==================== block 1
### Clock network drawn from the DEF, block 1

Scale bar: 10 um.
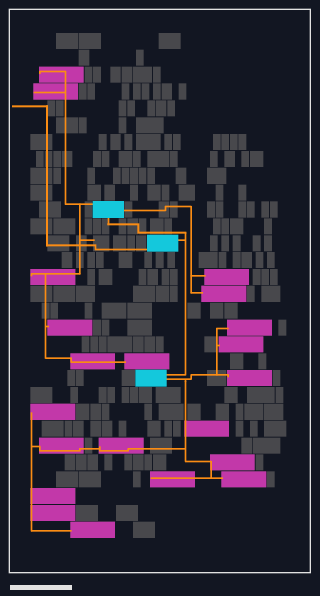
### Clock routing, block 1

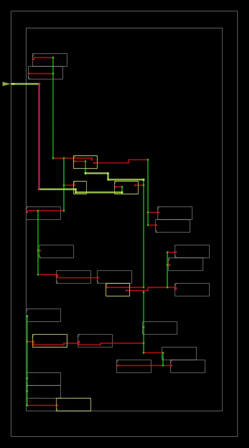
`src/rtl/slink_gpio_pkg.sv`:
```
// Shared definitions for the GPIO serdes enable sequencer: state encoding and width.
package slink_gpio_pkg;

    localparam int SLINK_GPIO_ST_W = 4;

    localparam logic [SLINK_GPIO_ST_W-1:0] SLINK_GPIO_ST_OFF      = 4'd0;
    localparam logic [SLINK_GPIO_ST_W-1:0] SLINK_GPIO_ST_CLK_ON   = 4'd1;
    localparam logic [SLINK_GPIO_ST_W-1:0] SLINK_GPIO_ST_TXRX_ON  = 4'd2;
    localparam logic [SLINK_GPIO_ST_W-1:0] SLINK_GPIO_ST_SETTLE   = 4'd3;
    localparam logic [SLINK_GPIO_ST_W-1:0] SLINK_GPIO_ST_ACTIVE   = 4'd4;
    localparam logic [SLINK_GPIO_ST_W-1:0] SLINK_GPIO_ST_IDLE     = 4'd5;
    localparam logic [SLINK_GPIO_ST_W-1:0] SLINK_GPIO_ST_WAKE     = 4'd6;
    localparam logic [SLINK_GPIO_ST_W-1:0] SLINK_GPIO_ST_TXRX_OFF = 4'd7;
    localparam logic [SLINK_GPIO_ST_W-1:0] SLINK_GPIO_ST_CLK_OFF  = 4'd8;
    localparam logic [SLINK_GPIO_ST_W-1:0] SLINK_GPIO_ST_ERROR    = 4'd9;

    typedef enum logic [SLINK_GPIO_ST_W-1:0] {
        ST_OFF      = SLINK_GPIO_ST_OFF,
        ST_CLK_ON   = SLINK_GPIO_ST_CLK_ON,
        ST_TXRX_ON  = SLINK_GPIO_ST_TXRX_ON,
        ST_SETTLE   = SLINK_GPIO_ST_SETTLE,
        ST_ACTIVE   = SLINK_GPIO_ST_ACTIVE,
        ST_IDLE     = SLINK_GPIO_ST_IDLE,
        ST_WAKE     = SLINK_GPIO_ST_WAKE,
        ST_TXRX_OFF = SLINK_GPIO_ST_TXRX_OFF,
        ST_CLK_OFF  = SLINK_GPIO_ST_CLK_OFF,
        ST_ERROR    = SLINK_GPIO_ST_ERROR
    } slink_gpio_state_t;

endpackage

```
`src/rtl/slink_gpio_serdes_ctrl_cnt.sv`:
```
// Saturating up-counter with synchronous clear; clear wins over increment.
module slink_gpio_serdes_ctrl_cnt #(
    parameter int W = 8
) (
    input  logic         clk,
    input  logic         reset_n,
    input  logic         clr,
    input  logic         inc,
    output logic [W-1:0] value
);

    logic [W-1:0] value_reg;

    always_ff @(posedge clk) begin
        if (!reset_n) begin
            value_reg <= '0;
        end else if (clr) begin
            value_reg <= '0;
        end else if (inc && (value_reg != {W{1'b1}})) begin
            value_reg <= value_reg + W'(1);
        end
    end

    assign value = value_reg;

endmodule

```
`src/rtl/slink_gpio_serdes_ctrl.sv`:
```
// Serdes power/enable sequencer: orders clk/tx/rx enables, waits on ready levels,
// handles idle entry/exit and shutdown, and traps stuck handshakes in ERROR.
module slink_gpio_serdes_ctrl
    import slink_gpio_pkg::*;
#(
    parameter int TIMEOUT_CYCLES = 255,
    parameter int SETTLE_CYCLES  = 4
) (
    input  logic                       clk,
    input  logic                       reset_n,
    input  logic                       enable,
    input  logic                       idle_req,
    input  logic                       tx_dir_en,
    input  logic                       rx_dir_en,
    output logic                       clk_en,
    output logic                       clk_idle,
    output logic                       tx_en,
    output logic                       rx_en,
    input  logic                       clk_ready,
    input  logic                       tx_ready,
    input  logic                       rx_ready,
    output logic                       active,
    output logic                       busy,
    output logic                       timeout_err,
    output logic [SLINK_GPIO_ST_W-1:0] state
);

    localparam int MAX_CNT = (TIMEOUT_CYCLES > SETTLE_CYCLES) ? TIMEOUT_CYCLES : SETTLE_CYCLES;
    localparam int CW      = $clog2(MAX_CNT + 1);
    localparam logic [CW-1:0] TIMEOUT_LAST = CW'(TIMEOUT_CYCLES - 1);
    localparam logic [CW-1:0] SETTLE_LAST  = CW'(SETTLE_CYCLES - 1);

    slink_gpio_state_t state_reg, state_next;
    logic tx_sel_reg, tx_sel_next;
    logic rx_sel_reg, rx_sel_next;
    logic clk_en_reg, clk_en_next;
    logic clk_idle_reg, clk_idle_next;
    logic tx_en_reg, tx_en_next;
    logic rx_en_reg, rx_en_next;
    logic active_reg, active_next;
    logic busy_reg, busy_next;
    logic err_reg, err_next;

    logic [CW-1:0] cnt;
    logic          cnt_inc;
    logic          cnt_clr;
    logic          trx_ok;
    logic          timeout_hit;
    logic          settle_done;

    // Unused direction paths are treated as already matched.
    assign trx_ok      = (!tx_sel_reg || (tx_ready == tx_en_reg)) &&
                         (!rx_sel_reg || (rx_ready == rx_en_reg));
    assign timeout_hit = (cnt == TIMEOUT_LAST);
    assign settle_done = (cnt == SETTLE_LAST);

    always_comb begin
        state_next  = state_reg;
        tx_sel_next = tx_sel_reg;
        rx_sel_next = rx_sel_reg;
        case (state_reg)
            ST_OFF: begin
                if (enable) begin
                    state_next  = ST_CLK_ON;
                    tx_sel_next = tx_dir_en;
                    rx_sel_next = rx_dir_en;
                end
            end
            ST_CLK_ON: begin
                if (!enable)          state_next = ST_CLK_OFF;
                else if (clk_ready)   state_next = ST_TXRX_ON;
                else if (timeout_hit) state_next = ST_ERROR;
            end
            ST_TXRX_ON: begin
                if (!enable)          state_next = ST_TXRX_OFF;
                else if (trx_ok)      state_next = ST_SETTLE;
                else if (timeout_hit) state_next = ST_ERROR;
            end
            ST_SETTLE, ST_WAKE: begin
                if (!enable)          state_next = ST_TXRX_OFF;
                else if (settle_done) state_next = ST_ACTIVE;
            end
            ST_ACTIVE: begin
                if (!enable)          state_next = ST_TXRX_OFF;
                else if (idle_req)    state_next = ST_IDLE;
            end
            ST_IDLE: begin
                if (!enable)          state_next = ST_TXRX_OFF;
                else if (!idle_req)   state_next = ST_WAKE;
            end
            ST_TXRX_OFF: begin
                if (trx_ok)           state_next = ST_CLK_OFF;
                else if (timeout_hit) state_next = ST_ERROR;
            end
            ST_CLK_OFF: begin
                if (!clk_ready)       state_next = ST_OFF;
                else if (timeout_hit) state_next = ST_ERROR;
            end
            ST_ERROR: begin
                if (!enable)          state_next = ST_OFF;
            end
            default: state_next = ST_OFF;
        endcase
    end

    // Outputs are decoded from the next state so they move on the transition edge.
    always_comb begin
        clk_en_next   = 1'b0;
        clk_idle_next = 1'b0;
        tx_en_next    = 1'b0;
        rx_en_next    = 1'b0;
        active_next   = 1'b0;
        busy_next     = 1'b0;
        err_next      = 1'b0;
        case (state_next)
            ST_CLK_ON: begin
                clk_en_next = 1'b1;
                busy_next   = 1'b1;
            end
            ST_TXRX_ON, ST_SETTLE, ST_WAKE: begin
                clk_en_next = 1'b1;
                tx_en_next  = tx_sel_next;
                rx_en_next  = rx_sel_next;
                busy_next   = 1'b1;
            end
            ST_ACTIVE: begin
                clk_en_next = 1'b1;
                tx_en_next  = tx_sel_next;
                rx_en_next  = rx_sel_next;
                active_next = 1'b1;
            end
            ST_IDLE: begin
                clk_en_next   = 1'b1;
                clk_idle_next = 1'b1;
                tx_en_next    = tx_sel_next;
                rx_en_next    = rx_sel_next;
            end
            ST_TXRX_OFF: begin
                clk_en_next = 1'b1;
                busy_next   = 1'b1;
            end
            ST_CLK_OFF: busy_next = 1'b1;
            ST_ERROR:   err_next  = 1'b1;
            default: ;
        endcase
    end

    always_ff @(posedge clk) begin
        if (!reset_n) begin
            state_reg    <= ST_OFF;
            tx_sel_reg   <= 1'b0;
            rx_sel_reg   <= 1'b0;
            clk_en_reg   <= 1'b0;
            clk_idle_reg <= 1'b0;
            tx_en_reg    <= 1'b0;
            rx_en_reg    <= 1'b0;
            active_reg   <= 1'b0;
            busy_reg     <= 1'b0;
            err_reg      <= 1'b0;
        end else begin
            state_reg    <= state_next;
            tx_sel_reg   <= tx_sel_next;
            rx_sel_reg   <= rx_sel_next;
            clk_en_reg   <= clk_en_next;
            clk_idle_reg <= clk_idle_next;
            tx_en_reg    <= tx_en_next;
            rx_en_reg    <= rx_en_next;
            active_reg   <= active_next;
            busy_reg     <= busy_next;
            err_reg      <= err_next;
        end
    end

    always_comb begin
        cnt_inc = 1'b0;
        case (state_reg)
            ST_CLK_ON, ST_TXRX_ON, ST_SETTLE, ST_WAKE, ST_TXRX_OFF, ST_CLK_OFF: cnt_inc = 1'b1;
            default: cnt_inc = 1'b0;
        endcase
    end

    assign cnt_clr = (state_next != state_reg);

    slink_gpio_serdes_ctrl_cnt #(
        .W (CW)
    ) u_cnt (
        .clk     (clk),
        .reset_n (reset_n),
        .clr     (cnt_clr),
        .inc     (cnt_inc),
        .value   (cnt)
    );

    assign clk_en      = clk_en_reg;
    assign clk_idle    = clk_idle_reg;
    assign tx_en       = tx_en_reg;
    assign rx_en       = rx_en_reg;
    assign active      = active_reg;
    assign busy        = busy_reg;
    assign timeout_err = err_reg;
    assign state       = state_reg;

endmodule
```
`config.mk`:
```
export PLATFORM = sky130hd
export DESIGN_NAME = slink_gpio_serdes_ctrl
export DESIGN_NICKNAME = d
export VERILOG_FILES = /design/src/rtl/slink_gpio_pkg.sv /design/src/rtl/slink_gpio_serdes_ctrl_cnt.sv /design/src/rtl/slink_gpio_serdes_ctrl.sv
export SDC_FILE = /design/constraint.sdc
export NUM_CORES = 1
export LEC_CHECK = 0
export ABC_AREA = 1
export ABC_CLOCK_PERIOD_IN_PS = 3890
export CORE_ASPECT_RATIO = 2
export CORE_MARGIN = 3
export CORE_UTILIZATION = 40
export CTS_CLUSTER_DIAMETER = 80
export CTS_CLUSTER_SIZE = 12
export DETAILED_ROUTE_END_ITERATION = 12
export PLACE_DENSITY_LB_ADDON = 0.12
export SLEW_MARGIN = 40
export SYNTH_ARGS = -nofsm -noshare
export SYNTH_HDL_FRONTEND = slang
export SYNTH_SLANG_ARGS = --single-unit
```
`constraint.sdc`:
```
create_clock -name clk -period 3.89 [get_ports clk]
set_input_delay 0.778 -clock clk [delete_from_list [all_inputs] [get_ports clk]]
set_output_delay 0.778 -clock clk [all_outputs]
set_load 0.01 [all_outputs]
```
==> flow_summary.json <==
{
  "ys_ff": 21,
  "grt_pass1_wl_um": 6090,
  "slowest_stage": "clkdlybuf4s50_1",
  "use_met3_pct": 2.81,
  "seq_area_sq_um": 420,
  "yosysSeqAreaShare_pct": 29.3,
  "num_vias": 1384,
  "async_flop_share_pct": 0,
  "largest_class": "multi-input combinational cells",
  "antenna_found_initial": 0,
  "status": "finished, final reports clean",
  "cp.buffers_inverters": 1,
  "avgRoutedWirePerCell_um": 12.3,
  "arrival_ps": 2660,
  "setup_viol": 0,
  "die_w_um": 48.3,
  "cts_tree": "done",
  "crit_family": "simple AND/OR/NAND/NOR gates",
  "buf_share_pct": 11.1,
  "area_growth_pct": 20.0,
  "synthCells": 224,
  "synth.distinct_cells": 27,
  "grt.total_usage_pct": 17.6,
  "top_cells_by_count": "63 x nand2_1, 27 x inv_1, 27 x nor2_1",
  "vdd_drop_max_v": 0.000218,
  "power-top-group": "registers",
  "fp_util_pct": 42.0
}
## Picture notes: 'Clock network drawn from the DEF' of block 1
[flip-flops] magenta | count: 21
[clock wires] orange | length: 325 um
[clock-net drivers] cyan | count: 3
routed clock nets: 4
worst skew pair latency: 270 ps
Clock Skews: 5.47 ps
P_clk: 151 uW
power share of the clock group: 28.0%

## Picture notes: 'Clock routing' of block 1
number of buffers created by CTS: 3
clock buffers: 3
Clock Sink Count: 21
Flops: 21


==================== block 2
### M4 wires, block 2

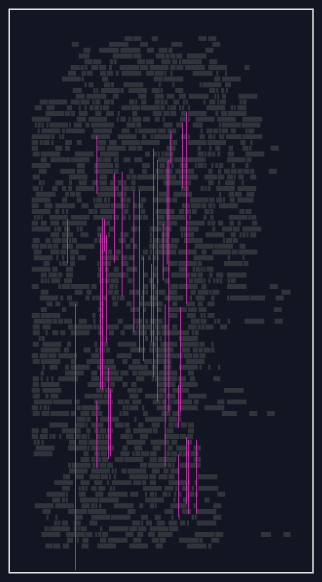
### Signal metal coverage by tile, block 2

The die is cut into 14 by 27 equal tiles; dark blue is low, red is high, scaled to the fullest tile. Values are wire area over tile area, all layers added.
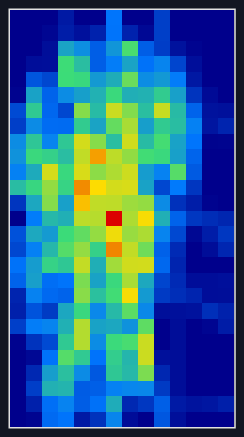
File: src/rtl/hex_display_pkg.sv
// Shared constants for the multi-digit seven-segment display controller.
package hex_display_pkg;

  localparam int unsigned ADDR_W = 4;
  localparam int unsigned DATA_W = 32;
  localparam int unsigned NIB_W  = 4;
  localparam int unsigned SEG_W  = 7;

  // Per-digit display mode, two bits per digit in the MODE register.
  typedef enum logic [1:0] {
    MODE_HEX   = 2'b00,
    MODE_RAW   = 2'b01,
    MODE_BLANK = 2'b10,
    MODE_BLINK = 2'b11
  } mode_e;

  // Word addresses of the register map.
  localparam logic [ADDR_W-1:0] ADDR_VALUE    = 4'd0;
  localparam logic [ADDR_W-1:0] ADDR_MODE     = 4'd1;
  localparam logic [ADDR_W-1:0] ADDR_CTRL     = 4'd2;
  localparam logic [ADDR_W-1:0] ADDR_RAW_BASE = 4'd4;

  // CTRL register layout, LSB first: enable, lzs, phase, restart.
  typedef struct packed {
    logic restart;
    logic phase;
    logic lzs;
    logic enable;
  } ctrl_t;

  // Nibble to segments, active-high, bit 0 = a ... bit 6 = g.
  localparam logic [15:0][SEG_W-1:0] SEG7_TABLE = {
    7'h71, 7'h79, 7'h5E, 7'h39, 7'h7C, 7'h77, 7'h6F, 7'h7F,
    7'h07, 7'h7D, 7'h6D, 7'h66, 7'h4F, 7'h5B, 7'h06, 7'h3F
  };

endpackage

File: src/rtl/hex_display_mm_if.sv
// Avalon-MM slave port of the display controller.
interface hex_display_mm_if;
  import hex_display_pkg::*;

  logic [ADDR_W-1:0] avs_address;
  logic              avs_read;
  logic [DATA_W-1:0] avs_readdata;
  logic              avs_readdatavalid;
  logic              avs_write;
  logic [DATA_W-1:0] avs_writedata;

  modport master (
    output avs_address, avs_read, avs_write, avs_writedata,
    input  avs_readdata, avs_readdatavalid
  );

  modport slave (
    input  avs_address, avs_read, avs_write, avs_writedata,
    output avs_readdata, avs_readdatavalid
  );
endinterface

File: src/rtl/seg7_decode.sv
// Combinational hex nibble to active-high seven-segment pattern.
module seg7_decode
  import hex_display_pkg::*;
(
  input  logic [NIB_W-1:0] nibble,
  output logic [SEG_W-1:0] seg_c
);

  assign seg_c = SEG7_TABLE[nibble];

endmodule

File: src/rtl/hex_display_mm.sv
// Multi-digit seven-segment controller: register file, blink timer,
// leading-zero suppression and registered segment outputs.
module hex_display_mm
  import hex_display_pkg::*;
#(
  parameter int unsigned NUM_DIGITS = 6,
  parameter int unsigned BLINK_DIV  = 25_000_000,
  parameter bit          ACTIVE_LOW = 1'b1
) (
  input  logic                        clk,
  input  logic                        rst_n,
  hex_display_mm_if.slave             avs,
  output logic [SEG_W*NUM_DIGITS-1:0] hex_out
);

  localparam int unsigned HEX_W  = SEG_W * NUM_DIGITS;
  localparam int unsigned MODE_W = 2 * NUM_DIGITS;
  localparam int unsigned CNT_W  = $clog2(BLINK_DIV);
  localparam logic [CNT_W-1:0] CNT_LAST = CNT_W'(BLINK_DIV - 1);
  localparam logic [HEX_W-1:0] HEX_OFF  = {HEX_W{ACTIVE_LOW}};

  logic [DATA_W-1:0] value_q;
  logic [MODE_W-1:0] mode_q;
  logic [SEG_W-1:0]  raw_q [NUM_DIGITS];
  logic              enable_q;
  logic              lzs_q;
  logic [CNT_W-1:0]  cnt_q;
  logic              phase_q;

  logic                  wr_value_c;
  logic                  wr_mode_c;
  logic                  wr_ctrl_c;
  logic                  restart_c;
  logic [NUM_DIGITS-1:0] wr_raw_c;
  logic [NUM_DIGITS-1:0] hexlike_c;
  logic [NUM_DIGITS-1:0] suppress_c;
  logic [SEG_W-1:0]      dec_c [NUM_DIGITS];
  logic [HEX_W-1:0]      hex_next_c;
  logic [DATA_W-1:0]     rdata_c;
  ctrl_t                 ctrl_rd_c;

  // Write address decode.
  always_comb begin
    wr_value_c = avs.avs_write && (avs.avs_address == ADDR_VALUE);
    wr_mode_c  = avs.avs_write && (avs.avs_address == ADDR_MODE);
    wr_ctrl_c  = avs.avs_write && (avs.avs_address == ADDR_CTRL);
    restart_c  = wr_ctrl_c && avs.avs_writedata[3];
    wr_raw_c   = '0;
    for (int i = 0; i < NUM_DIGITS; i++) begin
      wr_raw_c[i] = avs.avs_write && (avs.avs_address == ADDR_W'(ADDR_RAW_BASE + i));
    end
  end

  // Register file.
  always_ff @(posedge clk or negedge rst_n) begin
    if (!rst_n) begin
      value_q  <= '0;
      mode_q   <= '0;
      enable_q <= 1'b1;
      lzs_q    <= 1'b0;
      for (int i = 0; i < NUM_DIGITS; i++) raw_q[i] <= '0;
    end else begin
      if (wr_value_c) value_q <= avs.avs_writedata;
      if (wr_mode_c)  mode_q  <= avs.avs_writedata[MODE_W-1:0];
      if (wr_ctrl_c) begin
        enable_q <= avs.avs_writedata[0];
        lzs_q    <= avs.avs_writedata[1];
      end
      for (int i = 0; i < NUM_DIGITS; i++) begin
        if (wr_raw_c[i]) raw_q[i] <= avs.avs_writedata[SEG_W-1:0];
      end
    end
  end

  // Blink prescaler; a restart write takes priority over a wrap.
  always_ff @(posedge clk or negedge rst_n) begin
    if (!rst_n) begin
      cnt_q   <= '0;
      phase_q <= 1'b0;
    end else if (restart_c) begin
      cnt_q   <= '0;
      phase_q <= 1'b0;
    end else if (cnt_q == CNT_LAST) begin
      cnt_q   <= '0;
      phase_q <= ~phase_q;
    end else begin
      cnt_q   <= cnt_q + CNT_W'(1);
    end
  end

  // One nibble decoder per digit.
  for (genvar g = 0; g < NUM_DIGITS; g++) begin : g_dec
    seg7_decode u_dec (
      .nibble (value_q[NIB_W*g +: NIB_W]),
      .seg_c  (dec_c[g])
    );
  end

  // Leading-zero suppression: hex/blink digits above the highest nonzero one go dark.
  always_comb begin : p_lzs
    logic seen;
    seen       = 1'b0;
    hexlike_c  = '0;
    suppress_c = '0;
    for (int i = NUM_DIGITS - 1; i >= 0; i--) begin
      hexlike_c[i] = (mode_q[2*i +: 2] == MODE_HEX) || (mode_q[2*i +: 2] == MODE_BLINK);
      if (hexlike_c[i] && (value_q[NIB_W*i +: NIB_W] != '0)) seen = 1'b1;
      suppress_c[i] = lzs_q && (i != 0) && hexlike_c[i] && !seen;
    end
  end

  // Per-digit segment selection and output polarity.
  always_comb begin : p_sel
    logic [SEG_W-1:0] seg;
    seg        = '0;
    hex_next_c = '0;
    for (int i = 0; i < NUM_DIGITS; i++) begin
      seg = '0;
      if (enable_q && !suppress_c[i]) begin
        case (mode_e'(mode_q[2*i +: 2]))
          MODE_HEX:   seg = dec_c[i];
          MODE_RAW:   seg = raw_q[i];
          MODE_BLINK: seg = phase_q ? '0 : dec_c[i];
          default:    seg = '0;
        endcase
      end
      hex_next_c[SEG_W*i +: SEG_W] = ACTIVE_LOW ? ~seg : seg;
    end
  end

  // Output register.
  always_ff @(posedge clk or negedge rst_n) begin
    if (!rst_n) hex_out <= HEX_OFF;
    else        hex_out <= hex_next_c;
  end

  // Read mux over the pre-write register state.
  always_comb begin
    ctrl_rd_c = '{restart: 1'b0, phase: phase_q, lzs: lzs_q, enable: enable_q};
    rdata_c   = '0;
    if (avs.avs_address == ADDR_VALUE)     rdata_c = value_q;
    else if (avs.avs_address == ADDR_MODE) rdata_c = DATA_W'(mode_q);
    else if (avs.avs_address == ADDR_CTRL) rdata_c = DATA_W'(ctrl_rd_c);
    for (int i = 0; i < NUM_DIGITS; i++) begin
      if (avs.avs_address == ADDR_W'(ADDR_RAW_BASE + i)) rdata_c = DATA_W'(raw_q[i]);
    end
  end

  // Read response, fixed latency one; data holds between reads.
  always_ff @(posedge clk or negedge rst_n) begin
    if (!rst_n) begin
      avs.avs_readdatavalid <= 1'b0;
      avs.avs_readdata      <= '0;
    end else begin
      avs.avs_readdatavalid <= avs.avs_read;
      if (avs.avs_read) avs.avs_readdata <= rdata_c;
    end
  end

endmodule

File: src/flat_wrapper.sv
// flat-port wrapper written by rule: the top's interface ports become plain ports
module hex_display_mm_flat import hex_display_pkg::*;
#(
  parameter int unsigned NUM_DIGITS = 6,
  parameter int unsigned BLINK_DIV  = 25_000_000,
  parameter bit          ACTIVE_LOW = 1'b1
)
  (clk, rst_n, hex_out, avs_avs_address, avs_avs_read, avs_avs_write, avs_avs_writedata, avs_avs_readdata, avs_avs_readdatavalid);
  hex_display_mm_if avs_i ();
  input  logic clk;
  input  logic rst_n;
  output logic [SEG_W*NUM_DIGITS-1:0] hex_out;
  input wire logic [$bits(avs_i.avs_address)-1:0] avs_avs_address;
  input wire logic [$bits(avs_i.avs_read)-1:0] avs_avs_read;
  input wire logic [$bits(avs_i.avs_write)-1:0] avs_avs_write;
  input wire logic [$bits(avs_i.avs_writedata)-1:0] avs_avs_writedata;
  output wire logic [$bits(avs_i.avs_readdata)-1:0] avs_avs_readdata;
  output wire logic [$bits(avs_i.avs_readdatavalid)-1:0] avs_avs_readdatavalid;
  assign avs_i.avs_address = avs_avs_address;
  assign avs_i.avs_read = avs_avs_read;
  assign avs_i.avs_write = avs_avs_write;
  assign avs_i.avs_writedata = avs_avs_writedata;
  assign avs_avs_readdata = avs_i.avs_readdata;
  assign avs_avs_readdatavalid = avs_i.avs_readdatavalid;
  hex_display_mm #(.NUM_DIGITS(NUM_DIGITS), .BLINK_DIV(BLINK_DIV), .ACTIVE_LOW(ACTIVE_LOW)) u_core (.clk(clk), .rst_n(rst_n), .avs(avs_i), .hex_out(hex_out));
endmodule
File: config.mk
export PLATFORM = sky130hd
export DESIGN_NAME = hex_display_mm_flat
export DESIGN_NICKNAME = d
export VERILOG_FILES = /design/src/rtl/hex_display_pkg.sv /design/src/rtl/hex_display_mm_if.sv /design/src/rtl/seg7_decode.sv /design/src/rtl/hex_display_mm.sv /design/src/flat_wrapper.sv
export SDC_FILE = /design/constraint.sdc
export NUM_CORES = 1
export LEC_CHECK = 0
export CORE_ASPECT_RATIO = 2
export CORE_MARGIN = 10
export CORE_UTILIZATION = 35
export DETAILED_ROUTE_END_ITERATION = 7
export HOLD_SLACK_MARGIN = 0.08
export PLACE_DENSITY_LB_ADDON = 0.3
export SYNTH_ARGS = -nofsm -noshare
export SYNTH_HDL_FRONTEND = slang
export SYNTH_HIERARCHICAL = 1
export SYNTH_SLANG_ARGS = --single-unit
export TNS_END_PERCENT = 100
File: constraint.sdc
create_clock -name clk -period 2 [get_ports clk]
set_clock_uncertainty 0.05 [all_clocks]
set_input_delay 0.6 -clock clk [delete_from_list [all_inputs] [get_ports clk]]
set_output_delay 0.6 -clock clk [all_outputs]
set_load 0.03 [all_outputs]
==> flow_summary.json <==
{
  "status": "finished, final reports clean",
  "dr.pass1.iters": 5,
  "ys_ff": 189,
  "post_cts_resized": 157,
  "buf_share_pct": 16.9,
  "warnings": 78,
  "grt_pass1_vias": 8768,
  "dp_hpwl_um": 25100,
  "lay_top_count": "dfrtp_1",
  "fin_crit_ps": 1980,
  "layout_top_cells": "146 x dfrtp_1, 125 x buf_4, 103 x mux2_2, 83 x nand2_1, 77 x inv_1",
  "worstReg2RegStart": "u_core/cnt_q[7]$_DFF_PN0_",
  "fp_util_pct": 35.5,
  "critPathLaunch": "avs_avs_address[1]",
  "yosysTopAreaCellShare_pct": 34.8,
  "avgSynthCellArea_sq_um": 10.9,
  "routed.top_layer": "met4",
  "yosys_warnings": 6,
  "placed_area_sq_mm": 0.0129
}
About 'M4 wires' of block 2:
main direction: vertical
nets with wire on the layer: 27
share of all routed wire: 5.1%

About 'Signal metal coverage by tile' of block 2:
mean over tiles: 0.14
densest ninth of the die: middle
tiles over half the peak: 18%
routed via count: 8124
Routed WL: 32600 um
WL/cell: 20.8 um
GRT Total Usage: 17.5%


==================== block 3
<file path="src/rtl/keypad_word_buffer_if.sv">
// rtl/keypad_word_buffer_if.sv - committed-word valid/ready handshake between buffer and matcher
interface keypad_word_buffer_if #(
  parameter int MAX_LEN = 7,
  parameter int SYM_W   = 4
);
  localparam int CNT_W = $clog2(MAX_LEN + 1);

  logic                     word_valid;
  logic                     word_ready;
  logic [MAX_LEN*SYM_W-1:0] word_data;
  logic [CNT_W-1:0]         word_len;

  modport master (output word_valid, output word_data, output word_len, input word_ready);
  modport slave  (input word_valid, input word_data, input word_len, output word_ready);
endinterface

</file>
<file path="src/rtl/keypad_word_buffer.sv">
// rtl/keypad_word_buffer.sv - keypad symbol fill buffer with double-buffered word output
module keypad_word_buffer #(
  parameter int MAX_LEN  = 7,
  parameter int SYM_W    = 4,
  parameter int OVF_MODE = 0
) (
  input  logic                 clk,
  input  logic                 reset,
  input  logic                 key_valid,
  input  logic [SYM_W-1:0]     key_code,
  input  logic                 key_star,
  input  logic                 key_back,
  input  logic                 clear,
  output logic [$clog2(MAX_LEN+1)-1:0] len,
  output logic                 full,
  output logic                 overflow,
  keypad_word_buffer_if.master word_if
);
  localparam int CNT_W = $clog2(MAX_LEN + 1);
  localparam int BUF_W = MAX_LEN * SYM_W;
  localparam logic [CNT_W-1:0] MAX_LEN_C = CNT_W'(MAX_LEN);
  localparam logic [CNT_W-1:0] ONE_C     = CNT_W'(1);

  typedef enum logic {S_EMPTY, S_FULL} state_t;

  state_t             state_q;
  logic [BUF_W-1:0]   buf_q, buf_d;
  logic [CNT_W-1:0]   len_q, len_d;
  logic               ovf_q, ovf_d;
  logic [BUF_W-1:0]   data_q;
  logic [CNT_W-1:0]   wlen_q;

  logic ev_star, ev_back, ev_digit, out_free, commit;

  assign ev_star  = key_valid & key_star;
  assign ev_back  = key_valid & ~key_star & key_back;
  assign ev_digit = key_valid & ~key_star & ~key_back;
  // Output slot is free if empty, or being handed over on this very edge
  assign out_free = (state_q == S_EMPTY) | word_if.word_ready;
  assign commit   = ~clear & ev_star & (len_q != '0) & out_free;

  always_comb begin
    buf_d = buf_q;
    len_d = len_q;
    ovf_d = ovf_q;
    if (clear || commit) begin
      buf_d = '0;
      len_d = '0;
      ovf_d = 1'b0;
    end else if (ev_back) begin
      if (len_q != '0) begin
        for (int i = 0; i < MAX_LEN; i++)
          if (CNT_W'(i + 1) == len_q) buf_d[i*SYM_W +: SYM_W] = '0;
        len_d = len_q - ONE_C;
      end
    end else if (ev_digit) begin
      if (len_q != MAX_LEN_C) begin
        for (int i = 0; i < MAX_LEN; i++)
          if (CNT_W'(i) == len_q) buf_d[i*SYM_W +: SYM_W] = key_code;
        len_d = len_q + ONE_C;
      end else begin
        ovf_d = 1'b1;
        if (OVF_MODE == 1) begin
          buf_d = '0;
          buf_d[SYM_W-1:0] = key_code;
          len_d = ONE_C;
        end
      end
    end
  end

  always_ff @(posedge clk or negedge reset) begin
    if (!reset) begin
      state_q <= S_EMPTY;
      buf_q   <= '0;
      len_q   <= '0;
      ovf_q   <= 1'b0;
      data_q  <= '0;
      wlen_q  <= '0;
    end else begin
      buf_q <= buf_d;
      len_q <= len_d;
      ovf_q <= ovf_d;
      case (state_q)
        S_EMPTY: begin
          if (commit) begin
            state_q <= S_FULL;
            data_q  <= buf_q;
            wlen_q  <= len_q;
          end
        end
        S_FULL: begin
          if (commit) begin
            data_q <= buf_q;
            wlen_q <= len_q;
          end else if (word_if.word_ready) begin
            state_q <= S_EMPTY;
          end
        end
        default: state_q <= S_EMPTY;
      endcase
    end
  end

  assign len                = len_q;
  assign full               = (len_q == MAX_LEN_C);
  assign overflow           = ovf_q;
  assign word_if.word_valid = (state_q == S_FULL);
  assign word_if.word_data  = data_q;
  assign word_if.word_len   = wlen_q;
endmodule

</file>
<file path="src/flat_wrapper.sv">
// flat-port wrapper written by rule: the top's interface ports become plain ports
module keypad_word_buffer_flat 
#(
  parameter int MAX_LEN  = 7,
  parameter int SYM_W    = 4,
  parameter int OVF_MODE = 0
)
  (clk, reset, key_valid, key_code, key_star, key_back, clear, len, full, overflow, word_if_word_valid, word_if_word_data, word_if_word_len, word_if_word_ready);
  keypad_word_buffer_if #(.MAX_LEN(MAX_LEN), .SYM_W(SYM_W)) word_if_i ();
  input  logic clk;
  input  logic reset;
  input  logic key_valid;
  input  logic [SYM_W-1:0] key_code;
  input  logic key_star;
  input  logic key_back;
  input  logic clear;
  output logic [$clog2(MAX_LEN+1)-1:0] len;
  output logic full;
  output logic overflow;
  output wire logic [$bits(word_if_i.word_valid)-1:0] word_if_word_valid;
  output wire logic [$bits(word_if_i.word_data)-1:0] word_if_word_data;
  output wire logic [$bits(word_if_i.word_len)-1:0] word_if_word_len;
  input wire logic [$bits(word_if_i.word_ready)-1:0] word_if_word_ready;
  assign word_if_word_valid = word_if_i.word_valid;
  assign word_if_word_data = word_if_i.word_data;
  assign word_if_word_len = word_if_i.word_len;
  assign word_if_i.word_ready = word_if_word_ready;
  keypad_word_buffer #(.MAX_LEN(MAX_LEN), .SYM_W(SYM_W), .OVF_MODE(OVF_MODE)) u_core (.clk(clk), .reset(reset), .key_valid(key_valid), .key_code(key_code), .key_star(key_star), .key_back(key_back), .clear(clear), .len(len), .full(full), .overflow(overflow), .word_if(word_if_i));
endmodule
</file>
<file path="config.mk">
export PLATFORM = sky130hd
export DESIGN_NAME = keypad_word_buffer_flat
export DESIGN_NICKNAME = d
export VERILOG_FILES = /design/src/rtl/keypad_word_buffer_if.sv /design/src/rtl/keypad_word_buffer.sv /design/src/flat_wrapper.sv
export SDC_FILE = /design/constraint.sdc
export NUM_CORES = 1
export LEC_CHECK = 0
export CORE_MARGIN = 1
export CORE_UTILIZATION = 52
export CTS_CLUSTER_SIZE = 24
export DETAILED_ROUTE_END_ITERATION = 10
export PLACE_DENSITY = 0.88
export SYNTH_ARGS = -nofsm -noshare
export SYNTH_HDL_FRONTEND = slang
export SYNTH_SLANG_ARGS = --single-unit
</file>
<file path="constraint.sdc">
create_clock -name clk -period 2.61 [get_ports clk]
set_input_delay 0.6525 -clock clk [delete_from_list [all_inputs] [get_ports clk]]
set_output_delay 0.6525 -clock clk [all_outputs]
set_load 0.01 [all_outputs]
</file>
### Signal metal coverage by tile, block 3

The die is cut into 15 by 15 equal tiles; dark blue is low, red is high, scaled to the fullest tile. Values are wire area over tile area, all layers added.
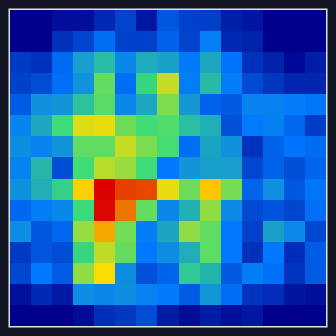
mean over tiles: 0.16
emptiest ninth of the die: top right
nearly empty tiles: 7.6%
densest ninth of the die: middle

### Clock routing, block 3

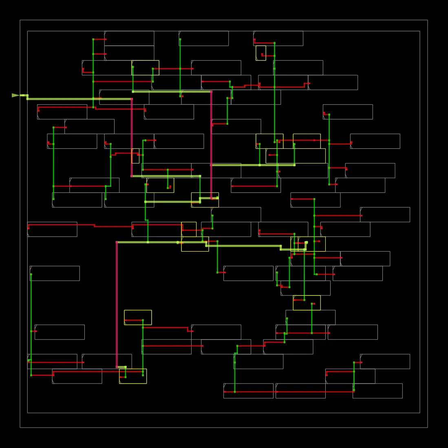
Clock Skews: 8.85 ps
clock buffers: 12
number of buffers created by CTS: 9

==> flow_summary.json <==
{
  "status": "finished, final reports clean",
  "n_fill_cell": 400,
  "wl_met3_um": 316,
  "path_cells": "ha_1, ha_1, clkdlybuf4s50_1",
  "grt_pass1_wl_um": 9670,
  "n_antenna_cell": 0,
  "met2_usage_pct": 37.8,
  "cts_tree": "done",
  "synthTopCellsByArea": "dfrtp_1 57%, mux2_2 12%, mux2i_1 5.3%",
  "postRouteWirelength_um": 5830,
  "combinationalPower_uw": 223,
  "vdd_drop_max_v": 0.000410,
  "ys.flop_type": "dfrtp_1",
  "routed.top_layer": "met4",
  "layout.nets": 301,
  "sh_comb_area_pct": 31.9,
  "stdcell_area_sq_mm": 0.00359,
  "grt_overflow": 0,
  "r2r_slack_ps": 390,
  "cellInternalPower_uw": 1580,
  "synthCells": 226,
  "fin_crit_ps": 2510
}

==================== block 4
File: config.mk
export PLATFORM = sky130hd
export DESIGN_NAME = ceespu_branch_predictor_flat
export DESIGN_NICKNAME = d
export VERILOG_FILES = /design/src/rtl/ceespu_pkg.sv /design/src/rtl/ceespu_branch_predictor_if.sv /design/src/rtl/ceespu_sat_counter.sv /design/src/rtl/ceespu_branch_predictor.sv /design/src/flat_wrapper.sv
export SDC_FILE = /design/constraint.sdc
export NUM_CORES = 2
export LEC_CHECK = 0
export ABC_CLOCK_PERIOD_IN_PS = 8100
export CAP_MARGIN = 20
export CORE_MARGIN = 2
export CORE_UTILIZATION = 55
export DETAILED_ROUTE_END_ITERATION = 7
export GPL_TIMING_DRIVEN = 0
export MAX_ROUTING_LAYER = met4
export PLACE_DENSITY_LB_ADDON = 0.25
export SLEW_MARGIN = 20
export SYNTH_ARGS = -nofsm -noshare
export SYNTH_HDL_FRONTEND = slang
export SYNTH_SLANG_ARGS = --single-unit
File: constraint.sdc
create_clock -name I_clk -period 8.1 [get_ports I_clk]
set_clock_uncertainty 0.2 [all_clocks]
set_input_delay 1.62 -clock I_clk [delete_from_list [all_inputs] [get_ports I_clk]]
set_output_delay 1.62 -clock I_clk [all_outputs]
set_load 0.03 [all_outputs]
File: src/rtl/ceespu_pkg.sv
// ---------------------------------------------------------------------------
// ceespu_pkg
// Shared definitions for the ceespu pipeline.
//   ctr_e       : 2-bit saturating branch counter encodings
//                 (SNT=00, WNT=01, WT=10, ST=11)
//   INSTR_BYTES : instruction size in bytes; used for the fall-through PC
// ---------------------------------------------------------------------------
package ceespu_pkg;

   typedef enum logic [1:0] {
      CTR_SNT = 2'b00,
      CTR_WNT = 2'b01,
      CTR_WT  = 2'b10,
      CTR_ST  = 2'b11
   } ctr_e;

   localparam logic [31:0] INSTR_BYTES = 32'd4;

endpackage

File: src/rtl/ceespu_branch_predictor_if.sv
// ---------------------------------------------------------------------------
// ceespu_branch_predictor_if
// Fetch/execute side bundle of the branch predictor.
//   lookup   : I_predictPC -> O_predictTaken, O_predictTarget
//   update   : I_updateValid, I_updatePC, I_updateTaken, I_updateTarget,
//              I_updatePredTaken, I_updatePredTarget
//   redirect : O_mispredict, O_redirectPC
// Modport master = pipeline (fetch/execute), slave = predictor.
// ---------------------------------------------------------------------------
interface ceespu_branch_predictor_if;

   logic [31:0] I_predictPC;
   logic        O_predictTaken;
   logic [31:0] O_predictTarget;

   logic        I_updateValid;
   logic [31:0] I_updatePC;
   logic        I_updateTaken;
   logic [31:0] I_updateTarget;
   logic        I_updatePredTaken;
   logic [31:0] I_updatePredTarget;

   logic        O_mispredict;
   logic [31:0] O_redirectPC;

   modport master (
      output I_predictPC,
      input  O_predictTaken, O_predictTarget,
      output I_updateValid, I_updatePC, I_updateTaken, I_updateTarget,
      output I_updatePredTaken, I_updatePredTarget,
      input  O_mispredict, O_redirectPC
   );

   modport slave (
      input  I_predictPC,
      output O_predictTaken, O_predictTarget,
      input  I_updateValid, I_updatePC, I_updateTaken, I_updateTarget,
      input  I_updatePredTaken, I_updatePredTarget,
      output O_mispredict, O_redirectPC
   );

endinterface

File: src/rtl/ceespu_sat_counter.sv
// ---------------------------------------------------------------------------
// ceespu_sat_counter
// Next-state logic of a 2-bit saturating counter.
//   ctr_i   : current counter
//   taken_i : resolved outcome (1 = count up, 0 = count down)
//   ctr_o   : next counter, saturating at CTR_SNT / CTR_ST
// ---------------------------------------------------------------------------
module ceespu_sat_counter
   import ceespu_pkg::*;
(
   input  ctr_e ctr_i,
   input  logic taken_i,
   output ctr_e ctr_o
);

   always_comb begin
      ctr_o = ctr_i;
      unique case (ctr_i)
         CTR_SNT: ctr_o = taken_i ? CTR_WNT : CTR_SNT;
         CTR_WNT: ctr_o = taken_i ? CTR_WT  : CTR_SNT;
         CTR_WT:  ctr_o = taken_i ? CTR_ST  : CTR_WNT;
         CTR_ST:  ctr_o = taken_i ? CTR_ST  : CTR_WT;
         default: ctr_o = ctr_i;
      endcase
   end

endmodule

File: src/rtl/ceespu_branch_predictor.sv
// ---------------------------------------------------------------------------
// ceespu_branch_predictor
// Direct-mapped table of 2-bit saturating counters with target tags, plus a
// registered mispredict/redirect generator for flushing fetch and decode.
//   I_clk  : clock, rising edge
//   I_rst  : synchronous active-high reset
//   bp     : slave side of ceespu_branch_predictor_if
//            (combinational lookup, 1-cycle update, registered redirect)
// The table lives in flops so it can be cleared on reset and read
// combinationally. Lookup and update to the same entry in one cycle see the
// pre-update contents (no bypass).
// ---------------------------------------------------------------------------
module ceespu_branch_predictor
   import ceespu_pkg::*;
#(
   parameter int IDX_BITS = 4
) (
   input  logic I_clk,
   input  logic I_rst,
   ceespu_branch_predictor_if.slave bp
);

   localparam int ENTRIES = 1 << IDX_BITS;
   localparam int TAG_W   = 30 - IDX_BITS;

   logic             valid_q  [ENTRIES];
   logic [TAG_W-1:0] tag_q    [ENTRIES];
   logic [31:0]      target_q [ENTRIES];
   ctr_e             ctr_q    [ENTRIES];

   logic        mispredict_q, mispredict_d;
   logic [31:0] redirect_q,   redirect_d;

   // Lookup
   logic [IDX_BITS-1:0] p_idx;
   logic [TAG_W-1:0]    p_tag;
   logic                p_hit;

   // PC bits [1:0] are always zero for word-aligned fetch
   logic [1:0] unused_pc_lsb;
   assign unused_pc_lsb = bp.I_predictPC[1:0];

   assign p_idx = bp.I_predictPC[IDX_BITS+1:2];
   assign p_tag = bp.I_predictPC[31:IDX_BITS+2];
   assign p_hit = valid_q[p_idx] && (tag_q[p_idx] == p_tag);

   assign bp.O_predictTaken  = p_hit && ctr_q[p_idx][1];
   assign bp.O_predictTarget = p_hit ? target_q[p_idx] : 32'd0;

   // Update
   logic [IDX_BITS-1:0] u_idx;
   logic [TAG_W-1:0]    u_tag;
   logic                u_hit;
   logic                wr_en;
   ctr_e                sat_next;
   ctr_e                entry_ctr_d;
   logic [31:0]         entry_target_d;

   assign u_idx = bp.I_updatePC[IDX_BITS+1:2];
   assign u_tag = bp.I_updatePC[31:IDX_BITS+2];
   assign u_hit = valid_q[u_idx] && (tag_q[u_idx] == u_tag);

   ceespu_sat_counter u_sat (
      .ctr_i   (ctr_q[u_idx]),
      .taken_i (bp.I_updateTaken),
      .ctr_o   (sat_next)
   );

   // A not-taken miss leaves the table alone; everything else writes the
   // entry. On a hit, valid and tag are rewritten with their current values.
   always_comb begin
      wr_en          = bp.I_updateValid && (u_hit || bp.I_updateTaken);
      entry_ctr_d    = u_hit ? sat_next : CTR_WT;
      entry_target_d = bp.I_updateTaken ? bp.I_updateTarget : target_q[u_idx];
   end

   // Mispredict / redirect
   always_comb begin
      mispredict_d = bp.I_updateValid &&
                     ((bp.I_updatePredTaken != bp.I_updateTaken) ||
                      (bp.I_updateTaken &&
                       (bp.I_updatePredTarget != bp.I_updateTarget)));
      redirect_d   = bp.I_updateTaken ? bp.I_updateTarget
                                      : bp.I_updatePC + INSTR_BYTES;
   end

   always_ff @(posedge I_clk) begin
      if (I_rst) begin
         for (int i = 0; i < ENTRIES; i++) begin
            valid_q[i]  <= 1'b0;
            tag_q[i]    <= '0;
            target_q[i] <= '0;
            ctr_q[i]    <= CTR_WNT;
         end
         mispredict_q <= 1'b0;
         redirect_q   <= 32'd0;
      end else begin
         if (wr_en) begin
            valid_q[u_idx]  <= 1'b1;
            tag_q[u_idx]    <= u_tag;
            target_q[u_idx] <= entry_target_d;
            ctr_q[u_idx]    <= entry_ctr_d;
         end
         mispredict_q <= mispredict_d;
         redirect_q   <= redirect_d;
      end
   end

   assign bp.O_mispredict = mispredict_q;
   assign bp.O_redirectPC = redirect_q;

endmodule

File: src/flat_wrapper.sv
// flat-port wrapper written by rule: the top's interface ports become plain ports
module ceespu_branch_predictor_flat import ceespu_pkg::*;
#(
   parameter int IDX_BITS = 4
)
  (I_clk, I_rst, bp_I_predictPC, bp_O_predictTaken, bp_O_predictTarget, bp_I_updateValid, bp_I_updatePC, bp_I_updateTaken, bp_I_updateTarget, bp_I_updatePredTaken, bp_I_updatePredTarget, bp_O_mispredict, bp_O_redirectPC);
  ceespu_branch_predictor_if bp_i ();
  input  logic I_clk;
  input  logic I_rst;
  input wire logic [$bits(bp_i.I_predictPC)-1:0] bp_I_predictPC;
  output wire logic [$bits(bp_i.O_predictTaken)-1:0] bp_O_predictTaken;
  output wire logic [$bits(bp_i.O_predictTarget)-1:0] bp_O_predictTarget;
  input wire logic [$bits(bp_i.I_updateValid)-1:0] bp_I_updateValid;
  input wire logic [$bits(bp_i.I_updatePC)-1:0] bp_I_updatePC;
  input wire logic [$bits(bp_i.I_updateTaken)-1:0] bp_I_updateTaken;
  input wire logic [$bits(bp_i.I_updateTarget)-1:0] bp_I_updateTarget;
  input wire logic [$bits(bp_i.I_updatePredTaken)-1:0] bp_I_updatePredTaken;
  input wire logic [$bits(bp_i.I_updatePredTarget)-1:0] bp_I_updatePredTarget;
  output wire logic [$bits(bp_i.O_mispredict)-1:0] bp_O_mispredict;
  output wire logic [$bits(bp_i.O_redirectPC)-1:0] bp_O_redirectPC;
  assign bp_i.I_predictPC = bp_I_predictPC;
  assign bp_O_predictTaken = bp_i.O_predictTaken;
  assign bp_O_predictTarget = bp_i.O_predictTarget;
  assign bp_i.I_updateValid = bp_I_updateValid;
  assign bp_i.I_updatePC = bp_I_updatePC;
  assign bp_i.I_updateTaken = bp_I_updateTaken;
  assign bp_i.I_updateTarget = bp_I_updateTarget;
  assign bp_i.I_updatePredTaken = bp_I_updatePredTaken;
  assign bp_i.I_updatePredTarget = bp_I_updatePredTarget;
  assign bp_O_mispredict = bp_i.O_mispredict;
  assign bp_O_redirectPC = bp_i.O_redirectPC;
  ceespu_branch_predictor #(.IDX_BITS(IDX_BITS)) u_core (.I_clk(I_clk), .I_rst(I_rst), .bp(bp_i));
endmodule
### Placement by cell class, block 4

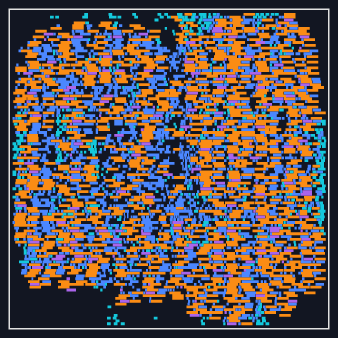
| class | colour | cells | share of their area |
|---|---|---|---|
| registers | orange | 1009 | 53% |
| remaining buffers and delay cells | cyan | 545 | 6.2% |
| clock drivers and dummy loads | purple | 189 | 6.0% |
| remaining logic cells | blue | 2027 | 35% |

### Signal metal coverage by tile, block 4

The die is cut into 31 by 31 equal tiles; dark blue is low, red is high, scaled to the fullest tile. Values are wire area over tile area, all layers added.
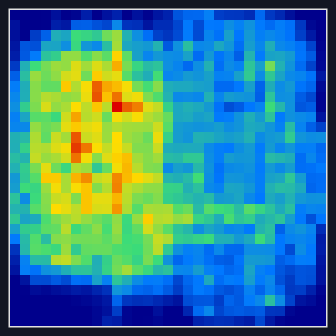
densest ninth of the die: left middle
fullest tile: 0.98
emptiest ninth of the die: bottom right
tiles over half the peak: 27%
routed via count: 34837
WL/cell: 37.3 um
GRT Total Usage: 40.6%
Routed WL: 186000 um

==> flow_summary.json <==
{
  "grt_pass1_vias": 34100,
  "status": "complete, but fails checks",
  "r2r-end": "u_core.tag_q[13][9]$_SDFFCE_PN0P_",
  "numCtsBuffers": 103,
  "cap_violations": 0,
  "setup_viol": 3,
  "mux_area_share_pct": 19.2,
  "grt-busiest-layer": "met2",
  "cp.buffers_inverters": 6,
  "setup_tns_ps": -48.9,
  "slew_headroom_pct": 16.1,
  "largest_class": "sequential cells",
  "fin_cells": 4974,
  "seq_cell_count": 1009,
  "netlist_area_sq_mm": 0.0507,
  "fin_ws_ps": -45.1,
  "wl_met2_um": 82400,
  "violations": "negative setup slack"
}
### Clock network drawn from the DEF, block 4

Scale bar: 100 um.
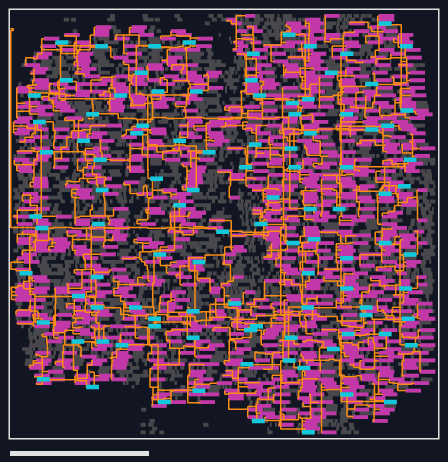
[clock-net drivers] cyan | count: 103
[clock wires] orange | length: 12500 um
[flip-flops] magenta | count: 1009
routed clock nets: 104
flops lie: spread over the die
P_clk: 4860 uW
power share of the clock group: 39.0%
worst skew pair latency: 730 ps


==================== block 5
### M4 wires, block 5

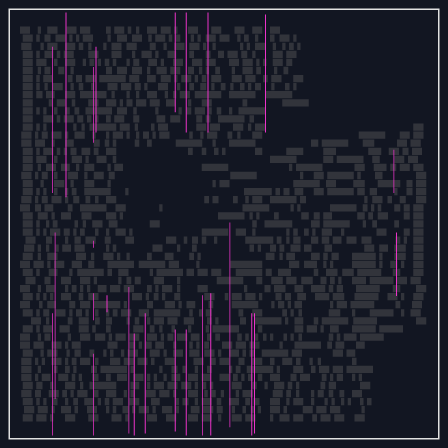
### Clock routing, block 5

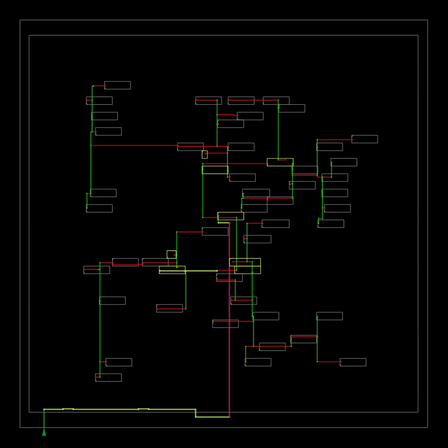
<file path="config.mk">
export PLATFORM = sky130hd
export DESIGN_NAME = xsw_pkt_arb_flat
export DESIGN_NICKNAME = d
export VERILOG_FILES = /design/src/rtl/xsw_pkt_arb_if.sv /design/src/rtl/xsw_pkt_arb.sv /design/src/flat_wrapper.sv
export SDC_FILE = /design/constraint.sdc
export NUM_CORES = 1
export LEC_CHECK = 0
export CAP_MARGIN = 0
export CELL_PAD_IN_SITES_DETAIL_PLACEMENT = 1
export CELL_PAD_IN_SITES_GLOBAL_PLACEMENT = 1
export CORE_MARGIN = 3
export CORE_UTILIZATION = 26
export CTS_CLUSTER_DIAMETER = 150
export DETAILED_ROUTE_END_ITERATION = 8
export PLACE_DENSITY = 0.92
export SYNTH_ARGS = -nofsm -noshare
export SYNTH_HDL_FRONTEND = slang
export SYNTH_HIERARCHICAL = 1
export SYNTH_SLANG_ARGS = --single-unit
</file>
<file path="constraint.sdc">
create_clock -name clk -period 9.29 [get_ports clk]
set_input_delay 1.3935 -clock clk [delete_from_list [all_inputs] [get_ports clk]]
set_output_delay 1.3935 -clock clk [all_outputs]
set_load 0.03 [all_outputs]
</file>
<file path="src/rtl/xsw_pkt_arb_if.sv">
// Handshake bundle between the ingress requesters, the egress scheduler and the downstream sink.
// The master side is the environment (requesters plus sink); the slave side is the scheduler.
interface xsw_pkt_arb_if #(
    parameter int N  = 8,
    parameter int DW = 32
);
    logic            en;
    logic [N-1:0]    in_vld;
    logic [N-1:0]    in_last;
    logic [N*DW-1:0] in_data;
    logic [N-1:0]    in_rdy;
    logic            out_vld;
    logic            out_last;
    logic [DW-1:0]   out_data;
    logic            out_rdy;
    logic [N-1:0]    cur_gnt;
    logic            busy;

    modport master (
        output en, in_vld, in_last, in_data, out_rdy,
        input  in_rdy, out_vld, out_last, out_data, cur_gnt, busy
    );

    modport slave (
        input  en, in_vld, in_last, in_data, out_rdy,
        output in_rdy, out_vld, out_last, out_data, cur_gnt, busy
    );
endinterface

</file>
<file path="src/rtl/xsw_pkt_arb.sv">
// Round-robin packet scheduler for one egress port: a grant is held from first beat to last beat,
// and the owner's beats pass through a single registered output slot with valid/ready backpressure.

module xsw_pkt_arb_chk #(
    parameter int N  = 8,
    parameter int DW = 32
) (
    input logic          clk,
    input logic          rstn,
    input logic [N-1:0]  cur_gnt,
    input logic [N-1:0]  in_rdy,
    input logic          busy,
    input logic          out_vld,
    input logic          out_rdy,
    input logic          out_last,
    input logic [DW-1:0] out_data
);
    a_gnt_onehot: assert property (@(posedge clk) disable iff (!rstn) $onehot0(cur_gnt))
        else $error("cur_gnt not one-hot or zero: %b", cur_gnt);
    a_rdy_subset: assert property (@(posedge clk) disable iff (!rstn) ((in_rdy & ~cur_gnt) == '0))
        else $error("in_rdy %b outside cur_gnt %b", in_rdy, cur_gnt);
    a_busy_gnt: assert property (@(posedge clk) disable iff (!rstn) (busy == (|cur_gnt)))
        else $error("busy disagrees with cur_gnt");
    a_out_hold: assert property (@(posedge clk) disable iff (!rstn)
        (out_vld && !out_rdy) |=> ($stable(out_data) && $stable(out_last)))
        else $error("output beat changed while stalled");
endmodule

module xsw_pkt_arb #(
    parameter int N  = 8,
    parameter int DW = 32
) (
    input logic          clk,
    input logic          rstn,
    xsw_pkt_arb_if.slave bus
);
    localparam int PW = $clog2(N);

    typedef enum logic {
        ST_IDLE = 1'b0,
        ST_LOCK = 1'b1
    } state_e;

    state_e          state_q, state_d;
    logic [N-1:0]    gnt_q, gnt_d;
    logic [PW-1:0]   ptr_q, ptr_d;
    logic            out_vld_q, out_vld_d;
    logic            out_last_q, out_last_d;
    logic [DW-1:0]   out_data_q, out_data_d;

    logic [PW-1:0]   owner_s;
    logic [PW-1:0]   win_s;
    logic            win_found_s;
    logic            drain_ok_s;
    logic            xfer_s;

    function automatic logic [PW-1:0] rr_idx(input logic [PW-1:0] ptr, input int k);
        return PW'((int'(ptr) + k) % N);
    endfunction

    // Binary index of the current owner, taken from the one-hot grant.
    always_comb begin
        owner_s = '0;
        for (int i = 0; i < N; i++) begin
            owner_s = owner_s | (gnt_q[i] ? PW'(i) : '0);
        end
    end

    // First valid requester at or after ptr+1, wrapping around.
    always_comb begin
        win_s       = '0;
        win_found_s = 1'b0;
        for (int k = 1; k <= N; k++) begin
            win_s       = (bus.in_vld[rr_idx(ptr_q, k)] && !win_found_s) ? rr_idx(ptr_q, k) : win_s;
            win_found_s = win_found_s | bus.in_vld[rr_idx(ptr_q, k)];
        end
    end

    // The slot can take a beat when empty or when its beat leaves this cycle.
    assign drain_ok_s = ~out_vld_q | bus.out_rdy;
    assign xfer_s     = (state_q == ST_LOCK) & bus.in_vld[owner_s] & drain_ok_s;

    // Next-state: grant in IDLE, release after the last beat, load/drain the output slot.
    always_comb begin
        state_d    = state_q;
        gnt_d      = gnt_q;
        ptr_d      = ptr_q;
        out_vld_d  = out_vld_q;
        out_last_d = out_last_q;
        out_data_d = out_data_q;
        case (state_q)
            ST_IDLE: begin
                if (bus.en && win_found_s) begin
                    state_d        = ST_LOCK;
                    gnt_d          = '0;
                    gnt_d[win_s]   = 1'b1;
                end else begin
                    state_d = ST_IDLE;
                    gnt_d   = '0;
                end
            end
            ST_LOCK: begin
                if (xfer_s && bus.in_last[owner_s]) begin
                    state_d = ST_IDLE;
                    gnt_d   = '0;
                    ptr_d   = owner_s;
                end else begin
                    state_d = ST_LOCK;
                    gnt_d   = gnt_q;
                end
            end
            default: begin
                state_d = ST_IDLE;
                gnt_d   = '0;
            end
        endcase
        if (xfer_s) begin
            out_vld_d  = 1'b1;
            out_last_d = bus.in_last[owner_s];
            out_data_d = bus.in_data[owner_s*DW +: DW];
        end else if (bus.out_rdy) begin
            out_vld_d = 1'b0;
        end else begin
            out_vld_d = out_vld_q;
        end
    end

    // All state and outputs are registered; pointer N-1 makes requester 0 first after reset.
    always_ff @(posedge clk or negedge rstn) begin
        if (!rstn) begin
            state_q    <= ST_IDLE;
            gnt_q      <= '0;
            ptr_q      <= PW'(N - 1);
            out_vld_q  <= 1'b0;
            out_last_q <= 1'b0;
            out_data_q <= '0;
        end else begin
            state_q    <= state_d;
            gnt_q      <= gnt_d;
            ptr_q      <= ptr_d;
            out_vld_q  <= out_vld_d;
            out_last_q <= out_last_d;
            out_data_q <= out_data_d;
        end
    end

    assign bus.in_rdy   = (state_q == ST_LOCK) ? (gnt_q & {N{drain_ok_s}}) : '0;
    assign bus.cur_gnt  = gnt_q;
    assign bus.busy     = (state_q == ST_LOCK);
    assign bus.out_vld  = out_vld_q;
    assign bus.out_last = out_last_q;
    assign bus.out_data = out_data_q;

    xsw_pkt_arb_chk #(.N(N), .DW(DW)) u_chk (
        .clk      (clk),
        .rstn     (rstn),
        .cur_gnt  (bus.cur_gnt),
        .in_rdy   (bus.in_rdy),
        .busy     (bus.busy),
        .out_vld  (bus.out_vld),
        .out_rdy  (bus.out_rdy),
        .out_last (bus.out_last),
        .out_data (bus.out_data)
    );
endmodule
</file>
<file path="src/flat_wrapper.sv">
// flat-port wrapper written by rule: the top's interface ports become plain ports
module xsw_pkt_arb_flat 
#(
    parameter int N  = 8,
    parameter int DW = 32
)
  (clk, rstn, bus_en, bus_in_vld, bus_in_last, bus_in_data, bus_out_rdy, bus_in_rdy, bus_out_vld, bus_out_last, bus_out_data, bus_cur_gnt, bus_busy);
  xsw_pkt_arb_if #(.N(N), .DW(DW)) bus_i ();
  input logic clk;
  input logic rstn;
  input wire logic [$bits(bus_i.en)-1:0] bus_en;
  input wire logic [$bits(bus_i.in_vld)-1:0] bus_in_vld;
  input wire logic [$bits(bus_i.in_last)-1:0] bus_in_last;
  input wire logic [$bits(bus_i.in_data)-1:0] bus_in_data;
  input wire logic [$bits(bus_i.out_rdy)-1:0] bus_out_rdy;
  output wire logic [$bits(bus_i.in_rdy)-1:0] bus_in_rdy;
  output wire logic [$bits(bus_i.out_vld)-1:0] bus_out_vld;
  output wire logic [$bits(bus_i.out_last)-1:0] bus_out_last;
  output wire logic [$bits(bus_i.out_data)-1:0] bus_out_data;
  output wire logic [$bits(bus_i.cur_gnt)-1:0] bus_cur_gnt;
  output wire logic [$bits(bus_i.busy)-1:0] bus_busy;
  assign bus_i.en = bus_en;
  assign bus_i.in_vld = bus_in_vld;
  assign bus_i.in_last = bus_in_last;
  assign bus_i.in_data = bus_in_data;
  assign bus_i.out_rdy = bus_out_rdy;
  assign bus_in_rdy = bus_i.in_rdy;
  assign bus_out_vld = bus_i.out_vld;
  assign bus_out_last = bus_i.out_last;
  assign bus_out_data = bus_i.out_data;
  assign bus_cur_gnt = bus_i.cur_gnt;
  assign bus_busy = bus_i.busy;
  xsw_pkt_arb #(.N(N), .DW(DW)) u_core (.clk(clk), .rstn(rstn), .bus(bus_i));
endmodule
</file>
==> flow_summary.json <==
{
  "ys_sh_aoi_pct": 22.0,
  "buf_share_pct": 39.0,
  "crit_cells": 4,
  "die-height_um": 144,
  "grt_start_max_net_pins": 98,
  "ys_area_sq_mm": 0.00496,
  "routed.top_layer": "met5",
  "fin_crit_ps": 4410,
  "vias_per_cell": 5.42,
  "status": "finished, final reports clean",
  "post-synth-top-area-cell": "nand2_1",
  "top_cells_by_count": "313 x nand2_1, 70 x nand3_1, 54 x clkbuf_1",
  "core_sq_mm": 0.0183,
  "hold_depth": 2,
  "layout_top_cells": "325 x clkdlybuf4s50_1, 313 x nand2_1, 70 x nand3_1, 43 x dfrtp_1, 40 x and3_1",
  "met2_usage_pct": 40.9,
  "seq_area_sq_mm": 0.00115,
  "dp_hpwl_um": 19800,
  "drc": 0,
  "worstHoldPathType": "register to register",
  "warnings": 27,
  "buffers_excl_clock": 334,
  "cp-endpoint": "bus_in_rdy[5]",
  "grt_overflow": 0,
  "slowest_stage": "clkdlybuf4s50_1"
}
Notes on 'M4 wires' of block 5 above:
share of all routed wire: 3.6%
wire length on this layer: 930 um
main direction: vertical
Routed WL: 25900 um
routed via count: 6846

Notes on 'Clock routing' of block 5 above:
Clock Sink Count: 46
clock buffers: 5
number of buffers created by CTS: 5
Clock Skews: 3.74 ps
Flops: 46


==================== block 6
### M4 wires, block 6

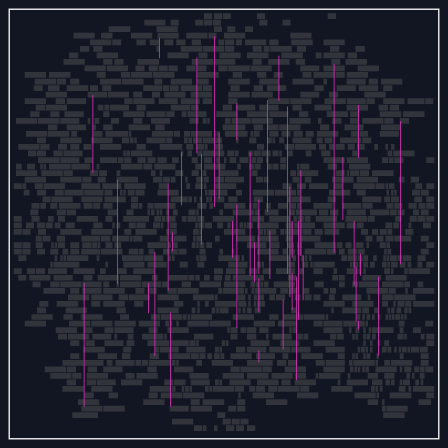
### Placement by cell class, block 6

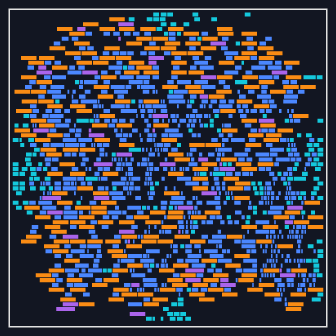
--- src/rtl/dmcache_pkg.sv ---
// Shared definitions for the direct-mapped cache tag store: flush FSM
// encodings and the index-width to entry-count derivation.
package dmcache_pkg;

    typedef enum logic [1:0] {
        IDLE  = 2'd0,
        FLUSH = 2'd1,
        DONE  = 2'd2
    } flushState_t;

    // Number of entries addressed by an index of the given width.
    function automatic int depthOf(input int indexW);
        return 1 << indexW;
    endfunction

endpackage

--- src/rtl/dmcache_flush_seq.sv ---
// Flush sequencer: walks a pointer over every entry, one per cycle,
// requesting a valid-bit clear, then pulses flushDone for one cycle.
// Writes and invalidates are held off (wrReady=0) while the walk runs.
module dmcache_flush_seq
    import dmcache_pkg::*;
#(
    parameter int INDEX_W = 4
) (
    input  logic               clk,
    input  logic               clr,
    input  logic               flushReq,
    output logic               flushBusy,
    output logic               flushDone,
    output logic               wrReady,
    output logic               clearEn,
    output logic [INDEX_W-1:0] clearIdx
);

    localparam int                 DEPTH   = depthOf(INDEX_W);
    localparam logic [INDEX_W-1:0] LAST_IX = INDEX_W'(DEPTH - 1);

    flushState_t        stateReg;
    flushState_t        stateNext;
    logic [INDEX_W-1:0] ptrReg;
    logic [INDEX_W-1:0] ptrNext;

    // State and pointer registers; reset aborts any flush in progress.
    always_ff @(posedge clk or negedge clr) begin
        if (!clr) begin
            stateReg <= IDLE;
            ptrReg   <= '0;
        end else begin
            stateReg <= stateNext;
            ptrReg   <= ptrNext;
        end
    end

    // Next-state, pointer advance and status outputs.
    always_comb begin
        stateNext = stateReg;
        ptrNext   = ptrReg;
        flushBusy = 1'b0;
        flushDone = 1'b0;
        wrReady   = 1'b1;
        clearEn   = 1'b0;
        case (stateReg)
            IDLE: begin
                if (flushReq) begin
                    stateNext = FLUSH;
                    ptrNext   = '0;
                end
            end
            FLUSH: begin
                flushBusy = 1'b1;
                wrReady   = 1'b0;
                clearEn   = 1'b1;
                // The last entry is cleared this cycle; the pointer holds
                // rather than wrapping back to zero.
                if (ptrReg == LAST_IX) begin
                    stateNext = DONE;
                end else begin
                    ptrNext = ptrReg + 1'b1;
                end
            end
            DONE: begin
                flushDone = 1'b1;
                stateNext = IDLE;
            end
            default: begin
                stateNext = IDLE;
            end
        endcase
    end

    assign clearIdx = ptrReg;

endmodule

--- src/rtl/cache_tag_array.sv ---
// Direct-mapped cache tag store: per-entry tag and valid bit, a single
// write/invalidate port, NUM_RD combinational read/compare ports with
// optional same-cycle write forwarding, and a sequenced full flush.
module cache_tag_array
    import dmcache_pkg::*;
#(
    parameter int INDEX_W = 4,
    parameter int TAG_W   = 13,
    parameter int NUM_RD  = 2,
    parameter int BYPASS  = 1
) (
    input  logic                      clk,
    input  logic                      clr,
    input  logic                      wrEn,
    input  logic [INDEX_W-1:0]        wrIdx,
    input  logic [TAG_W-1:0]          wrTag,
    input  logic                      invEn,
    input  logic [INDEX_W-1:0]        invIdx,
    input  logic                      flushReq,
    input  logic [NUM_RD*INDEX_W-1:0] rdIdx,
    input  logic [NUM_RD*TAG_W-1:0]   cmpTag,
    output logic [NUM_RD*TAG_W-1:0]   rdTag,
    output logic [NUM_RD-1:0]         rdValid,
    output logic [NUM_RD-1:0]         hit,
    output logic                      wrReady,
    output logic                      flushBusy,
    output logic                      flushDone
);

    localparam int DEPTH = depthOf(INDEX_W);

    logic [DEPTH-1:0]   validReg;
    logic [TAG_W-1:0]   tagMem [DEPTH];
    logic               clearEn;
    logic [INDEX_W-1:0] clearIdx;
    logic               wrAcc;
    logic               invAcc;

    dmcache_flush_seq #(
        .INDEX_W (INDEX_W)
    ) flushSeq (
        .clk       (clk),
        .clr       (clr),
        .flushReq  (flushReq),
        .flushBusy (flushBusy),
        .flushDone (flushDone),
        .wrReady   (wrReady),
        .clearEn   (clearEn),
        .clearIdx  (clearIdx)
    );

    // Requests are accepted only when the sequencer is not flushing; the
    // clr term keeps forwarding off while reset is held so read ports
    // show reset values.
    assign wrAcc  = wrEn  & wrReady & clr;
    assign invAcc = invEn & wrReady & clr;

    // Entry state. Later assignments take priority, so a write to the same
    // index as an invalidate leaves the entry valid with the new tag.
    always_ff @(posedge clk or negedge clr) begin
        if (!clr) begin
            validReg <= '0;
            for (int i = 0; i < DEPTH; i++) begin
                tagMem[i] <= '0;
            end
        end else begin
            if (clearEn) begin
                validReg[clearIdx] <= 1'b0;
            end
            if (invAcc) begin
                validReg[invIdx] <= 1'b0;
            end
            if (wrAcc) begin
                validReg[wrIdx] <= 1'b1;
                tagMem[wrIdx]   <= wrTag;
            end
        end
    end

    // One combinational read/compare path per port.
    generate
        for (genvar gi = 0; gi < NUM_RD; gi++) begin : gRead
            logic [INDEX_W-1:0] portIdx;
            logic [TAG_W-1:0]   portTag;
            logic               portValid;
            logic               fwd;

            assign portIdx = rdIdx[gi*INDEX_W +: INDEX_W];
            assign fwd     = (BYPASS != 0) && wrAcc && (portIdx == wrIdx);

            // Forward the in-flight write when enabled, else stored state.
            always_comb begin
                portTag   = tagMem[portIdx];
                portValid = validReg[portIdx];
                if (fwd) begin
                    portTag   = wrTag;
                    portValid = 1'b1;
                end
            end

            assign rdTag[gi*TAG_W +: TAG_W] = portTag;
            assign rdValid[gi]              = portValid;
            assign hit[gi]                  = portValid && (portTag == cmpTag[gi*TAG_W +: TAG_W]);
        end
    endgenerate

endmodule

--- config.mk ---
export PLATFORM = sky130hd
export DESIGN_NAME = cache_tag_array
export DESIGN_NICKNAME = d
export VERILOG_FILES = /design/src/rtl/dmcache_pkg.sv /design/src/rtl/dmcache_flush_seq.sv /design/src/rtl/cache_tag_array.sv
export SDC_FILE = /design/constraint.sdc
export NUM_CORES = 1
export LEC_CHECK = 0
export ABC_AREA = 0
export CORE_UTILIZATION = 44
export CTS_CLUSTER_SIZE = 30
export DETAILED_ROUTE_END_ITERATION = 7
export MAX_ROUTING_LAYER = met4
export PLACE_DENSITY_LB_ADDON = 0.2
export SLEW_MARGIN = 20
export SYNTH_ARGS = -nofsm -noshare
export SYNTH_HDL_FRONTEND = slang
export SYNTH_SLANG_ARGS = --single-unit
--- constraint.sdc ---
create_clock -name clk -period 4.36 [get_ports clk]
set_clock_uncertainty 0.05 [all_clocks]
set_input_delay 0.436 -clock clk [delete_from_list [all_inputs] [get_ports clk]]
set_output_delay 0.436 -clock clk [all_outputs]
set_load 0.01 [all_outputs]
==> flow_summary.json <==
{
  "seq_cell_count": 230,
  "area_growth_pct": 18.6,
  "vias_per_cell": 6.27,
  "largest_reg_flops": 208,
  "clockBufferDepth": 3,
  "r2r_slack_ps": 1700,
  "cp_max_fo": 3,
  "antenna_left": 0,
  "comb_area_sq_mm": 0.00735,
  "netlist_area_sq_mm": 0.0136,
  "top_cell": "dfrtp_1",
  "status": "finished, final reports clean",
  "layout_top_cells": "230 x dfrtp_1, 197 x mux2_2, 117 x nand2_1, 95 x mux4_2, 85 x clkdlybuf4s50_1",
  "combinationalPower_uw": 1910,
  "sh_comb_area_pct": 45.5,
  "setup_tns_ps": 0,
  "place.port_buffers": 92,
  "max_stage_delay_ps": 660,
  "fin_ws_ps": 66.9
}
Notes on 'M4 wires' of block 6 above:
main direction: vertical
share of all routed wire: 3.0%
longest straight run: 78.2 um
wire length on this layer: 1340 um
Routed WL: 44600 um
routed via count: 10120

Notes on 'Placement by cell class' of block 6 above:
| class | colour | cells | share of their area |
|---|---|---|---|
| clock drivers and dummy loads | purple | 46 | 5.9% |
| registers | orange | 230 | 37% |
| remaining logic cells | blue | 772 | 47% |
| remaining buffers and delay cells | cyan | 169 | 10% |
post-layout instance area: 0.0162 sq mm
CORE AREA: 0.0305 sq mm


==================== block 7
### Clock network drawn from the DEF, block 7

Scale bar: 20 um.
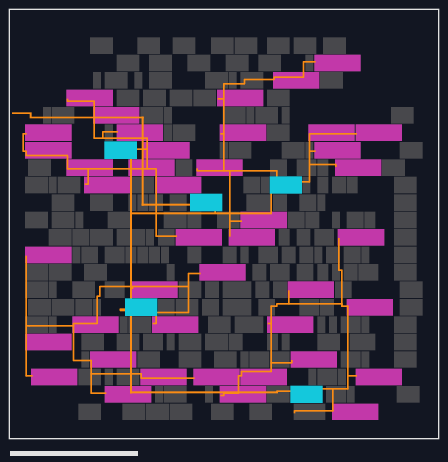
### Placement by cell class, block 7

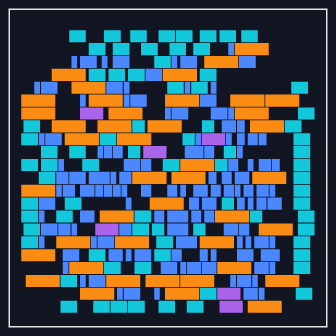
## src/rtl/cpu_pkg.sv

```systemverilog
// Shared CPU constants and the fetch-stage state encoding.
package cpu_pkg;

  localparam int unsigned ADDR_W   = 4;
  localparam int unsigned INST_W   = 16;
  localparam int unsigned RESET_PC = 0;
  localparam int unsigned CNT_W    = 16;

  typedef enum logic {
    ST_RUN    = 1'b0,
    ST_HALTED = 1'b1
  } fetch_state_e;

endpackage

```

## src/rtl/fetch_unit_if.sv

```systemverilog
// Fetch-to-decode valid/ready handshake carrying the instruction and its PC.
interface fetch_unit_if #(
  parameter int unsigned ADDR_W = cpu_pkg::ADDR_W,
  parameter int unsigned INST_W = cpu_pkg::INST_W
);

  logic              if_valid;
  logic              if_ready;
  logic [INST_W-1:0] if_instruction;
  logic [ADDR_W-1:0] if_pc;

  modport master (
    output if_valid,
    output if_instruction,
    output if_pc,
    input  if_ready
  );

  modport slave (
    input  if_valid,
    input  if_instruction,
    input  if_pc,
    output if_ready
  );

endinterface

```

## src/rtl/fetch_unit.sv

```systemverilog
// Instruction fetch stage: PC, ROM addressing, output register, RUN/HALTED
// control and a count of instructions accepted by decode.
module fetch_unit #(
  parameter int unsigned ADDR_W   = cpu_pkg::ADDR_W,
  parameter int unsigned INST_W   = cpu_pkg::INST_W,
  parameter int unsigned RESET_PC = cpu_pkg::RESET_PC,
  parameter int unsigned CNT_W    = cpu_pkg::CNT_W
) (
  input  logic              clk,
  input  logic              rst,
  output logic [ADDR_W-1:0] rom_address,
  input  logic [INST_W-1:0] rom_instruction,
  fetch_unit_if.master      dec,
  input  logic              redirect_valid,
  input  logic [ADDR_W-1:0] redirect_pc,
  input  logic              halt,
  output logic              halted,
  output logic [CNT_W-1:0]  fetch_count
);

  import cpu_pkg::*;

  fetch_state_e      state_q, state_d;
  logic [ADDR_W-1:0] pc_q, pc_d;
  logic              valid_q, valid_d;
  logic [INST_W-1:0] inst_q, inst_d;
  logic [ADDR_W-1:0] ipc_q, ipc_d;
  logic              halted_q, halted_d;
  logic [CNT_W-1:0]  cnt_q, cnt_d;
  logic              handshake;
  logic              load;

  assign handshake = valid_q && dec.if_ready;
  assign load      = (state_q == ST_RUN) && (!valid_q || dec.if_ready);

  // Next-state logic: redirect beats halt beats load beats drain.
  always_comb begin
    state_d = state_q;
    pc_d    = pc_q;
    valid_d = valid_q;
    inst_d  = inst_q;
    ipc_d   = ipc_q;
    cnt_d   = cnt_q + CNT_W'(handshake);

    if (redirect_valid) begin
      pc_d    = redirect_pc;
      valid_d = 1'b0;
      state_d = ST_RUN;
    end else if (halt && (state_q == ST_RUN)) begin
      state_d = ST_HALTED;
      if (handshake) begin
        valid_d = 1'b0;
      end
    end else if (load) begin
      inst_d  = rom_instruction;
      ipc_d   = pc_q;
      valid_d = 1'b1;
      pc_d    = pc_q + ADDR_W'(1);
    end else if (handshake) begin
      valid_d = 1'b0;
    end

    halted_d = (state_d == ST_HALTED);
  end

  // State registers with synchronous reset.
  always_ff @(posedge clk) begin
    if (rst) begin
      state_q  <= ST_RUN;
      pc_q     <= ADDR_W'(RESET_PC);
      valid_q  <= 1'b0;
      inst_q   <= '0;
      ipc_q    <= '0;
      halted_q <= 1'b0;
      cnt_q    <= '0;
    end else begin
      state_q  <= state_d;
      pc_q     <= pc_d;
      valid_q  <= valid_d;
      inst_q   <= inst_d;
      ipc_q    <= ipc_d;
      halted_q <= halted_d;
      cnt_q    <= cnt_d;
    end
  end

  assign rom_address        = pc_q;
  assign dec.if_valid       = valid_q;
  assign dec.if_instruction = inst_q;
  assign dec.if_pc          = ipc_q;
  assign halted             = halted_q;
  assign fetch_count        = cnt_q;

endmodule

```

## src/flat_wrapper.sv

```systemverilog
// flat-port wrapper written by rule: the top's interface ports become plain ports
module fetch_unit_flat import cpu_pkg::*;
#(
  parameter int unsigned ADDR_W   = cpu_pkg::ADDR_W,
  parameter int unsigned INST_W   = cpu_pkg::INST_W,
  parameter int unsigned RESET_PC = cpu_pkg::RESET_PC,
  parameter int unsigned CNT_W    = cpu_pkg::CNT_W
)
  (clk, rst, rom_address, rom_instruction, redirect_valid, redirect_pc, halt, halted, fetch_count, dec_if_valid, dec_if_instruction, dec_if_pc, dec_if_ready);
  fetch_unit_if #(.ADDR_W(ADDR_W), .INST_W(INST_W)) dec_i ();
  input  logic clk;
  input  logic rst;
  output logic [ADDR_W-1:0] rom_address;
  input  logic [INST_W-1:0] rom_instruction;
  input  logic redirect_valid;
  input  logic [ADDR_W-1:0] redirect_pc;
  input  logic halt;
  output logic halted;
  output logic [CNT_W-1:0] fetch_count;
  output wire logic [$bits(dec_i.if_valid)-1:0] dec_if_valid;
  output wire logic [$bits(dec_i.if_instruction)-1:0] dec_if_instruction;
  output wire logic [$bits(dec_i.if_pc)-1:0] dec_if_pc;
  input wire logic [$bits(dec_i.if_ready)-1:0] dec_if_ready;
  assign dec_if_valid = dec_i.if_valid;
  assign dec_if_instruction = dec_i.if_instruction;
  assign dec_if_pc = dec_i.if_pc;
  assign dec_i.if_ready = dec_if_ready;
  fetch_unit #(.ADDR_W(ADDR_W), .INST_W(INST_W), .RESET_PC(RESET_PC), .CNT_W(CNT_W)) u_core (.clk(clk), .rst(rst), .rom_address(rom_address), .rom_instruction(rom_instruction), .dec(dec_i), .redirect_valid(redirect_valid), .redirect_pc(redirect_pc), .halt(halt), .halted(halted), .fetch_count(fetch_count));
endmodule
```

## config.mk

```make
export PLATFORM = sky130hd
export DESIGN_NAME = fetch_unit_flat
export DESIGN_NICKNAME = d
export VERILOG_FILES = /design/src/rtl/cpu_pkg.sv /design/src/rtl/fetch_unit_if.sv /design/src/rtl/fetch_unit.sv /design/src/flat_wrapper.sv
export SDC_FILE = /design/constraint.sdc
export NUM_CORES = 1
export LEC_CHECK = 0
export CAP_MARGIN = 40
export CORE_MARGIN = 2
export CORE_UTILIZATION = 43
export CTS_CLUSTER_DIAMETER = 200
export DETAILED_ROUTE_END_ITERATION = 7
export PLACE_DENSITY = 0.89
export SLEW_MARGIN = 10
export SYNTH_ARGS = -nofsm -noshare
export SYNTH_HDL_FRONTEND = slang
export SYNTH_SLANG_ARGS = --single-unit
export TNS_END_PERCENT = 5
```

## constraint.sdc

```tcl
create_clock -name clk -period 2.3 [get_ports clk]
set_input_delay 0.46 -clock clk [delete_from_list [all_inputs] [get_ports clk]]
set_output_delay 0.46 -clock clk [all_outputs]
set_load 0.05 [all_outputs]
```

==> flow_summary.json <==
{
  "status": "finished, final reports clean",
  "netlist_area_sq_mm": 0.00169,
  "fp_util_pct": 45.6,
  "power-top-group": "registers",
  "top_cell": "dfxtp_1",
  "crit_cells": 1,
  "tightest_slew_ps": 534,
  "cts_sinks": 42,
  "numCtsBuffers": 5,
  "cts_root_buf": "clkbuf_8",
  "min_from": "u_core.dec.if_instruction[6]$_SDFFE_PP0P_",
  "cellInternalPower_uw": 1090,
  "yosys_warnings": 0,
  "postRouteWirelength_um": 3740,
  "dp_hpwl_um": 2850,
  "critPathLaunch": "u_core.fetch_count[3]$_SDFF_PP0_",
  "post-synth-top-area-cell": "dfxtp_1",
  "seq_cell_count": 42,
  "cap_violations": 0,
  "slew_headroom_pct": 64.3
}
## Picture notes: 'Clock network drawn from the DEF' of block 7
[clock-net drivers] cyan | count: 5
[clock wires] orange | length: 477 um
[flip-flops] magenta | count: 42
flops lie: spread over the die
routed clock nets: 6

## Picture notes: 'Placement by cell class' of block 7
| class | colour | cells | share of their area |
|---|---|---|---|
| remaining logic cells | blue | 125 | 33% |
| remaining buffers and delay cells | cyan | 76 | 30% |
| clock drivers and dummy loads | purple | 6 | 3.3% |
| registers | orange | 42 | 34% |
row cnt: 22
sequential share of cell area: 33.1%
post-layout instance area: 0.00254 sq mm
post-layout util: 68.4%
CORE AREA: 0.00372 sq mm


==================== block 8
### M4 wires, block 8

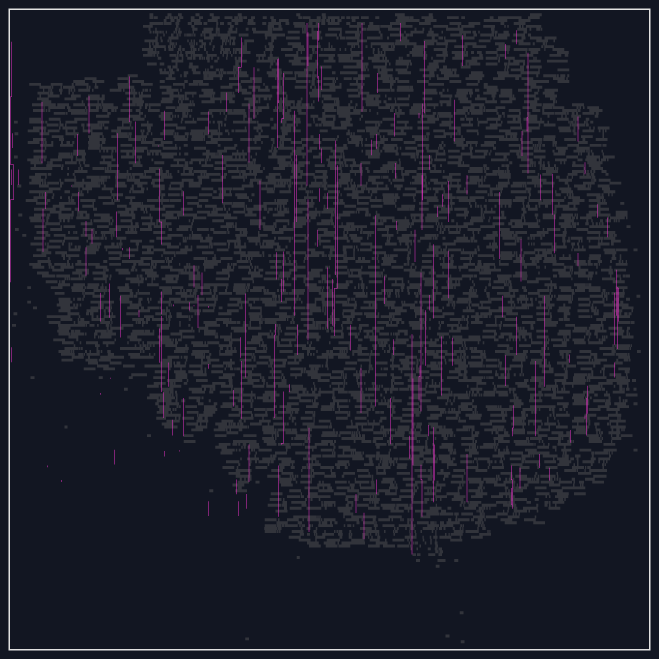
### Placement by cell class, block 8

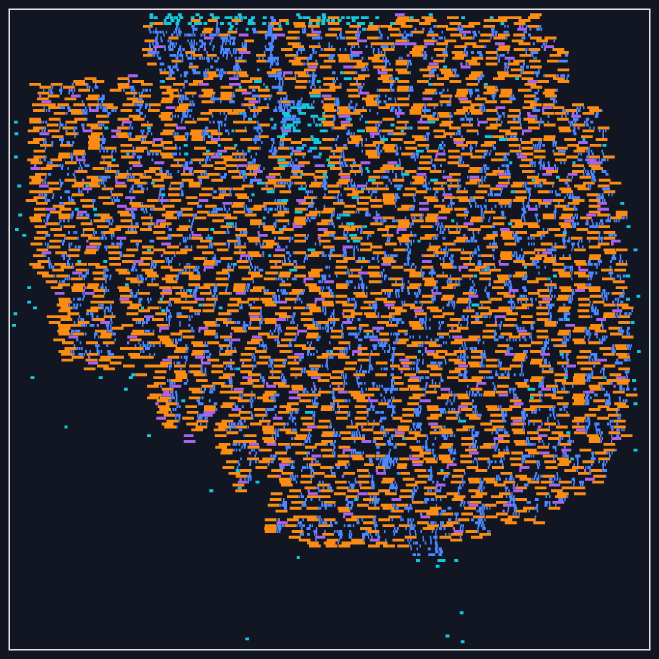
### Clock network drawn from the DEF, block 8

Scale bar: 200 um.
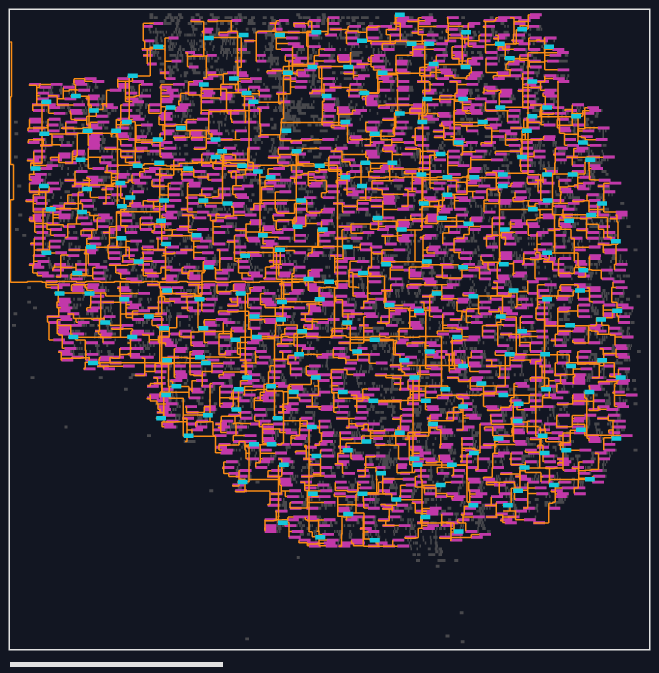
===== src/rtl/nice_pkg.sv =====
// Shared types and constants for the QPD position-sample frame FIFO.
// A frame is one sequence word followed by NUM_CH sign-extended samples.
package nice_pkg;
  localparam int DATA_BITS   = 24;
  localparam int NUM_CH      = 4;
  localparam int FRAME_WORDS = NUM_CH + 1;
  localparam int WORD_BITS   = 32;

  typedef logic signed [23:0] sample_t;
  typedef logic [31:0]        word_t;

  typedef enum logic {RD_IDLE, RD_STREAM} rd_state_t;

  function automatic word_t sext_sample(input sample_t s);
    return {{($bits(word_t) - $bits(sample_t)){s[$bits(sample_t)-1]}}, s};
  endfunction
endpackage


===== src/rtl/pos_sample_fifo_frame_fifo.sv =====
// Generic whole-entry FIFO: one push stores a full frame, one pop retires it.
// Full/empty are derived from the level counter, so pointers wrap freely.
module frame_fifo #(
  parameter int WIDTH = 128,
  parameter int DEPTH = 16,
  localparam int PW = $clog2(DEPTH),
  localparam int LW = PW + 1
) (
  input  logic             clk_i,
  input  logic             reset_i,
  input  logic             flush_i,
  input  logic             push_i,
  input  logic             pop_i,
  input  logic [WIDTH-1:0] wr_data_i,
  output logic [WIDTH-1:0] head_o,
  output logic [LW-1:0]    level_o,
  output logic             accept_o
);
  logic [WIDTH-1:0] r_mem [DEPTH];
  logic [PW-1:0]    r_wr_ptr;
  logic [PW-1:0]    r_rd_ptr;
  logic [LW-1:0]    r_level;
  logic             w_pop;

  assign w_pop = pop_i && (r_level != '0);
  // A full FIFO still takes a push when the head retires in the same cycle.
  assign accept_o = push_i && !flush_i && ((r_level != LW'(DEPTH)) || w_pop);

  always_ff @(posedge clk_i or posedge reset_i) begin
    if (reset_i) begin
      r_wr_ptr <= '0;
      r_rd_ptr <= '0;
      r_level  <= '0;
    end else if (flush_i) begin
      r_wr_ptr <= '0;
      r_rd_ptr <= '0;
      r_level  <= '0;
    end else begin
      if (accept_o) r_wr_ptr <= r_wr_ptr + 1'b1;
      if (w_pop)    r_rd_ptr <= r_rd_ptr + 1'b1;
      r_level <= r_level + LW'(accept_o) - LW'(w_pop);
    end
  end

  always_ff @(posedge clk_i) begin
    if (accept_o) r_mem[r_wr_ptr] <= wr_data_i;
  end

  assign head_o  = r_mem[r_rd_ptr];
  assign level_o = r_level;
endmodule


===== src/rtl/pos_sample_fifo.sv =====
// Captures {seq, x1, i1, x2, i2} per demod tick into a frame FIFO and streams
// the head frame out one 32-bit word at a time; refused frames are counted.
module pos_sample_fifo
  import nice_pkg::*;
#(
  parameter int DEPTH = 16,
  localparam int LW = $clog2(DEPTH) + 1
) (
  input  logic                        clk_i,
  input  logic                        reset_i,
  input  logic                        tick_i,
  input  logic [NUM_CH*DATA_BITS-1:0] ch_i,
  input  logic                        flush_i,
  input  logic                        rd_ready_i,
  output logic                        rd_valid_o,
  output logic [31:0]                 rd_data_o,
  output logic                        rd_last_o,
  output logic [LW-1:0]               level_o,
  output logic [31:0]                 drop_count_o
);
  localparam int FW = NUM_CH * DATA_BITS + WORD_BITS;
  localparam int IW = $clog2(FRAME_WORDS);

  word_t           r_seq;
  word_t           r_drop;
  logic [IW-1:0]   r_idx;
  rd_state_t       r_state;

  logic [FW-1:0]   w_frame_in;
  logic [FW-1:0]   w_head;
  logic [LW-1:0]   w_level;
  logic            w_accept;
  logic            w_valid;
  logic            w_pop;
  logic            w_last_word;
  logic            w_frame_pop;
  word_t           w_words [FRAME_WORDS];

  assign w_frame_in  = {ch_i, r_seq};
  assign w_valid     = (r_state == RD_STREAM);
  assign w_pop       = w_valid && rd_ready_i;
  assign w_last_word = (r_idx == IW'(NUM_CH));
  assign w_frame_pop = w_pop && w_last_word;

  frame_fifo #(.WIDTH(FW), .DEPTH(DEPTH)) u_fifo (
    .clk_i     (clk_i),
    .reset_i   (reset_i),
    .flush_i   (flush_i),
    .push_i    (tick_i),
    .pop_i     (w_frame_pop),
    .wr_data_i (w_frame_in),
    .head_o    (w_head),
    .level_o   (w_level),
    .accept_o  (w_accept)
  );

  assign w_words[0] = w_head[WORD_BITS-1:0];
  for (genvar gi = 1; gi < FRAME_WORDS; gi++) begin : g_word
    assign w_words[gi] = sext_sample(sample_t'(w_head[WORD_BITS + (gi-1)*DATA_BITS +: DATA_BITS]));
  end

  // A tick coinciding with flush is discarded entirely: no seq step, no drop.
  always_ff @(posedge clk_i or posedge reset_i) begin
    if (reset_i) begin
      r_seq  <= '0;
      r_drop <= '0;
    end else begin
      if (tick_i && !flush_i) r_seq <= r_seq + 1'b1;
      if (flush_i)
        r_drop <= '0;
      else if (tick_i && !w_accept && (r_drop != '1))
        r_drop <= r_drop + 1'b1;
    end
  end

  always_ff @(posedge clk_i or posedge reset_i) begin
    if (reset_i) begin
      r_state <= RD_IDLE;
      r_idx   <= '0;
    end else if (flush_i) begin
      r_state <= RD_IDLE;
      r_idx   <= '0;
    end else begin
      case (r_state)
        RD_IDLE: begin
          if (w_accept) r_state <= RD_STREAM;
        end
        RD_STREAM: begin
          if (w_pop) r_idx <= w_last_word ? '0 : r_idx + 1'b1;
          if (w_frame_pop && (w_level == LW'(1)) && !w_accept) r_state <= RD_IDLE;
        end
        default: r_state <= RD_IDLE;
      endcase
    end
  end

  assign rd_valid_o   = w_valid;
  assign rd_data_o    = w_valid ? w_words[r_idx] : '0;
  assign rd_last_o    = w_valid && w_last_word;
  assign level_o      = w_level;
  assign drop_count_o = r_drop;
endmodule


===== config.mk =====
export PLATFORM = sky130hd
export DESIGN_NAME = pos_sample_fifo
export DESIGN_NICKNAME = d
export VERILOG_FILES = /design/src/rtl/nice_pkg.sv /design/src/rtl/pos_sample_fifo_frame_fifo.sv /design/src/rtl/pos_sample_fifo.sv
export SDC_FILE = /design/constraint.sdc
export NUM_CORES = 2
export LEC_CHECK = 0
export ABC_AREA = 1
export CORE_UTILIZATION = 25
export CTS_CLUSTER_DIAMETER = 100
export DETAILED_ROUTE_END_ITERATION = 10
export PLACE_DENSITY = 0.4
export SLEW_MARGIN = 15
export SYNTH_ARGS = -nofsm -noshare
export SYNTH_HDL_FRONTEND = slang
export SYNTH_SLANG_ARGS = --single-unit

===== constraint.sdc =====
create_clock -name clk_i -period 8.1 [get_ports clk_i]
set_input_delay 0.81 -clock clk_i [delete_from_list [all_inputs] [get_ports clk_i]]
set_output_delay 0.81 -clock clk_i [all_outputs]
set_load 0.02 [all_outputs]

==> flow_summary.json <==
{
  "status": "finished, final reports clean",
  "setup_tns_ps": 0,
  "grt_pass1_vias": 57702,
  "numCtsBuffers": 237,
  "power_switching_uw": 5410,
  "synth-xor-area-share_pct": 0.374,
  "grt.total_usage_pct": 16.3,
  "largest_reg_flops": 2048,
  "r2r-end": "u_fifo.r_mem[11][96]$_DFFE_PP_",
  "antenna_found_initial": 41,
  "seq_area_sq_mm": 0.0635,
  "drv_slew": 0,
  "logic_gate_count": 4663,
  "final-clk-cell-share_pct": 6.96,
  "largest_class": "sequential cells",
  "combinationalPower_uw": 1090,
  "ys_sh_aoi_pct": 2.80,
  "cp-endpoint": "rd_data_o[18]",
  "n_all_inverters": 696,
  "arrival_ps": 5580,
  "cp_common_cell": "nand2_1",
  "layout.nets": 8130,
  "power_density_mw_per_mm2": 230,
  "io_pins": 172,
  "hold_viol": 0
}
About 'M4 wires' of block 8:
share of all routed wire: 2.2%
main direction: vertical
nets with wire on the layer: 86
wire length on this layer: 6550 um

About 'Placement by cell class' of block 8:
| class | colour | cells | share of their area |
|---|---|---|---|
| remaining buffers and delay cells | cyan | 287 | 3.3% |
| registers | orange | 2129 | 65% |
| remaining logic cells | blue | 5359 | 24% |
| clock drivers and dummy loads | purple | 427 | 7.4% |

About 'Clock network drawn from the DEF' of block 8:
[flip-flops] magenta | count: 2129
[clock-net drivers] cyan | count: 237
[clock wires] orange | length: 29.7 mm
routed clock nets: 238
worst skew pair latency: 910 ps
power share of the clock group: 43.2%
Clock Skews: 86.9 ps
P_clk: 10300 uW


==================== block 9
### Placement by cell class, block 9

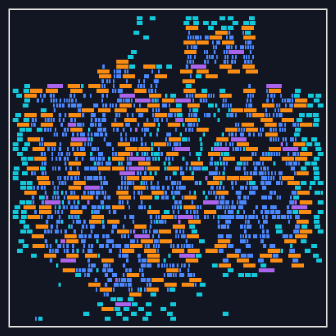
==> config.mk <==
export PLATFORM = sky130hd
export DESIGN_NAME = instruction_fetch
export DESIGN_NICKNAME = d
export VERILOG_FILES = /design/src/rtl/core_pkg.sv /design/src/rtl/microcode_rom.sv /design/src/rtl/instruction_fetch.sv
export SDC_FILE = /design/constraint.sdc
export NUM_CORES = 1
export LEC_CHECK = 0
export CAP_MARGIN = 20
export CORE_MARGIN = 1
export CORE_UTILIZATION = 30
export CTS_CLUSTER_DIAMETER = 150
export DETAILED_ROUTE_END_ITERATION = 6
export GPL_TIMING_DRIVEN = 0
export PLACE_DENSITY = 0.61
export SLEW_MARGIN = 10
export SYNTH_ARGS = -nofsm -noshare
export SYNTH_HDL_FRONTEND = slang
export SYNTH_SLANG_ARGS = --single-unit
==> constraint.sdc <==
create_clock -name clk -period 6.05 [get_ports clk]
set_input_delay 0.9075 -clock clk [delete_from_list [all_inputs] [get_ports clk]]
set_output_delay 0.9075 -clock clk [all_outputs]
set_load 0.02 [all_outputs]
==> src/rtl/core_pkg.sv <==
// Shared core types: fetch FSM states, microcode word layout and opcode keys.
// Used by the fetch stage and by any later decoder reading microcode.
package core_pkg;

    localparam int UCODE_W = 23;
    localparam int IDATA_W = 25;
    localparam int PC_W    = 30;

    typedef enum logic [1:0] {
        IDLE,
        REQ,
        HOLD,
        DRAIN
    } fetch_state_e;

    typedef struct packed {
        logic       trap;
        logic [3:0] cls;
        logic [3:0] alu_op;
        logic [2:0] funct3;
        logic       wb_en;
        logic [2:0] imm_sel;
        logic       mem_rd;
        logic       mem_wr;
        logic       branch;
        logic       jump;
        logic       src_a_pc;
        logic       src_b_imm;
        logic       rsvd;
    } ucode_t;

    localparam logic [UCODE_W-1:0] NOP_UCODE     = 23'h000000;
    localparam logic [UCODE_W-1:0] ILLEGAL_UCODE = 23'h400000;

    localparam logic [4:0] OP_LOAD   = 5'b00000;
    localparam logic [4:0] OP_FENCE  = 5'b00011;
    localparam logic [4:0] OP_OPIMM  = 5'b00100;
    localparam logic [4:0] OP_AUIPC  = 5'b00101;
    localparam logic [4:0] OP_STORE  = 5'b01000;
    localparam logic [4:0] OP_OP     = 5'b01100;
    localparam logic [4:0] OP_LUI    = 5'b01101;
    localparam logic [4:0] OP_BRANCH = 5'b11000;
    localparam logic [4:0] OP_JALR   = 5'b11001;
    localparam logic [4:0] OP_JAL    = 5'b11011;
    localparam logic [4:0] OP_SYSTEM = 5'b11100;

    localparam logic [2:0] IMM_NONE = 3'd0;
    localparam logic [2:0] IMM_I    = 3'd1;
    localparam logic [2:0] IMM_S    = 3'd2;
    localparam logic [2:0] IMM_B    = 3'd3;
    localparam logic [2:0] IMM_U    = 3'd4;
    localparam logic [2:0] IMM_J    = 3'd5;

    function automatic logic [8:0] ucode_key(input logic [31:0] instr);
        return {instr[6:2], instr[14:12], instr[30]};
    endfunction

endpackage

==> src/rtl/microcode_rom.sv <==
// Combinational microcode lookup keyed by {opcode[6:2], funct3, funct7[5]}.
// Any key outside RV32I returns ILLEGAL_UCODE.
module microcode_rom
    import core_pkg::*;
(
    input  logic [8:0]         key,
    output logic [UCODE_W-1:0] ucode
);

    logic [4:0] op;
    logic [2:0] f3;
    logic       f7;
    logic       legal;
    ucode_t     u;

    assign op = key[8:4];
    assign f3 = key[3:1];
    assign f7 = key[0];

    always_comb begin
        u        = '0;
        u.funct3 = f3;
        legal    = 1'b0;
        unique case (op)
            OP_LUI: begin
                legal = 1'b1; u.cls = 4'd1; u.wb_en = 1'b1;
                u.imm_sel = IMM_U; u.src_b_imm = 1'b1;
            end
            OP_AUIPC: begin
                legal = 1'b1; u.cls = 4'd2; u.wb_en = 1'b1;
                u.imm_sel = IMM_U; u.src_a_pc = 1'b1; u.src_b_imm = 1'b1;
            end
            OP_JAL: begin
                legal = 1'b1; u.cls = 4'd3; u.wb_en = 1'b1;
                u.imm_sel = IMM_J; u.jump = 1'b1; u.src_a_pc = 1'b1;
            end
            OP_JALR: begin
                legal = (f3 == 3'd0); u.cls = 4'd4; u.wb_en = 1'b1;
                u.imm_sel = IMM_I; u.jump = 1'b1; u.src_b_imm = 1'b1;
            end
            OP_BRANCH: begin
                legal = (f3 != 3'd2) && (f3 != 3'd3); u.cls = 4'd5;
                u.imm_sel = IMM_B; u.branch = 1'b1;
            end
            OP_LOAD: begin
                legal = (f3 != 3'd3) && (f3 < 3'd6); u.cls = 4'd6;
                u.wb_en = 1'b1; u.imm_sel = IMM_I; u.mem_rd = 1'b1;
                u.src_b_imm = 1'b1;
            end
            OP_STORE: begin
                legal = (f3 < 3'd3); u.cls = 4'd7; u.imm_sel = IMM_S;
                u.mem_wr = 1'b1; u.src_b_imm = 1'b1;
            end
            OP_OPIMM: begin
                legal = (f3 != 3'd1) || !f7; u.cls = 4'd8; u.wb_en = 1'b1;
                u.imm_sel = IMM_I; u.src_b_imm = 1'b1;
                u.alu_op = {(f3 == 3'd5) & f7, f3};
            end
            OP_OP: begin
                legal = !f7 || (f3 == 3'd0) || (f3 == 3'd5);
                u.cls = 4'd9; u.wb_en = 1'b1; u.alu_op = {f7, f3};
            end
            OP_FENCE: begin
                legal = (f3 < 3'd2); u.cls = 4'd10;
            end
            OP_SYSTEM: begin
                legal = 1'b1; u.cls = 4'd11; u.wb_en = (f3 != 3'd0);
                u.imm_sel = IMM_I;
            end
            default: legal = 1'b0;
        endcase
        ucode = legal ? u : ILLEGAL_UCODE;
    end

endmodule

==> src/rtl/instruction_fetch.sv <==
// Stage-0 fetch: req/ack instruction memory client with a one-entry skid
// buffer, redirect draining and bubble insertion into the s0 registers.
module instruction_fetch
    import core_pkg::*;
#(
    parameter logic [PC_W-1:0] RESET_PC = '0
) (
    input  logic               clk,
    input  logic               rst,
    input  logic               clk_enable,
    input  logic               redirect_valid,
    input  logic [PC_W-1:0]    redirect_pc,
    output logic               imem_req,
    output logic [PC_W-1:0]    imem_addr,
    input  logic               imem_ack,
    input  logic [31:0]        imem_rdata,
    output logic [UCODE_W-1:0] microcode_s0,
    output logic [IDATA_W-1:0] instruction_data_s0,
    output logic [PC_W-1:0]    pc_s0,
    output logic               valid_s0,
    output logic               fetch_stall
);

    fetch_state_e       state;
    logic [PC_W-1:0]    pc;
    logic [PC_W-1:0]    addr_q;
    logic               req_q;
    logic               buf_valid;
    logic [31:0]        buf_instr;
    logic [PC_W-1:0]    buf_pc;

    logic [31:0]        sel_instr;
    logic [PC_W-1:0]    sel_pc;
    logic [UCODE_W-1:0] rom_word;
    logic [UCODE_W-1:0] sel_ucode;
    logic               avail;
    logic [PC_W-1:0]    pc_inc;

    assign imem_req  = req_q;
    assign imem_addr = addr_q;
    assign pc_inc    = pc + 30'd1;

    assign sel_instr = (state == HOLD) ? buf_instr : imem_rdata;
    assign sel_pc    = (state == HOLD) ? buf_pc : pc;

    microcode_rom u_rom (
        .key   (ucode_key(sel_instr)),
        .ucode (rom_word)
    );

    // Compressed / reserved encodings are not mapped: trap downstream.
    assign sel_ucode = (sel_instr[1:0] == 2'b11) ? rom_word : ILLEGAL_UCODE;

    assign avail = !redirect_valid &&
                   ((state == REQ && imem_ack) ||
                    (state == HOLD && buf_valid));

    assign fetch_stall = !rst &&
                         !(state == HOLD || (state == REQ && imem_ack));

    always_ff @(posedge clk) begin
        if (rst) begin
            state     <= IDLE;
            pc        <= RESET_PC;
            addr_q    <= RESET_PC;
            req_q     <= 1'b0;
            buf_valid <= 1'b0;
            buf_instr <= '0;
            buf_pc    <= '0;
        end else begin
            unique case (state)
                IDLE: begin
                    state  <= REQ;
                    req_q  <= 1'b1;
                    addr_q <= redirect_valid ? redirect_pc : pc;
                    if (redirect_valid) pc <= redirect_pc;
                end
                REQ: begin
                    if (redirect_valid) begin
                        pc        <= redirect_pc;
                        buf_valid <= 1'b0;
                        if (imem_ack) addr_q <= redirect_pc;
                        else          state  <= DRAIN;
                    end else if (imem_ack) begin
                        pc <= pc_inc;
                        if (clk_enable) begin
                            addr_q <= pc_inc;
                        end else begin
                            buf_valid <= 1'b1;
                            buf_instr <= imem_rdata;
                            buf_pc    <= pc;
                            state     <= HOLD;
                            req_q     <= 1'b0;
                        end
                    end
                end
                HOLD: begin
                    if (redirect_valid || clk_enable) begin
                        buf_valid <= 1'b0;
                        state     <= REQ;
                        req_q     <= 1'b1;
                        addr_q    <= redirect_valid ? redirect_pc : pc;
                        if (redirect_valid) pc <= redirect_pc;
                    end
                end
                DRAIN: begin
                    // Old address stays on the bus until memory answers.
                    if (redirect_valid) pc <= redirect_pc;
                    if (imem_ack) begin
                        state  <= REQ;
                        addr_q <= redirect_valid ? redirect_pc : pc;
                    end
                end
                default: state <= IDLE;
            endcase
        end
    end

    always_ff @(posedge clk) begin
        if (rst) begin
            microcode_s0        <= NOP_UCODE;
            instruction_data_s0 <= '0;
            pc_s0               <= '0;
            valid_s0            <= 1'b0;
        end else if (clk_enable) begin
            if (avail) begin
                microcode_s0        <= sel_ucode;
                instruction_data_s0 <= sel_instr[31:7];
                pc_s0               <= sel_pc;
                valid_s0            <= 1'b1;
            end else begin
                microcode_s0        <= NOP_UCODE;
                instruction_data_s0 <= '0;
                valid_s0            <= 1'b0;
            end
        end
    end

endmodule

==> flow_summary.json <==
{
  "synth.distinct_cells": 69,
  "place.port_buffers": 174,
  "cp.buffers_inverters": 5,
  "r2r_slack_ps": 2900,
  "wl_met2_um": 14000,
  "worstReg2RegStart": "state[1]$_SDFFE_PP0P_",
  "yosysCellCount": 1215,
  "post-synth-top-area-cell": "dfxtp_1",
  "p_clk_share_pct": 41.6,
  "p_leak_uw": 0.00421,
  "largest_reg_flops": 32,
  "cts_root_buf": "clkbuf_16",
  "cp_common_cell": "clkbuf_1",
  "drive_gt1_share_pct": 4.27,
  "grt.total_usage_pct": 19.3,
  "post_cts_resized": 0,
  "rows": 63,
  "layout_top_cells": "395 x nand2_1, 204 x dfxtp_1, 174 x clkdlybuf4s50_1, 115 x a21oi_1",
  "grt_pass1_wl_um": 47900,
  "status": "finished, final reports clean",
  "wl_met3_um": 1920,
  "dp_hpwl_um": 22900,
  "cp-endpoint": "fetch_stall",
  "period_used_pct": 72.6,
  "cts_tree": "done",
  "pg_clk_uw": 1320,
  "slowest_stage": "clkdlybuf4s50_1",
  "n_fill_cell": 3169
}
About 'Placement by cell class' of block 9:
| class | colour | cells | share of their area |
|---|---|---|---|
| registers | orange | 204 | 35% |
| clock drivers and dummy loads | purple | 38 | 6.0% |
| remaining logic cells | blue | 912 | 40% |
| remaining buffers and delay cells | cyan | 273 | 19% |
CORE AREA: 0.0300 sq mm
post-layout instance area: 0.0122 sq mm
post-layout util: 40.6%


==================== block 10
### Placement by cell class, block 10

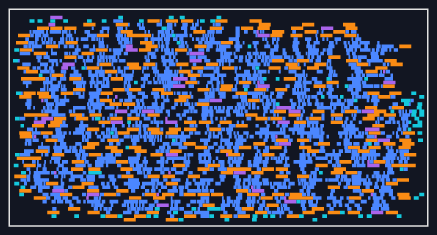
### Clock network drawn from the DEF, block 10

Scale bar: 100 um.
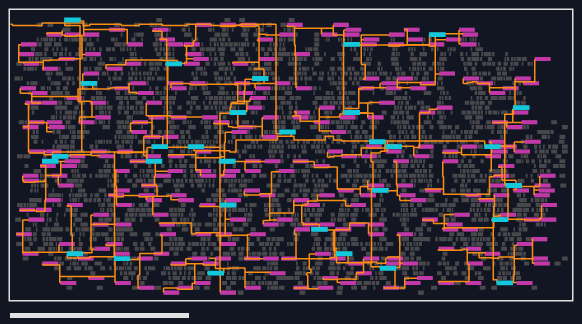
File: src/rtl/ssemi_cic_interpolator.sv
// CIC interpolator: low-rate comb chain, zero-stuffing by R, high-rate integrator chain.
// One input sample produces R output samples through a valid/ready handshake on each side.
module ssemi_cic_interpolator #(
  parameter int CIC_STAGES         = 4,
  parameter int DIFFERENTIAL_DELAY = 1,
  parameter int INTERP_FACTOR      = 8,
  parameter int INPUT_DATA_WIDTH   = 16,
  parameter int OUTPUT_DATA_WIDTH  = 32
) (
  input  logic                         i_clk,
  input  logic                         i_rst,
  input  logic                         i_enable,
  input  logic                         i_valid,
  output logic                         o_ready,
  input  logic [INPUT_DATA_WIDTH-1:0]  i_data,
  output logic [OUTPUT_DATA_WIDTH-1:0] o_data,
  output logic                         o_valid,
  input  logic                         i_ready,
  output logic                         o_busy,
  output logic [5:0]                   o_phase,
  output logic [3:0]                   o_status
);

  localparam int N = CIC_STAGES;
  localparam int M = DIFFERENTIAL_DELAY;
  localparam int W = OUTPUT_DATA_WIDTH;
  localparam logic [5:0] LAST_PHASE = 6'(INTERP_FACTOR - 1);

  if (CIC_STAGES < 1 || CIC_STAGES > 8) begin : g_err_stages
    $error("CIC_STAGES must be in 1..8");
  end
  if (DIFFERENTIAL_DELAY < 1 || DIFFERENTIAL_DELAY > 2) begin : g_err_delay
    $error("DIFFERENTIAL_DELAY must be in 1..2");
  end
  if (INTERP_FACTOR < 2 || INTERP_FACTOR > 64) begin : g_err_interp
    $error("INTERP_FACTOR must be in 2..64");
  end
  if (INPUT_DATA_WIDTH < 8 || INPUT_DATA_WIDTH > 24) begin : g_err_in_width
    $error("INPUT_DATA_WIDTH must be in 8..24");
  end
  if (OUTPUT_DATA_WIDTH < INPUT_DATA_WIDTH || OUTPUT_DATA_WIDTH > 48) begin : g_err_out_width
    $error("OUTPUT_DATA_WIDTH must be in INPUT_DATA_WIDTH..48");
  end

  typedef enum logic [1:0] {
    IDLE = 2'd0,
    STEP = 2'd1,
    EMIT = 2'd2
  } state_t;

  state_t              state_r;
  state_t              state_nxt_s;
  logic signed [W-1:0] integ_r     [N];
  logic signed [W-1:0] integ_nxt_s [N];
  logic signed [W-1:0] dly_r       [N][M];
  logic signed [W-1:0] comb_in_s   [N];
  logic signed [W-1:0] cmb_s;
  logic signed [W-1:0] cmb_out_r;
  logic signed [W-1:0] step_x_s;
  logic [5:0]          phase_r;
  logic                accept_r;
  logic                in_hs_s;
  logic                out_hs_s;
  logic                int_step_s;
  logic                last_s;
  logic                emit_s;

  assign emit_s     = (state_r == EMIT);
  assign last_s     = (phase_r == LAST_PHASE);
  assign o_ready    = i_enable && (state_r == IDLE);
  assign in_hs_s    = i_valid && o_ready;
  assign out_hs_s   = emit_s && i_ready;
  assign int_step_s = (state_r == STEP) || (out_hs_s && !last_s);

  // Next-state decode; a low enable overrides any burst in progress
  always_comb begin
    state_nxt_s = state_r;
    if (!i_enable) begin
      state_nxt_s = IDLE;
    end else begin
      case (state_r)
        IDLE:    state_nxt_s = in_hs_s ? STEP : IDLE;
        STEP:    state_nxt_s = EMIT;
        EMIT:    state_nxt_s = (out_hs_s && last_s) ? IDLE : EMIT;
        default: state_nxt_s = IDLE;
      endcase
    end
  end

  // Comb chain on the incoming sample and integrator chain update (Ik' = Ik + I(k-1)')
  always_comb begin : datapath_comb
    logic signed [W-1:0] acc_v;
    acc_v = W'($signed(i_data));
    for (int k = 0; k < N; k++) begin
      comb_in_s[k] = acc_v;
      acc_v        = acc_v - dly_r[k][M-1];
    end
    cmb_s = acc_v;
    if (state_r == STEP) begin
      step_x_s = cmb_out_r;
    end else begin
      step_x_s = {W{1'b0}};
    end
    acc_v = step_x_s;
    for (int k = 0; k < N; k++) begin
      acc_v          = acc_v + integ_r[k];
      integ_nxt_s[k] = acc_v;
    end
  end

  // State register
  always_ff @(posedge i_clk or posedge i_rst) begin
    if (i_rst) begin
      state_r <= IDLE;
    end else begin
      state_r <= state_nxt_s;
    end
  end

  // Filter state, phase counter and input-accept pulse
  always_ff @(posedge i_clk or posedge i_rst) begin
    if (i_rst) begin
      for (int k = 0; k < N; k++) begin
        integ_r[k] <= {W{1'b0}};
        for (int j = 0; j < M; j++) dly_r[k][j] <= {W{1'b0}};
      end
      cmb_out_r <= {W{1'b0}};
      phase_r   <= 6'd0;
      accept_r  <= 1'b0;
    end else if (!i_enable) begin
      for (int k = 0; k < N; k++) begin
        integ_r[k] <= {W{1'b0}};
        for (int j = 0; j < M; j++) dly_r[k][j] <= {W{1'b0}};
      end
      cmb_out_r <= {W{1'b0}};
      phase_r   <= 6'd0;
      accept_r  <= 1'b0;
    end else begin
      if (in_hs_s) begin
        for (int k = 0; k < N; k++) begin
          dly_r[k][0] <= comb_in_s[k];
          for (int j = 1; j < M; j++) dly_r[k][j] <= dly_r[k][j-1];
        end
        cmb_out_r <= cmb_s;
      end
      if (int_step_s) begin
        for (int k = 0; k < N; k++) integ_r[k] <= integ_nxt_s[k];
      end
      if (state_r == STEP) begin
        phase_r <= 6'd0;
      end else if (out_hs_s && !last_s) begin
        phase_r <= phase_r + 6'd1;
      end
      accept_r <= in_hs_s;
    end
  end

  assign o_data   = integ_r[N-1];
  assign o_valid  = i_enable && emit_s;
  assign o_busy   = (state_r != IDLE);
  assign o_phase  = phase_r;
  assign o_status = {o_busy, emit_s, emit_s && last_s, accept_r};

endmodule

File: config.mk
export PLATFORM = sky130hd
export DESIGN_NAME = ssemi_cic_interpolator
export DESIGN_NICKNAME = d
export VERILOG_FILES = /design/src/rtl/ssemi_cic_interpolator.sv
export SDC_FILE = /design/constraint.sdc
export NUM_CORES = 1
export LEC_CHECK = 0
export CAP_MARGIN = 20
export CORE_AREA = 2 2 312 160
export DETAILED_ROUTE_END_ITERATION = 10
export DIE_AREA = 0 0 314 162
export PLACE_DENSITY_LB_ADDON = 0.12
export SLEW_MARGIN = 30
export SYNTH_ARGS = -nofsm -noshare
export SYNTH_HDL_FRONTEND = slang
export SYNTH_SLANG_ARGS = --single-unit
File: constraint.sdc
create_clock -name i_clk -period 10.74 [get_ports i_clk]
set_clock_uncertainty 0.05 [all_clocks]
set_input_delay 2.148 -clock i_clk [delete_from_list [all_inputs] [get_ports i_clk]]
set_output_delay 2.148 -clock i_clk [all_outputs]
set_load 0.02 [all_outputs]
==> flow_summary.json <==
{
  "ys_sh_simple_pct": 14.5,
  "lay_top_count": "dfrtp_1",
  "m1WireLength_um": 30800,
  "hold_ws_ps": 426,
  "min_to": "cmb_out_r[22]$_DFFE_PP0P_",
  "seq_cell_count": 281,
  "r2r-end": "o_data[29]$_DFFE_PP0P_",
  "drv_slew": 0,
  "cap_violations": 0,
  "cp.buffers_inverters": 2,
  "wl_met3_um": 2920,
  "startpoint_type": "input port",
  "antenna_found_initial": 0,
  "drc": 0,
  "clockBufferDepth": 3,
  "area_growth_pct": 10.1,
  "vdd_drop_max_v": 0.000316,
  "htreeDepth": 1,
  "layout_top_cells": "281 x dfrtp_1, 240 x ha_1, 229 x nand2_1, 184 x a21oi_1, 183 x inv_1",
  "cts_tree": "done",
  "ys.flop_type": "dfrtp_1",
  "drtIter0Drc": 1306,
  "edf_count": 0,
  "worst-setup-path-type": "input port to register",
  "dp_hpwl_um": 40300,
  "status": "finished, final reports clean",
  "ys_area_sq_mm": 0.0224
}
Notes on 'Placement by cell class' of block 10 above:
| class | colour | cells | share of their area |
|---|---|---|---|
| registers | orange | 281 | 30% |
| remaining buffers and delay cells | cyan | 97 | 4.0% |
| remaining logic cells | blue | 2162 | 62% |
| clock drivers and dummy loads | purple | 56 | 4.2% |

Notes on 'Clock network drawn from the DEF' of block 10 above:
[clock-net drivers] cyan | count: 30
[flip-flops] magenta | count: 281
[clock wires] orange | length: 4580 um
flops lie: spread over the die
power share of the clock group: 13.4%
P_clk: 1080 uW
worst skew pair latency: 570 ps


==================== block 11
### Clock routing, block 11

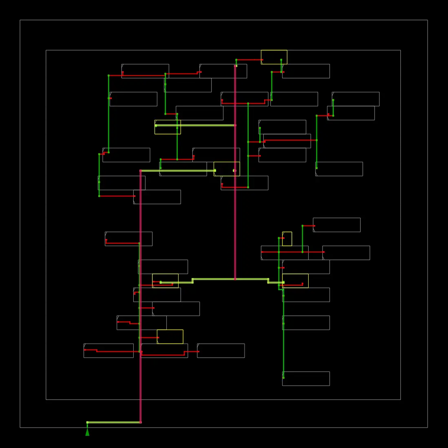
==> src/rtl/uart_pkg.sv <==
// Shared UART definitions used by the receiver (and by a future transmitter).
// Holds the default bit timing for 115200 baud, the data width and the FSM
// state type.
package uart_pkg;

  // Clock cycles per serial bit.
  localparam int unsigned CLOCKS_PER_BIT = 217;
  // Cycles from start-edge detection to the start-bit mid-sample.
  localparam int unsigned SAMPLE_POINT   = 108;
  // 8N1 framing: eight data bits per frame.
  localparam int unsigned DATA_BITS      = 8;

  typedef enum logic [1:0] {
    StIdle,
    StStart,
    StData,
    StStop
  } uart_state_e;

endpackage

==> src/rtl/sync_2ff.sv <==
// Two-flop synchronizer for a single asynchronous input bit.
// Ports:
//   clk_i  - destination clock
//   rst_i  - asynchronous active-high reset; both flops go to ResetValue
//   d_i    - asynchronous input
//   q_o    - synchronized output, two cycles behind d_i
module sync_2ff #(
  parameter logic ResetValue = 1'b1
) (
  input  logic clk_i,
  input  logic rst_i,
  input  logic d_i,
  output logic q_o
);

  logic meta_q;
  logic sync_q;

  always_ff @(posedge clk_i or posedge rst_i) begin
    if (rst_i) begin
      meta_q <= ResetValue;
      sync_q <= ResetValue;
    end else begin
      meta_q <= d_i;
      sync_q <= meta_q;
    end
  end

  assign q_o = sync_q;

endmodule

==> src/rtl/uart_rx.sv <==
// 8N1 UART receiver.
// Ports:
//   clk   - single clock, rising edge
//   reset - asynchronous active-high reset
//   RX    - serial line, idle high, asynchronous to clk
//   clear - acknowledges the held byte: zeroes the valid/error/overrun flags
//   out   - {valid, framing_error, overrun, 5'b0, last_good_byte}
module uart_rx #(
  parameter int unsigned CLOCKS_PER_BIT = uart_pkg::CLOCKS_PER_BIT,
  parameter int unsigned SAMPLE_POINT   = uart_pkg::SAMPLE_POINT
) (
  input  logic        clk,
  input  logic        reset,
  input  logic        RX,
  input  logic        clear,
  output logic [15:0] out
);
  import uart_pkg::*;

  localparam int unsigned CntW    = (CLOCKS_PER_BIT > 1) ? $clog2(CLOCKS_PER_BIT) : 1;
  localparam int unsigned BitIdxW = $clog2(DATA_BITS);

  localparam logic [CntW-1:0]    BitEnd   = CntW'(CLOCKS_PER_BIT - 1);
  // The counter starts at 0 on the detection edge, so reaching SAMPLE_POINT-1
  // puts the sample exactly SAMPLE_POINT cycles after detection.
  localparam logic [CntW-1:0]    StartEnd = CntW'(SAMPLE_POINT - 1);
  localparam logic [BitIdxW-1:0] LastBit  = BitIdxW'(DATA_BITS - 1);

  logic rx_sync;

  sync_2ff #(
    .ResetValue(1'b1)
  ) u_sync (
    .clk_i(clk),
    .rst_i(reset),
    .d_i  (RX),
    .q_o  (rx_sync)
  );

  uart_state_e          state_q, state_d;
  logic [CntW-1:0]      cnt_q, cnt_d;
  logic [BitIdxW-1:0]   bit_idx_q, bit_idx_d;
  logic [DATA_BITS-1:0] shift_q, shift_d;
  logic [DATA_BITS-1:0] data_q, data_d;
  logic                 rx_prev_q, rx_prev_d;
  logic                 valid_q, valid_d;
  logic                 ferr_q, ferr_d;
  logic                 ovr_q, ovr_d;
  logic                 stop_good, stop_bad;

  always_comb begin
    state_d   = state_q;
    cnt_d     = cnt_q;
    bit_idx_d = bit_idx_q;
    shift_d   = shift_q;
    data_d    = data_q;
    rx_prev_d = rx_sync;
    valid_d   = valid_q;
    ferr_d    = ferr_q;
    ovr_d     = ovr_q;
    stop_good = 1'b0;
    stop_bad  = 1'b0;

    unique case (state_q)
      StIdle: begin
        // Only a real high-to-low transition starts a frame.
        if (rx_prev_q && !rx_sync) begin
          state_d = StStart;
          cnt_d   = '0;
        end
      end
      StStart: begin
        if (cnt_q == StartEnd) begin
          cnt_d     = '0;
          bit_idx_d = '0;
          state_d   = rx_sync ? StIdle : StData;
        end else begin
          cnt_d = cnt_q + CntW'(1);
        end
      end
      StData: begin
        if (cnt_q == BitEnd) begin
          cnt_d     = '0;
          shift_d   = {rx_sync, shift_q[DATA_BITS-1:1]};
          bit_idx_d = bit_idx_q + BitIdxW'(1);
          if (bit_idx_q == LastBit) begin
            state_d = StStop;
          end
        end else begin
          cnt_d = cnt_q + CntW'(1);
        end
      end
      StStop: begin
        if (cnt_q == BitEnd) begin
          cnt_d     = '0;
          state_d   = StIdle;
          stop_good = rx_sync;
          stop_bad  = !rx_sync;
        end else begin
          cnt_d = cnt_q + CntW'(1);
        end
      end
      default: state_d = StIdle;
    endcase

    // A completing frame takes priority over clear for the flags it sets.
    if (stop_good) begin
      data_d  = shift_q;
      valid_d = 1'b1;
      ovr_d   = valid_q && !clear;
      ferr_d  = ferr_q && !clear;
    end else if (stop_bad) begin
      ferr_d  = 1'b1;
      valid_d = valid_q && !clear;
      ovr_d   = ovr_q && !clear;
    end else if (clear) begin
      valid_d = 1'b0;
      ferr_d  = 1'b0;
      ovr_d   = 1'b0;
    end
  end

  always_ff @(posedge clk or posedge reset) begin
    if (reset) begin
      state_q   <= StIdle;
      cnt_q     <= '0;
      bit_idx_q <= '0;
      shift_q   <= '0;
      data_q    <= '0;
      rx_prev_q <= 1'b1;
      valid_q   <= 1'b0;
      ferr_q    <= 1'b0;
      ovr_q     <= 1'b0;
    end else begin
      state_q   <= state_d;
      cnt_q     <= cnt_d;
      bit_idx_q <= bit_idx_d;
      shift_q   <= shift_d;
      data_q    <= data_d;
      rx_prev_q <= rx_prev_d;
      valid_q   <= valid_d;
      ferr_q    <= ferr_d;
      ovr_q     <= ovr_d;
    end
  end

  assign out = {valid_q, ferr_q, ovr_q, 5'b00000, data_q};

endmodule

==> config.mk <==
export PLATFORM = sky130hd
export DESIGN_NAME = uart_rx
export DESIGN_NICKNAME = d
export VERILOG_FILES = /design/src/rtl/uart_pkg.sv /design/src/rtl/sync_2ff.sv /design/src/rtl/uart_rx.sv
export SDC_FILE = /design/constraint.sdc
export NUM_CORES = 1
export LEC_CHECK = 0
export ABC_AREA = 1
export CORE_MARGIN = 5
export CORE_UTILIZATION = 35
export DETAILED_ROUTE_END_ITERATION = 8
export HOLD_SLACK_MARGIN = 0.02
export SLEW_MARGIN = 20
export SYNTH_ARGS = -nofsm -noshare
export SYNTH_HDL_FRONTEND = slang
export SYNTH_HIERARCHICAL = 1
export SYNTH_SLANG_ARGS = --single-unit
==> constraint.sdc <==
create_clock -name clk -period 3.7 [get_ports clk]
set_clock_uncertainty 0.05 [all_clocks]
set_input_delay 0.74 -clock clk [delete_from_list [all_inputs] [get_ports clk]]
set_output_delay 0.74 -clock clk [all_outputs]
set_load 0.05 [all_outputs]
==> flow_summary.json <==
{
  "status": "finished, final reports clean",
  "async_flop_share_pct": 100,
  "period_used_pct": 60.5,
  "fmax_mhz": 447,
  "combinationalPower_uw": 190,
  "drc": 0,
  "seq_cell_count": 35,
  "comb_area_sq_um": 627,
  "dp_cells": 248,
  "synth.distinct_cells": 24,
  "path_clk_slew_ps": 60,
  "die-height_um": 79.3,
  "cts_root_buf": "clkbuf_8",
  "cp-endpoint": "out[0]",
  "final-clk-cell-share_pct": 4.58,
  "yosysTopAreaCellShare_pct": 47.6,
  "logic_gate_count": 117,
  "use_met3_pct": 3.85,
  "fin_ws_ps": 1460,
  "routed.top_layer": "met4",
  "area_growth_pct": 13.8,
  "avgRoutedWirePerCell_um": 10.7,
  "post_cts_buffers": 0,
  "ys_sh_simple_pct": 20.4,
  "startpoint_type": "register"
}
About 'Clock routing' of block 11:
clock buffers: 6
number of buffers created by CTS: 5



==> layout pictures side by side <==
Placement by cell class.
image #1
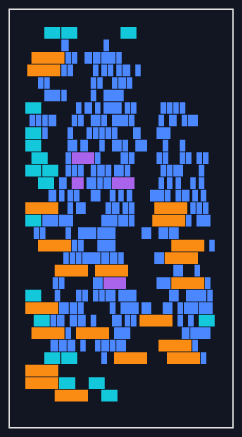
image #2
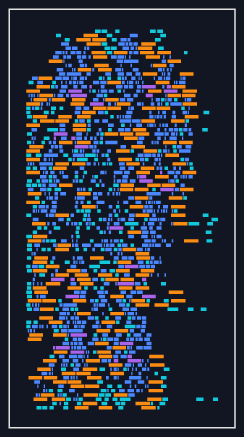
image #3
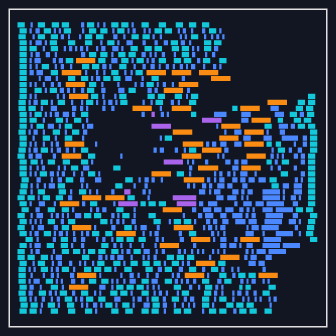
image #4
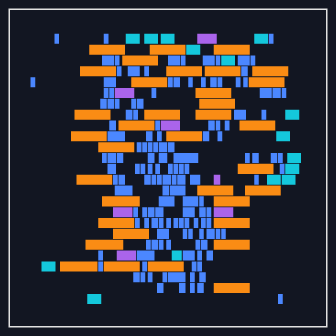
image #5
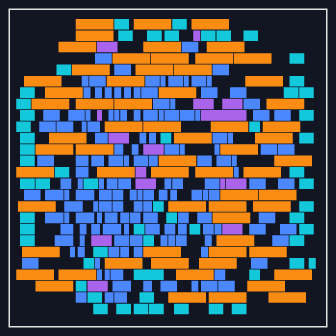
block 5 -> image #3
block 1 -> image #1
block 3 -> image #5
block 11 -> image #4
block 2 -> image #2
Of these, fewest sequential cells: image #1
Of these, most cells: image #2


==> layout pictures side by side <==
M4 wires.
Plate I
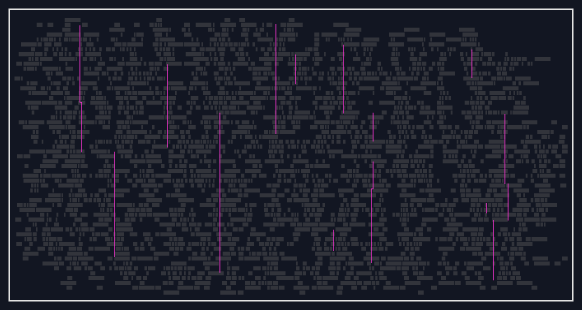
Plate II
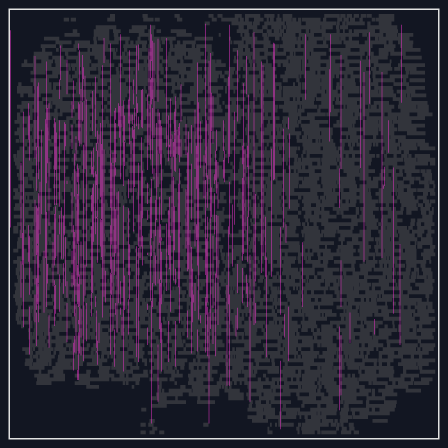
Plate III
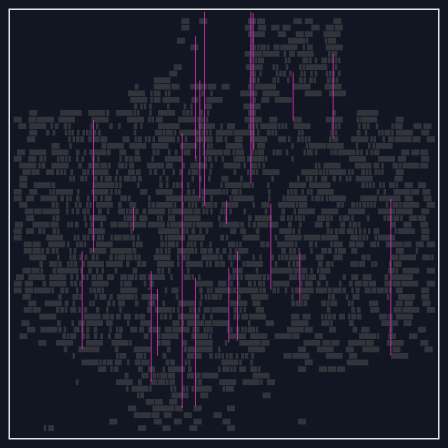
Plate IV
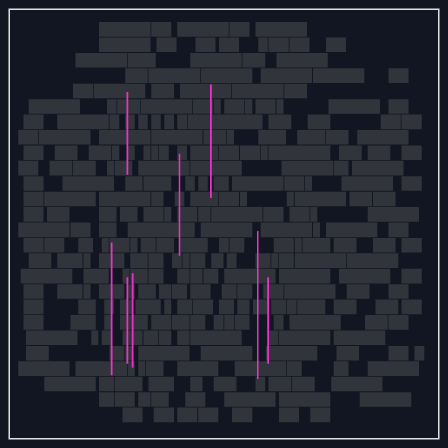
- Plate II = block 4
- Plate III = block 9
- Plate IV = block 3
- Plate I = block 10

Key to Plate I:
share of all routed wire: 1.1%
longest straight run: 89.1 um

Power and IR drop assume default switching activity.
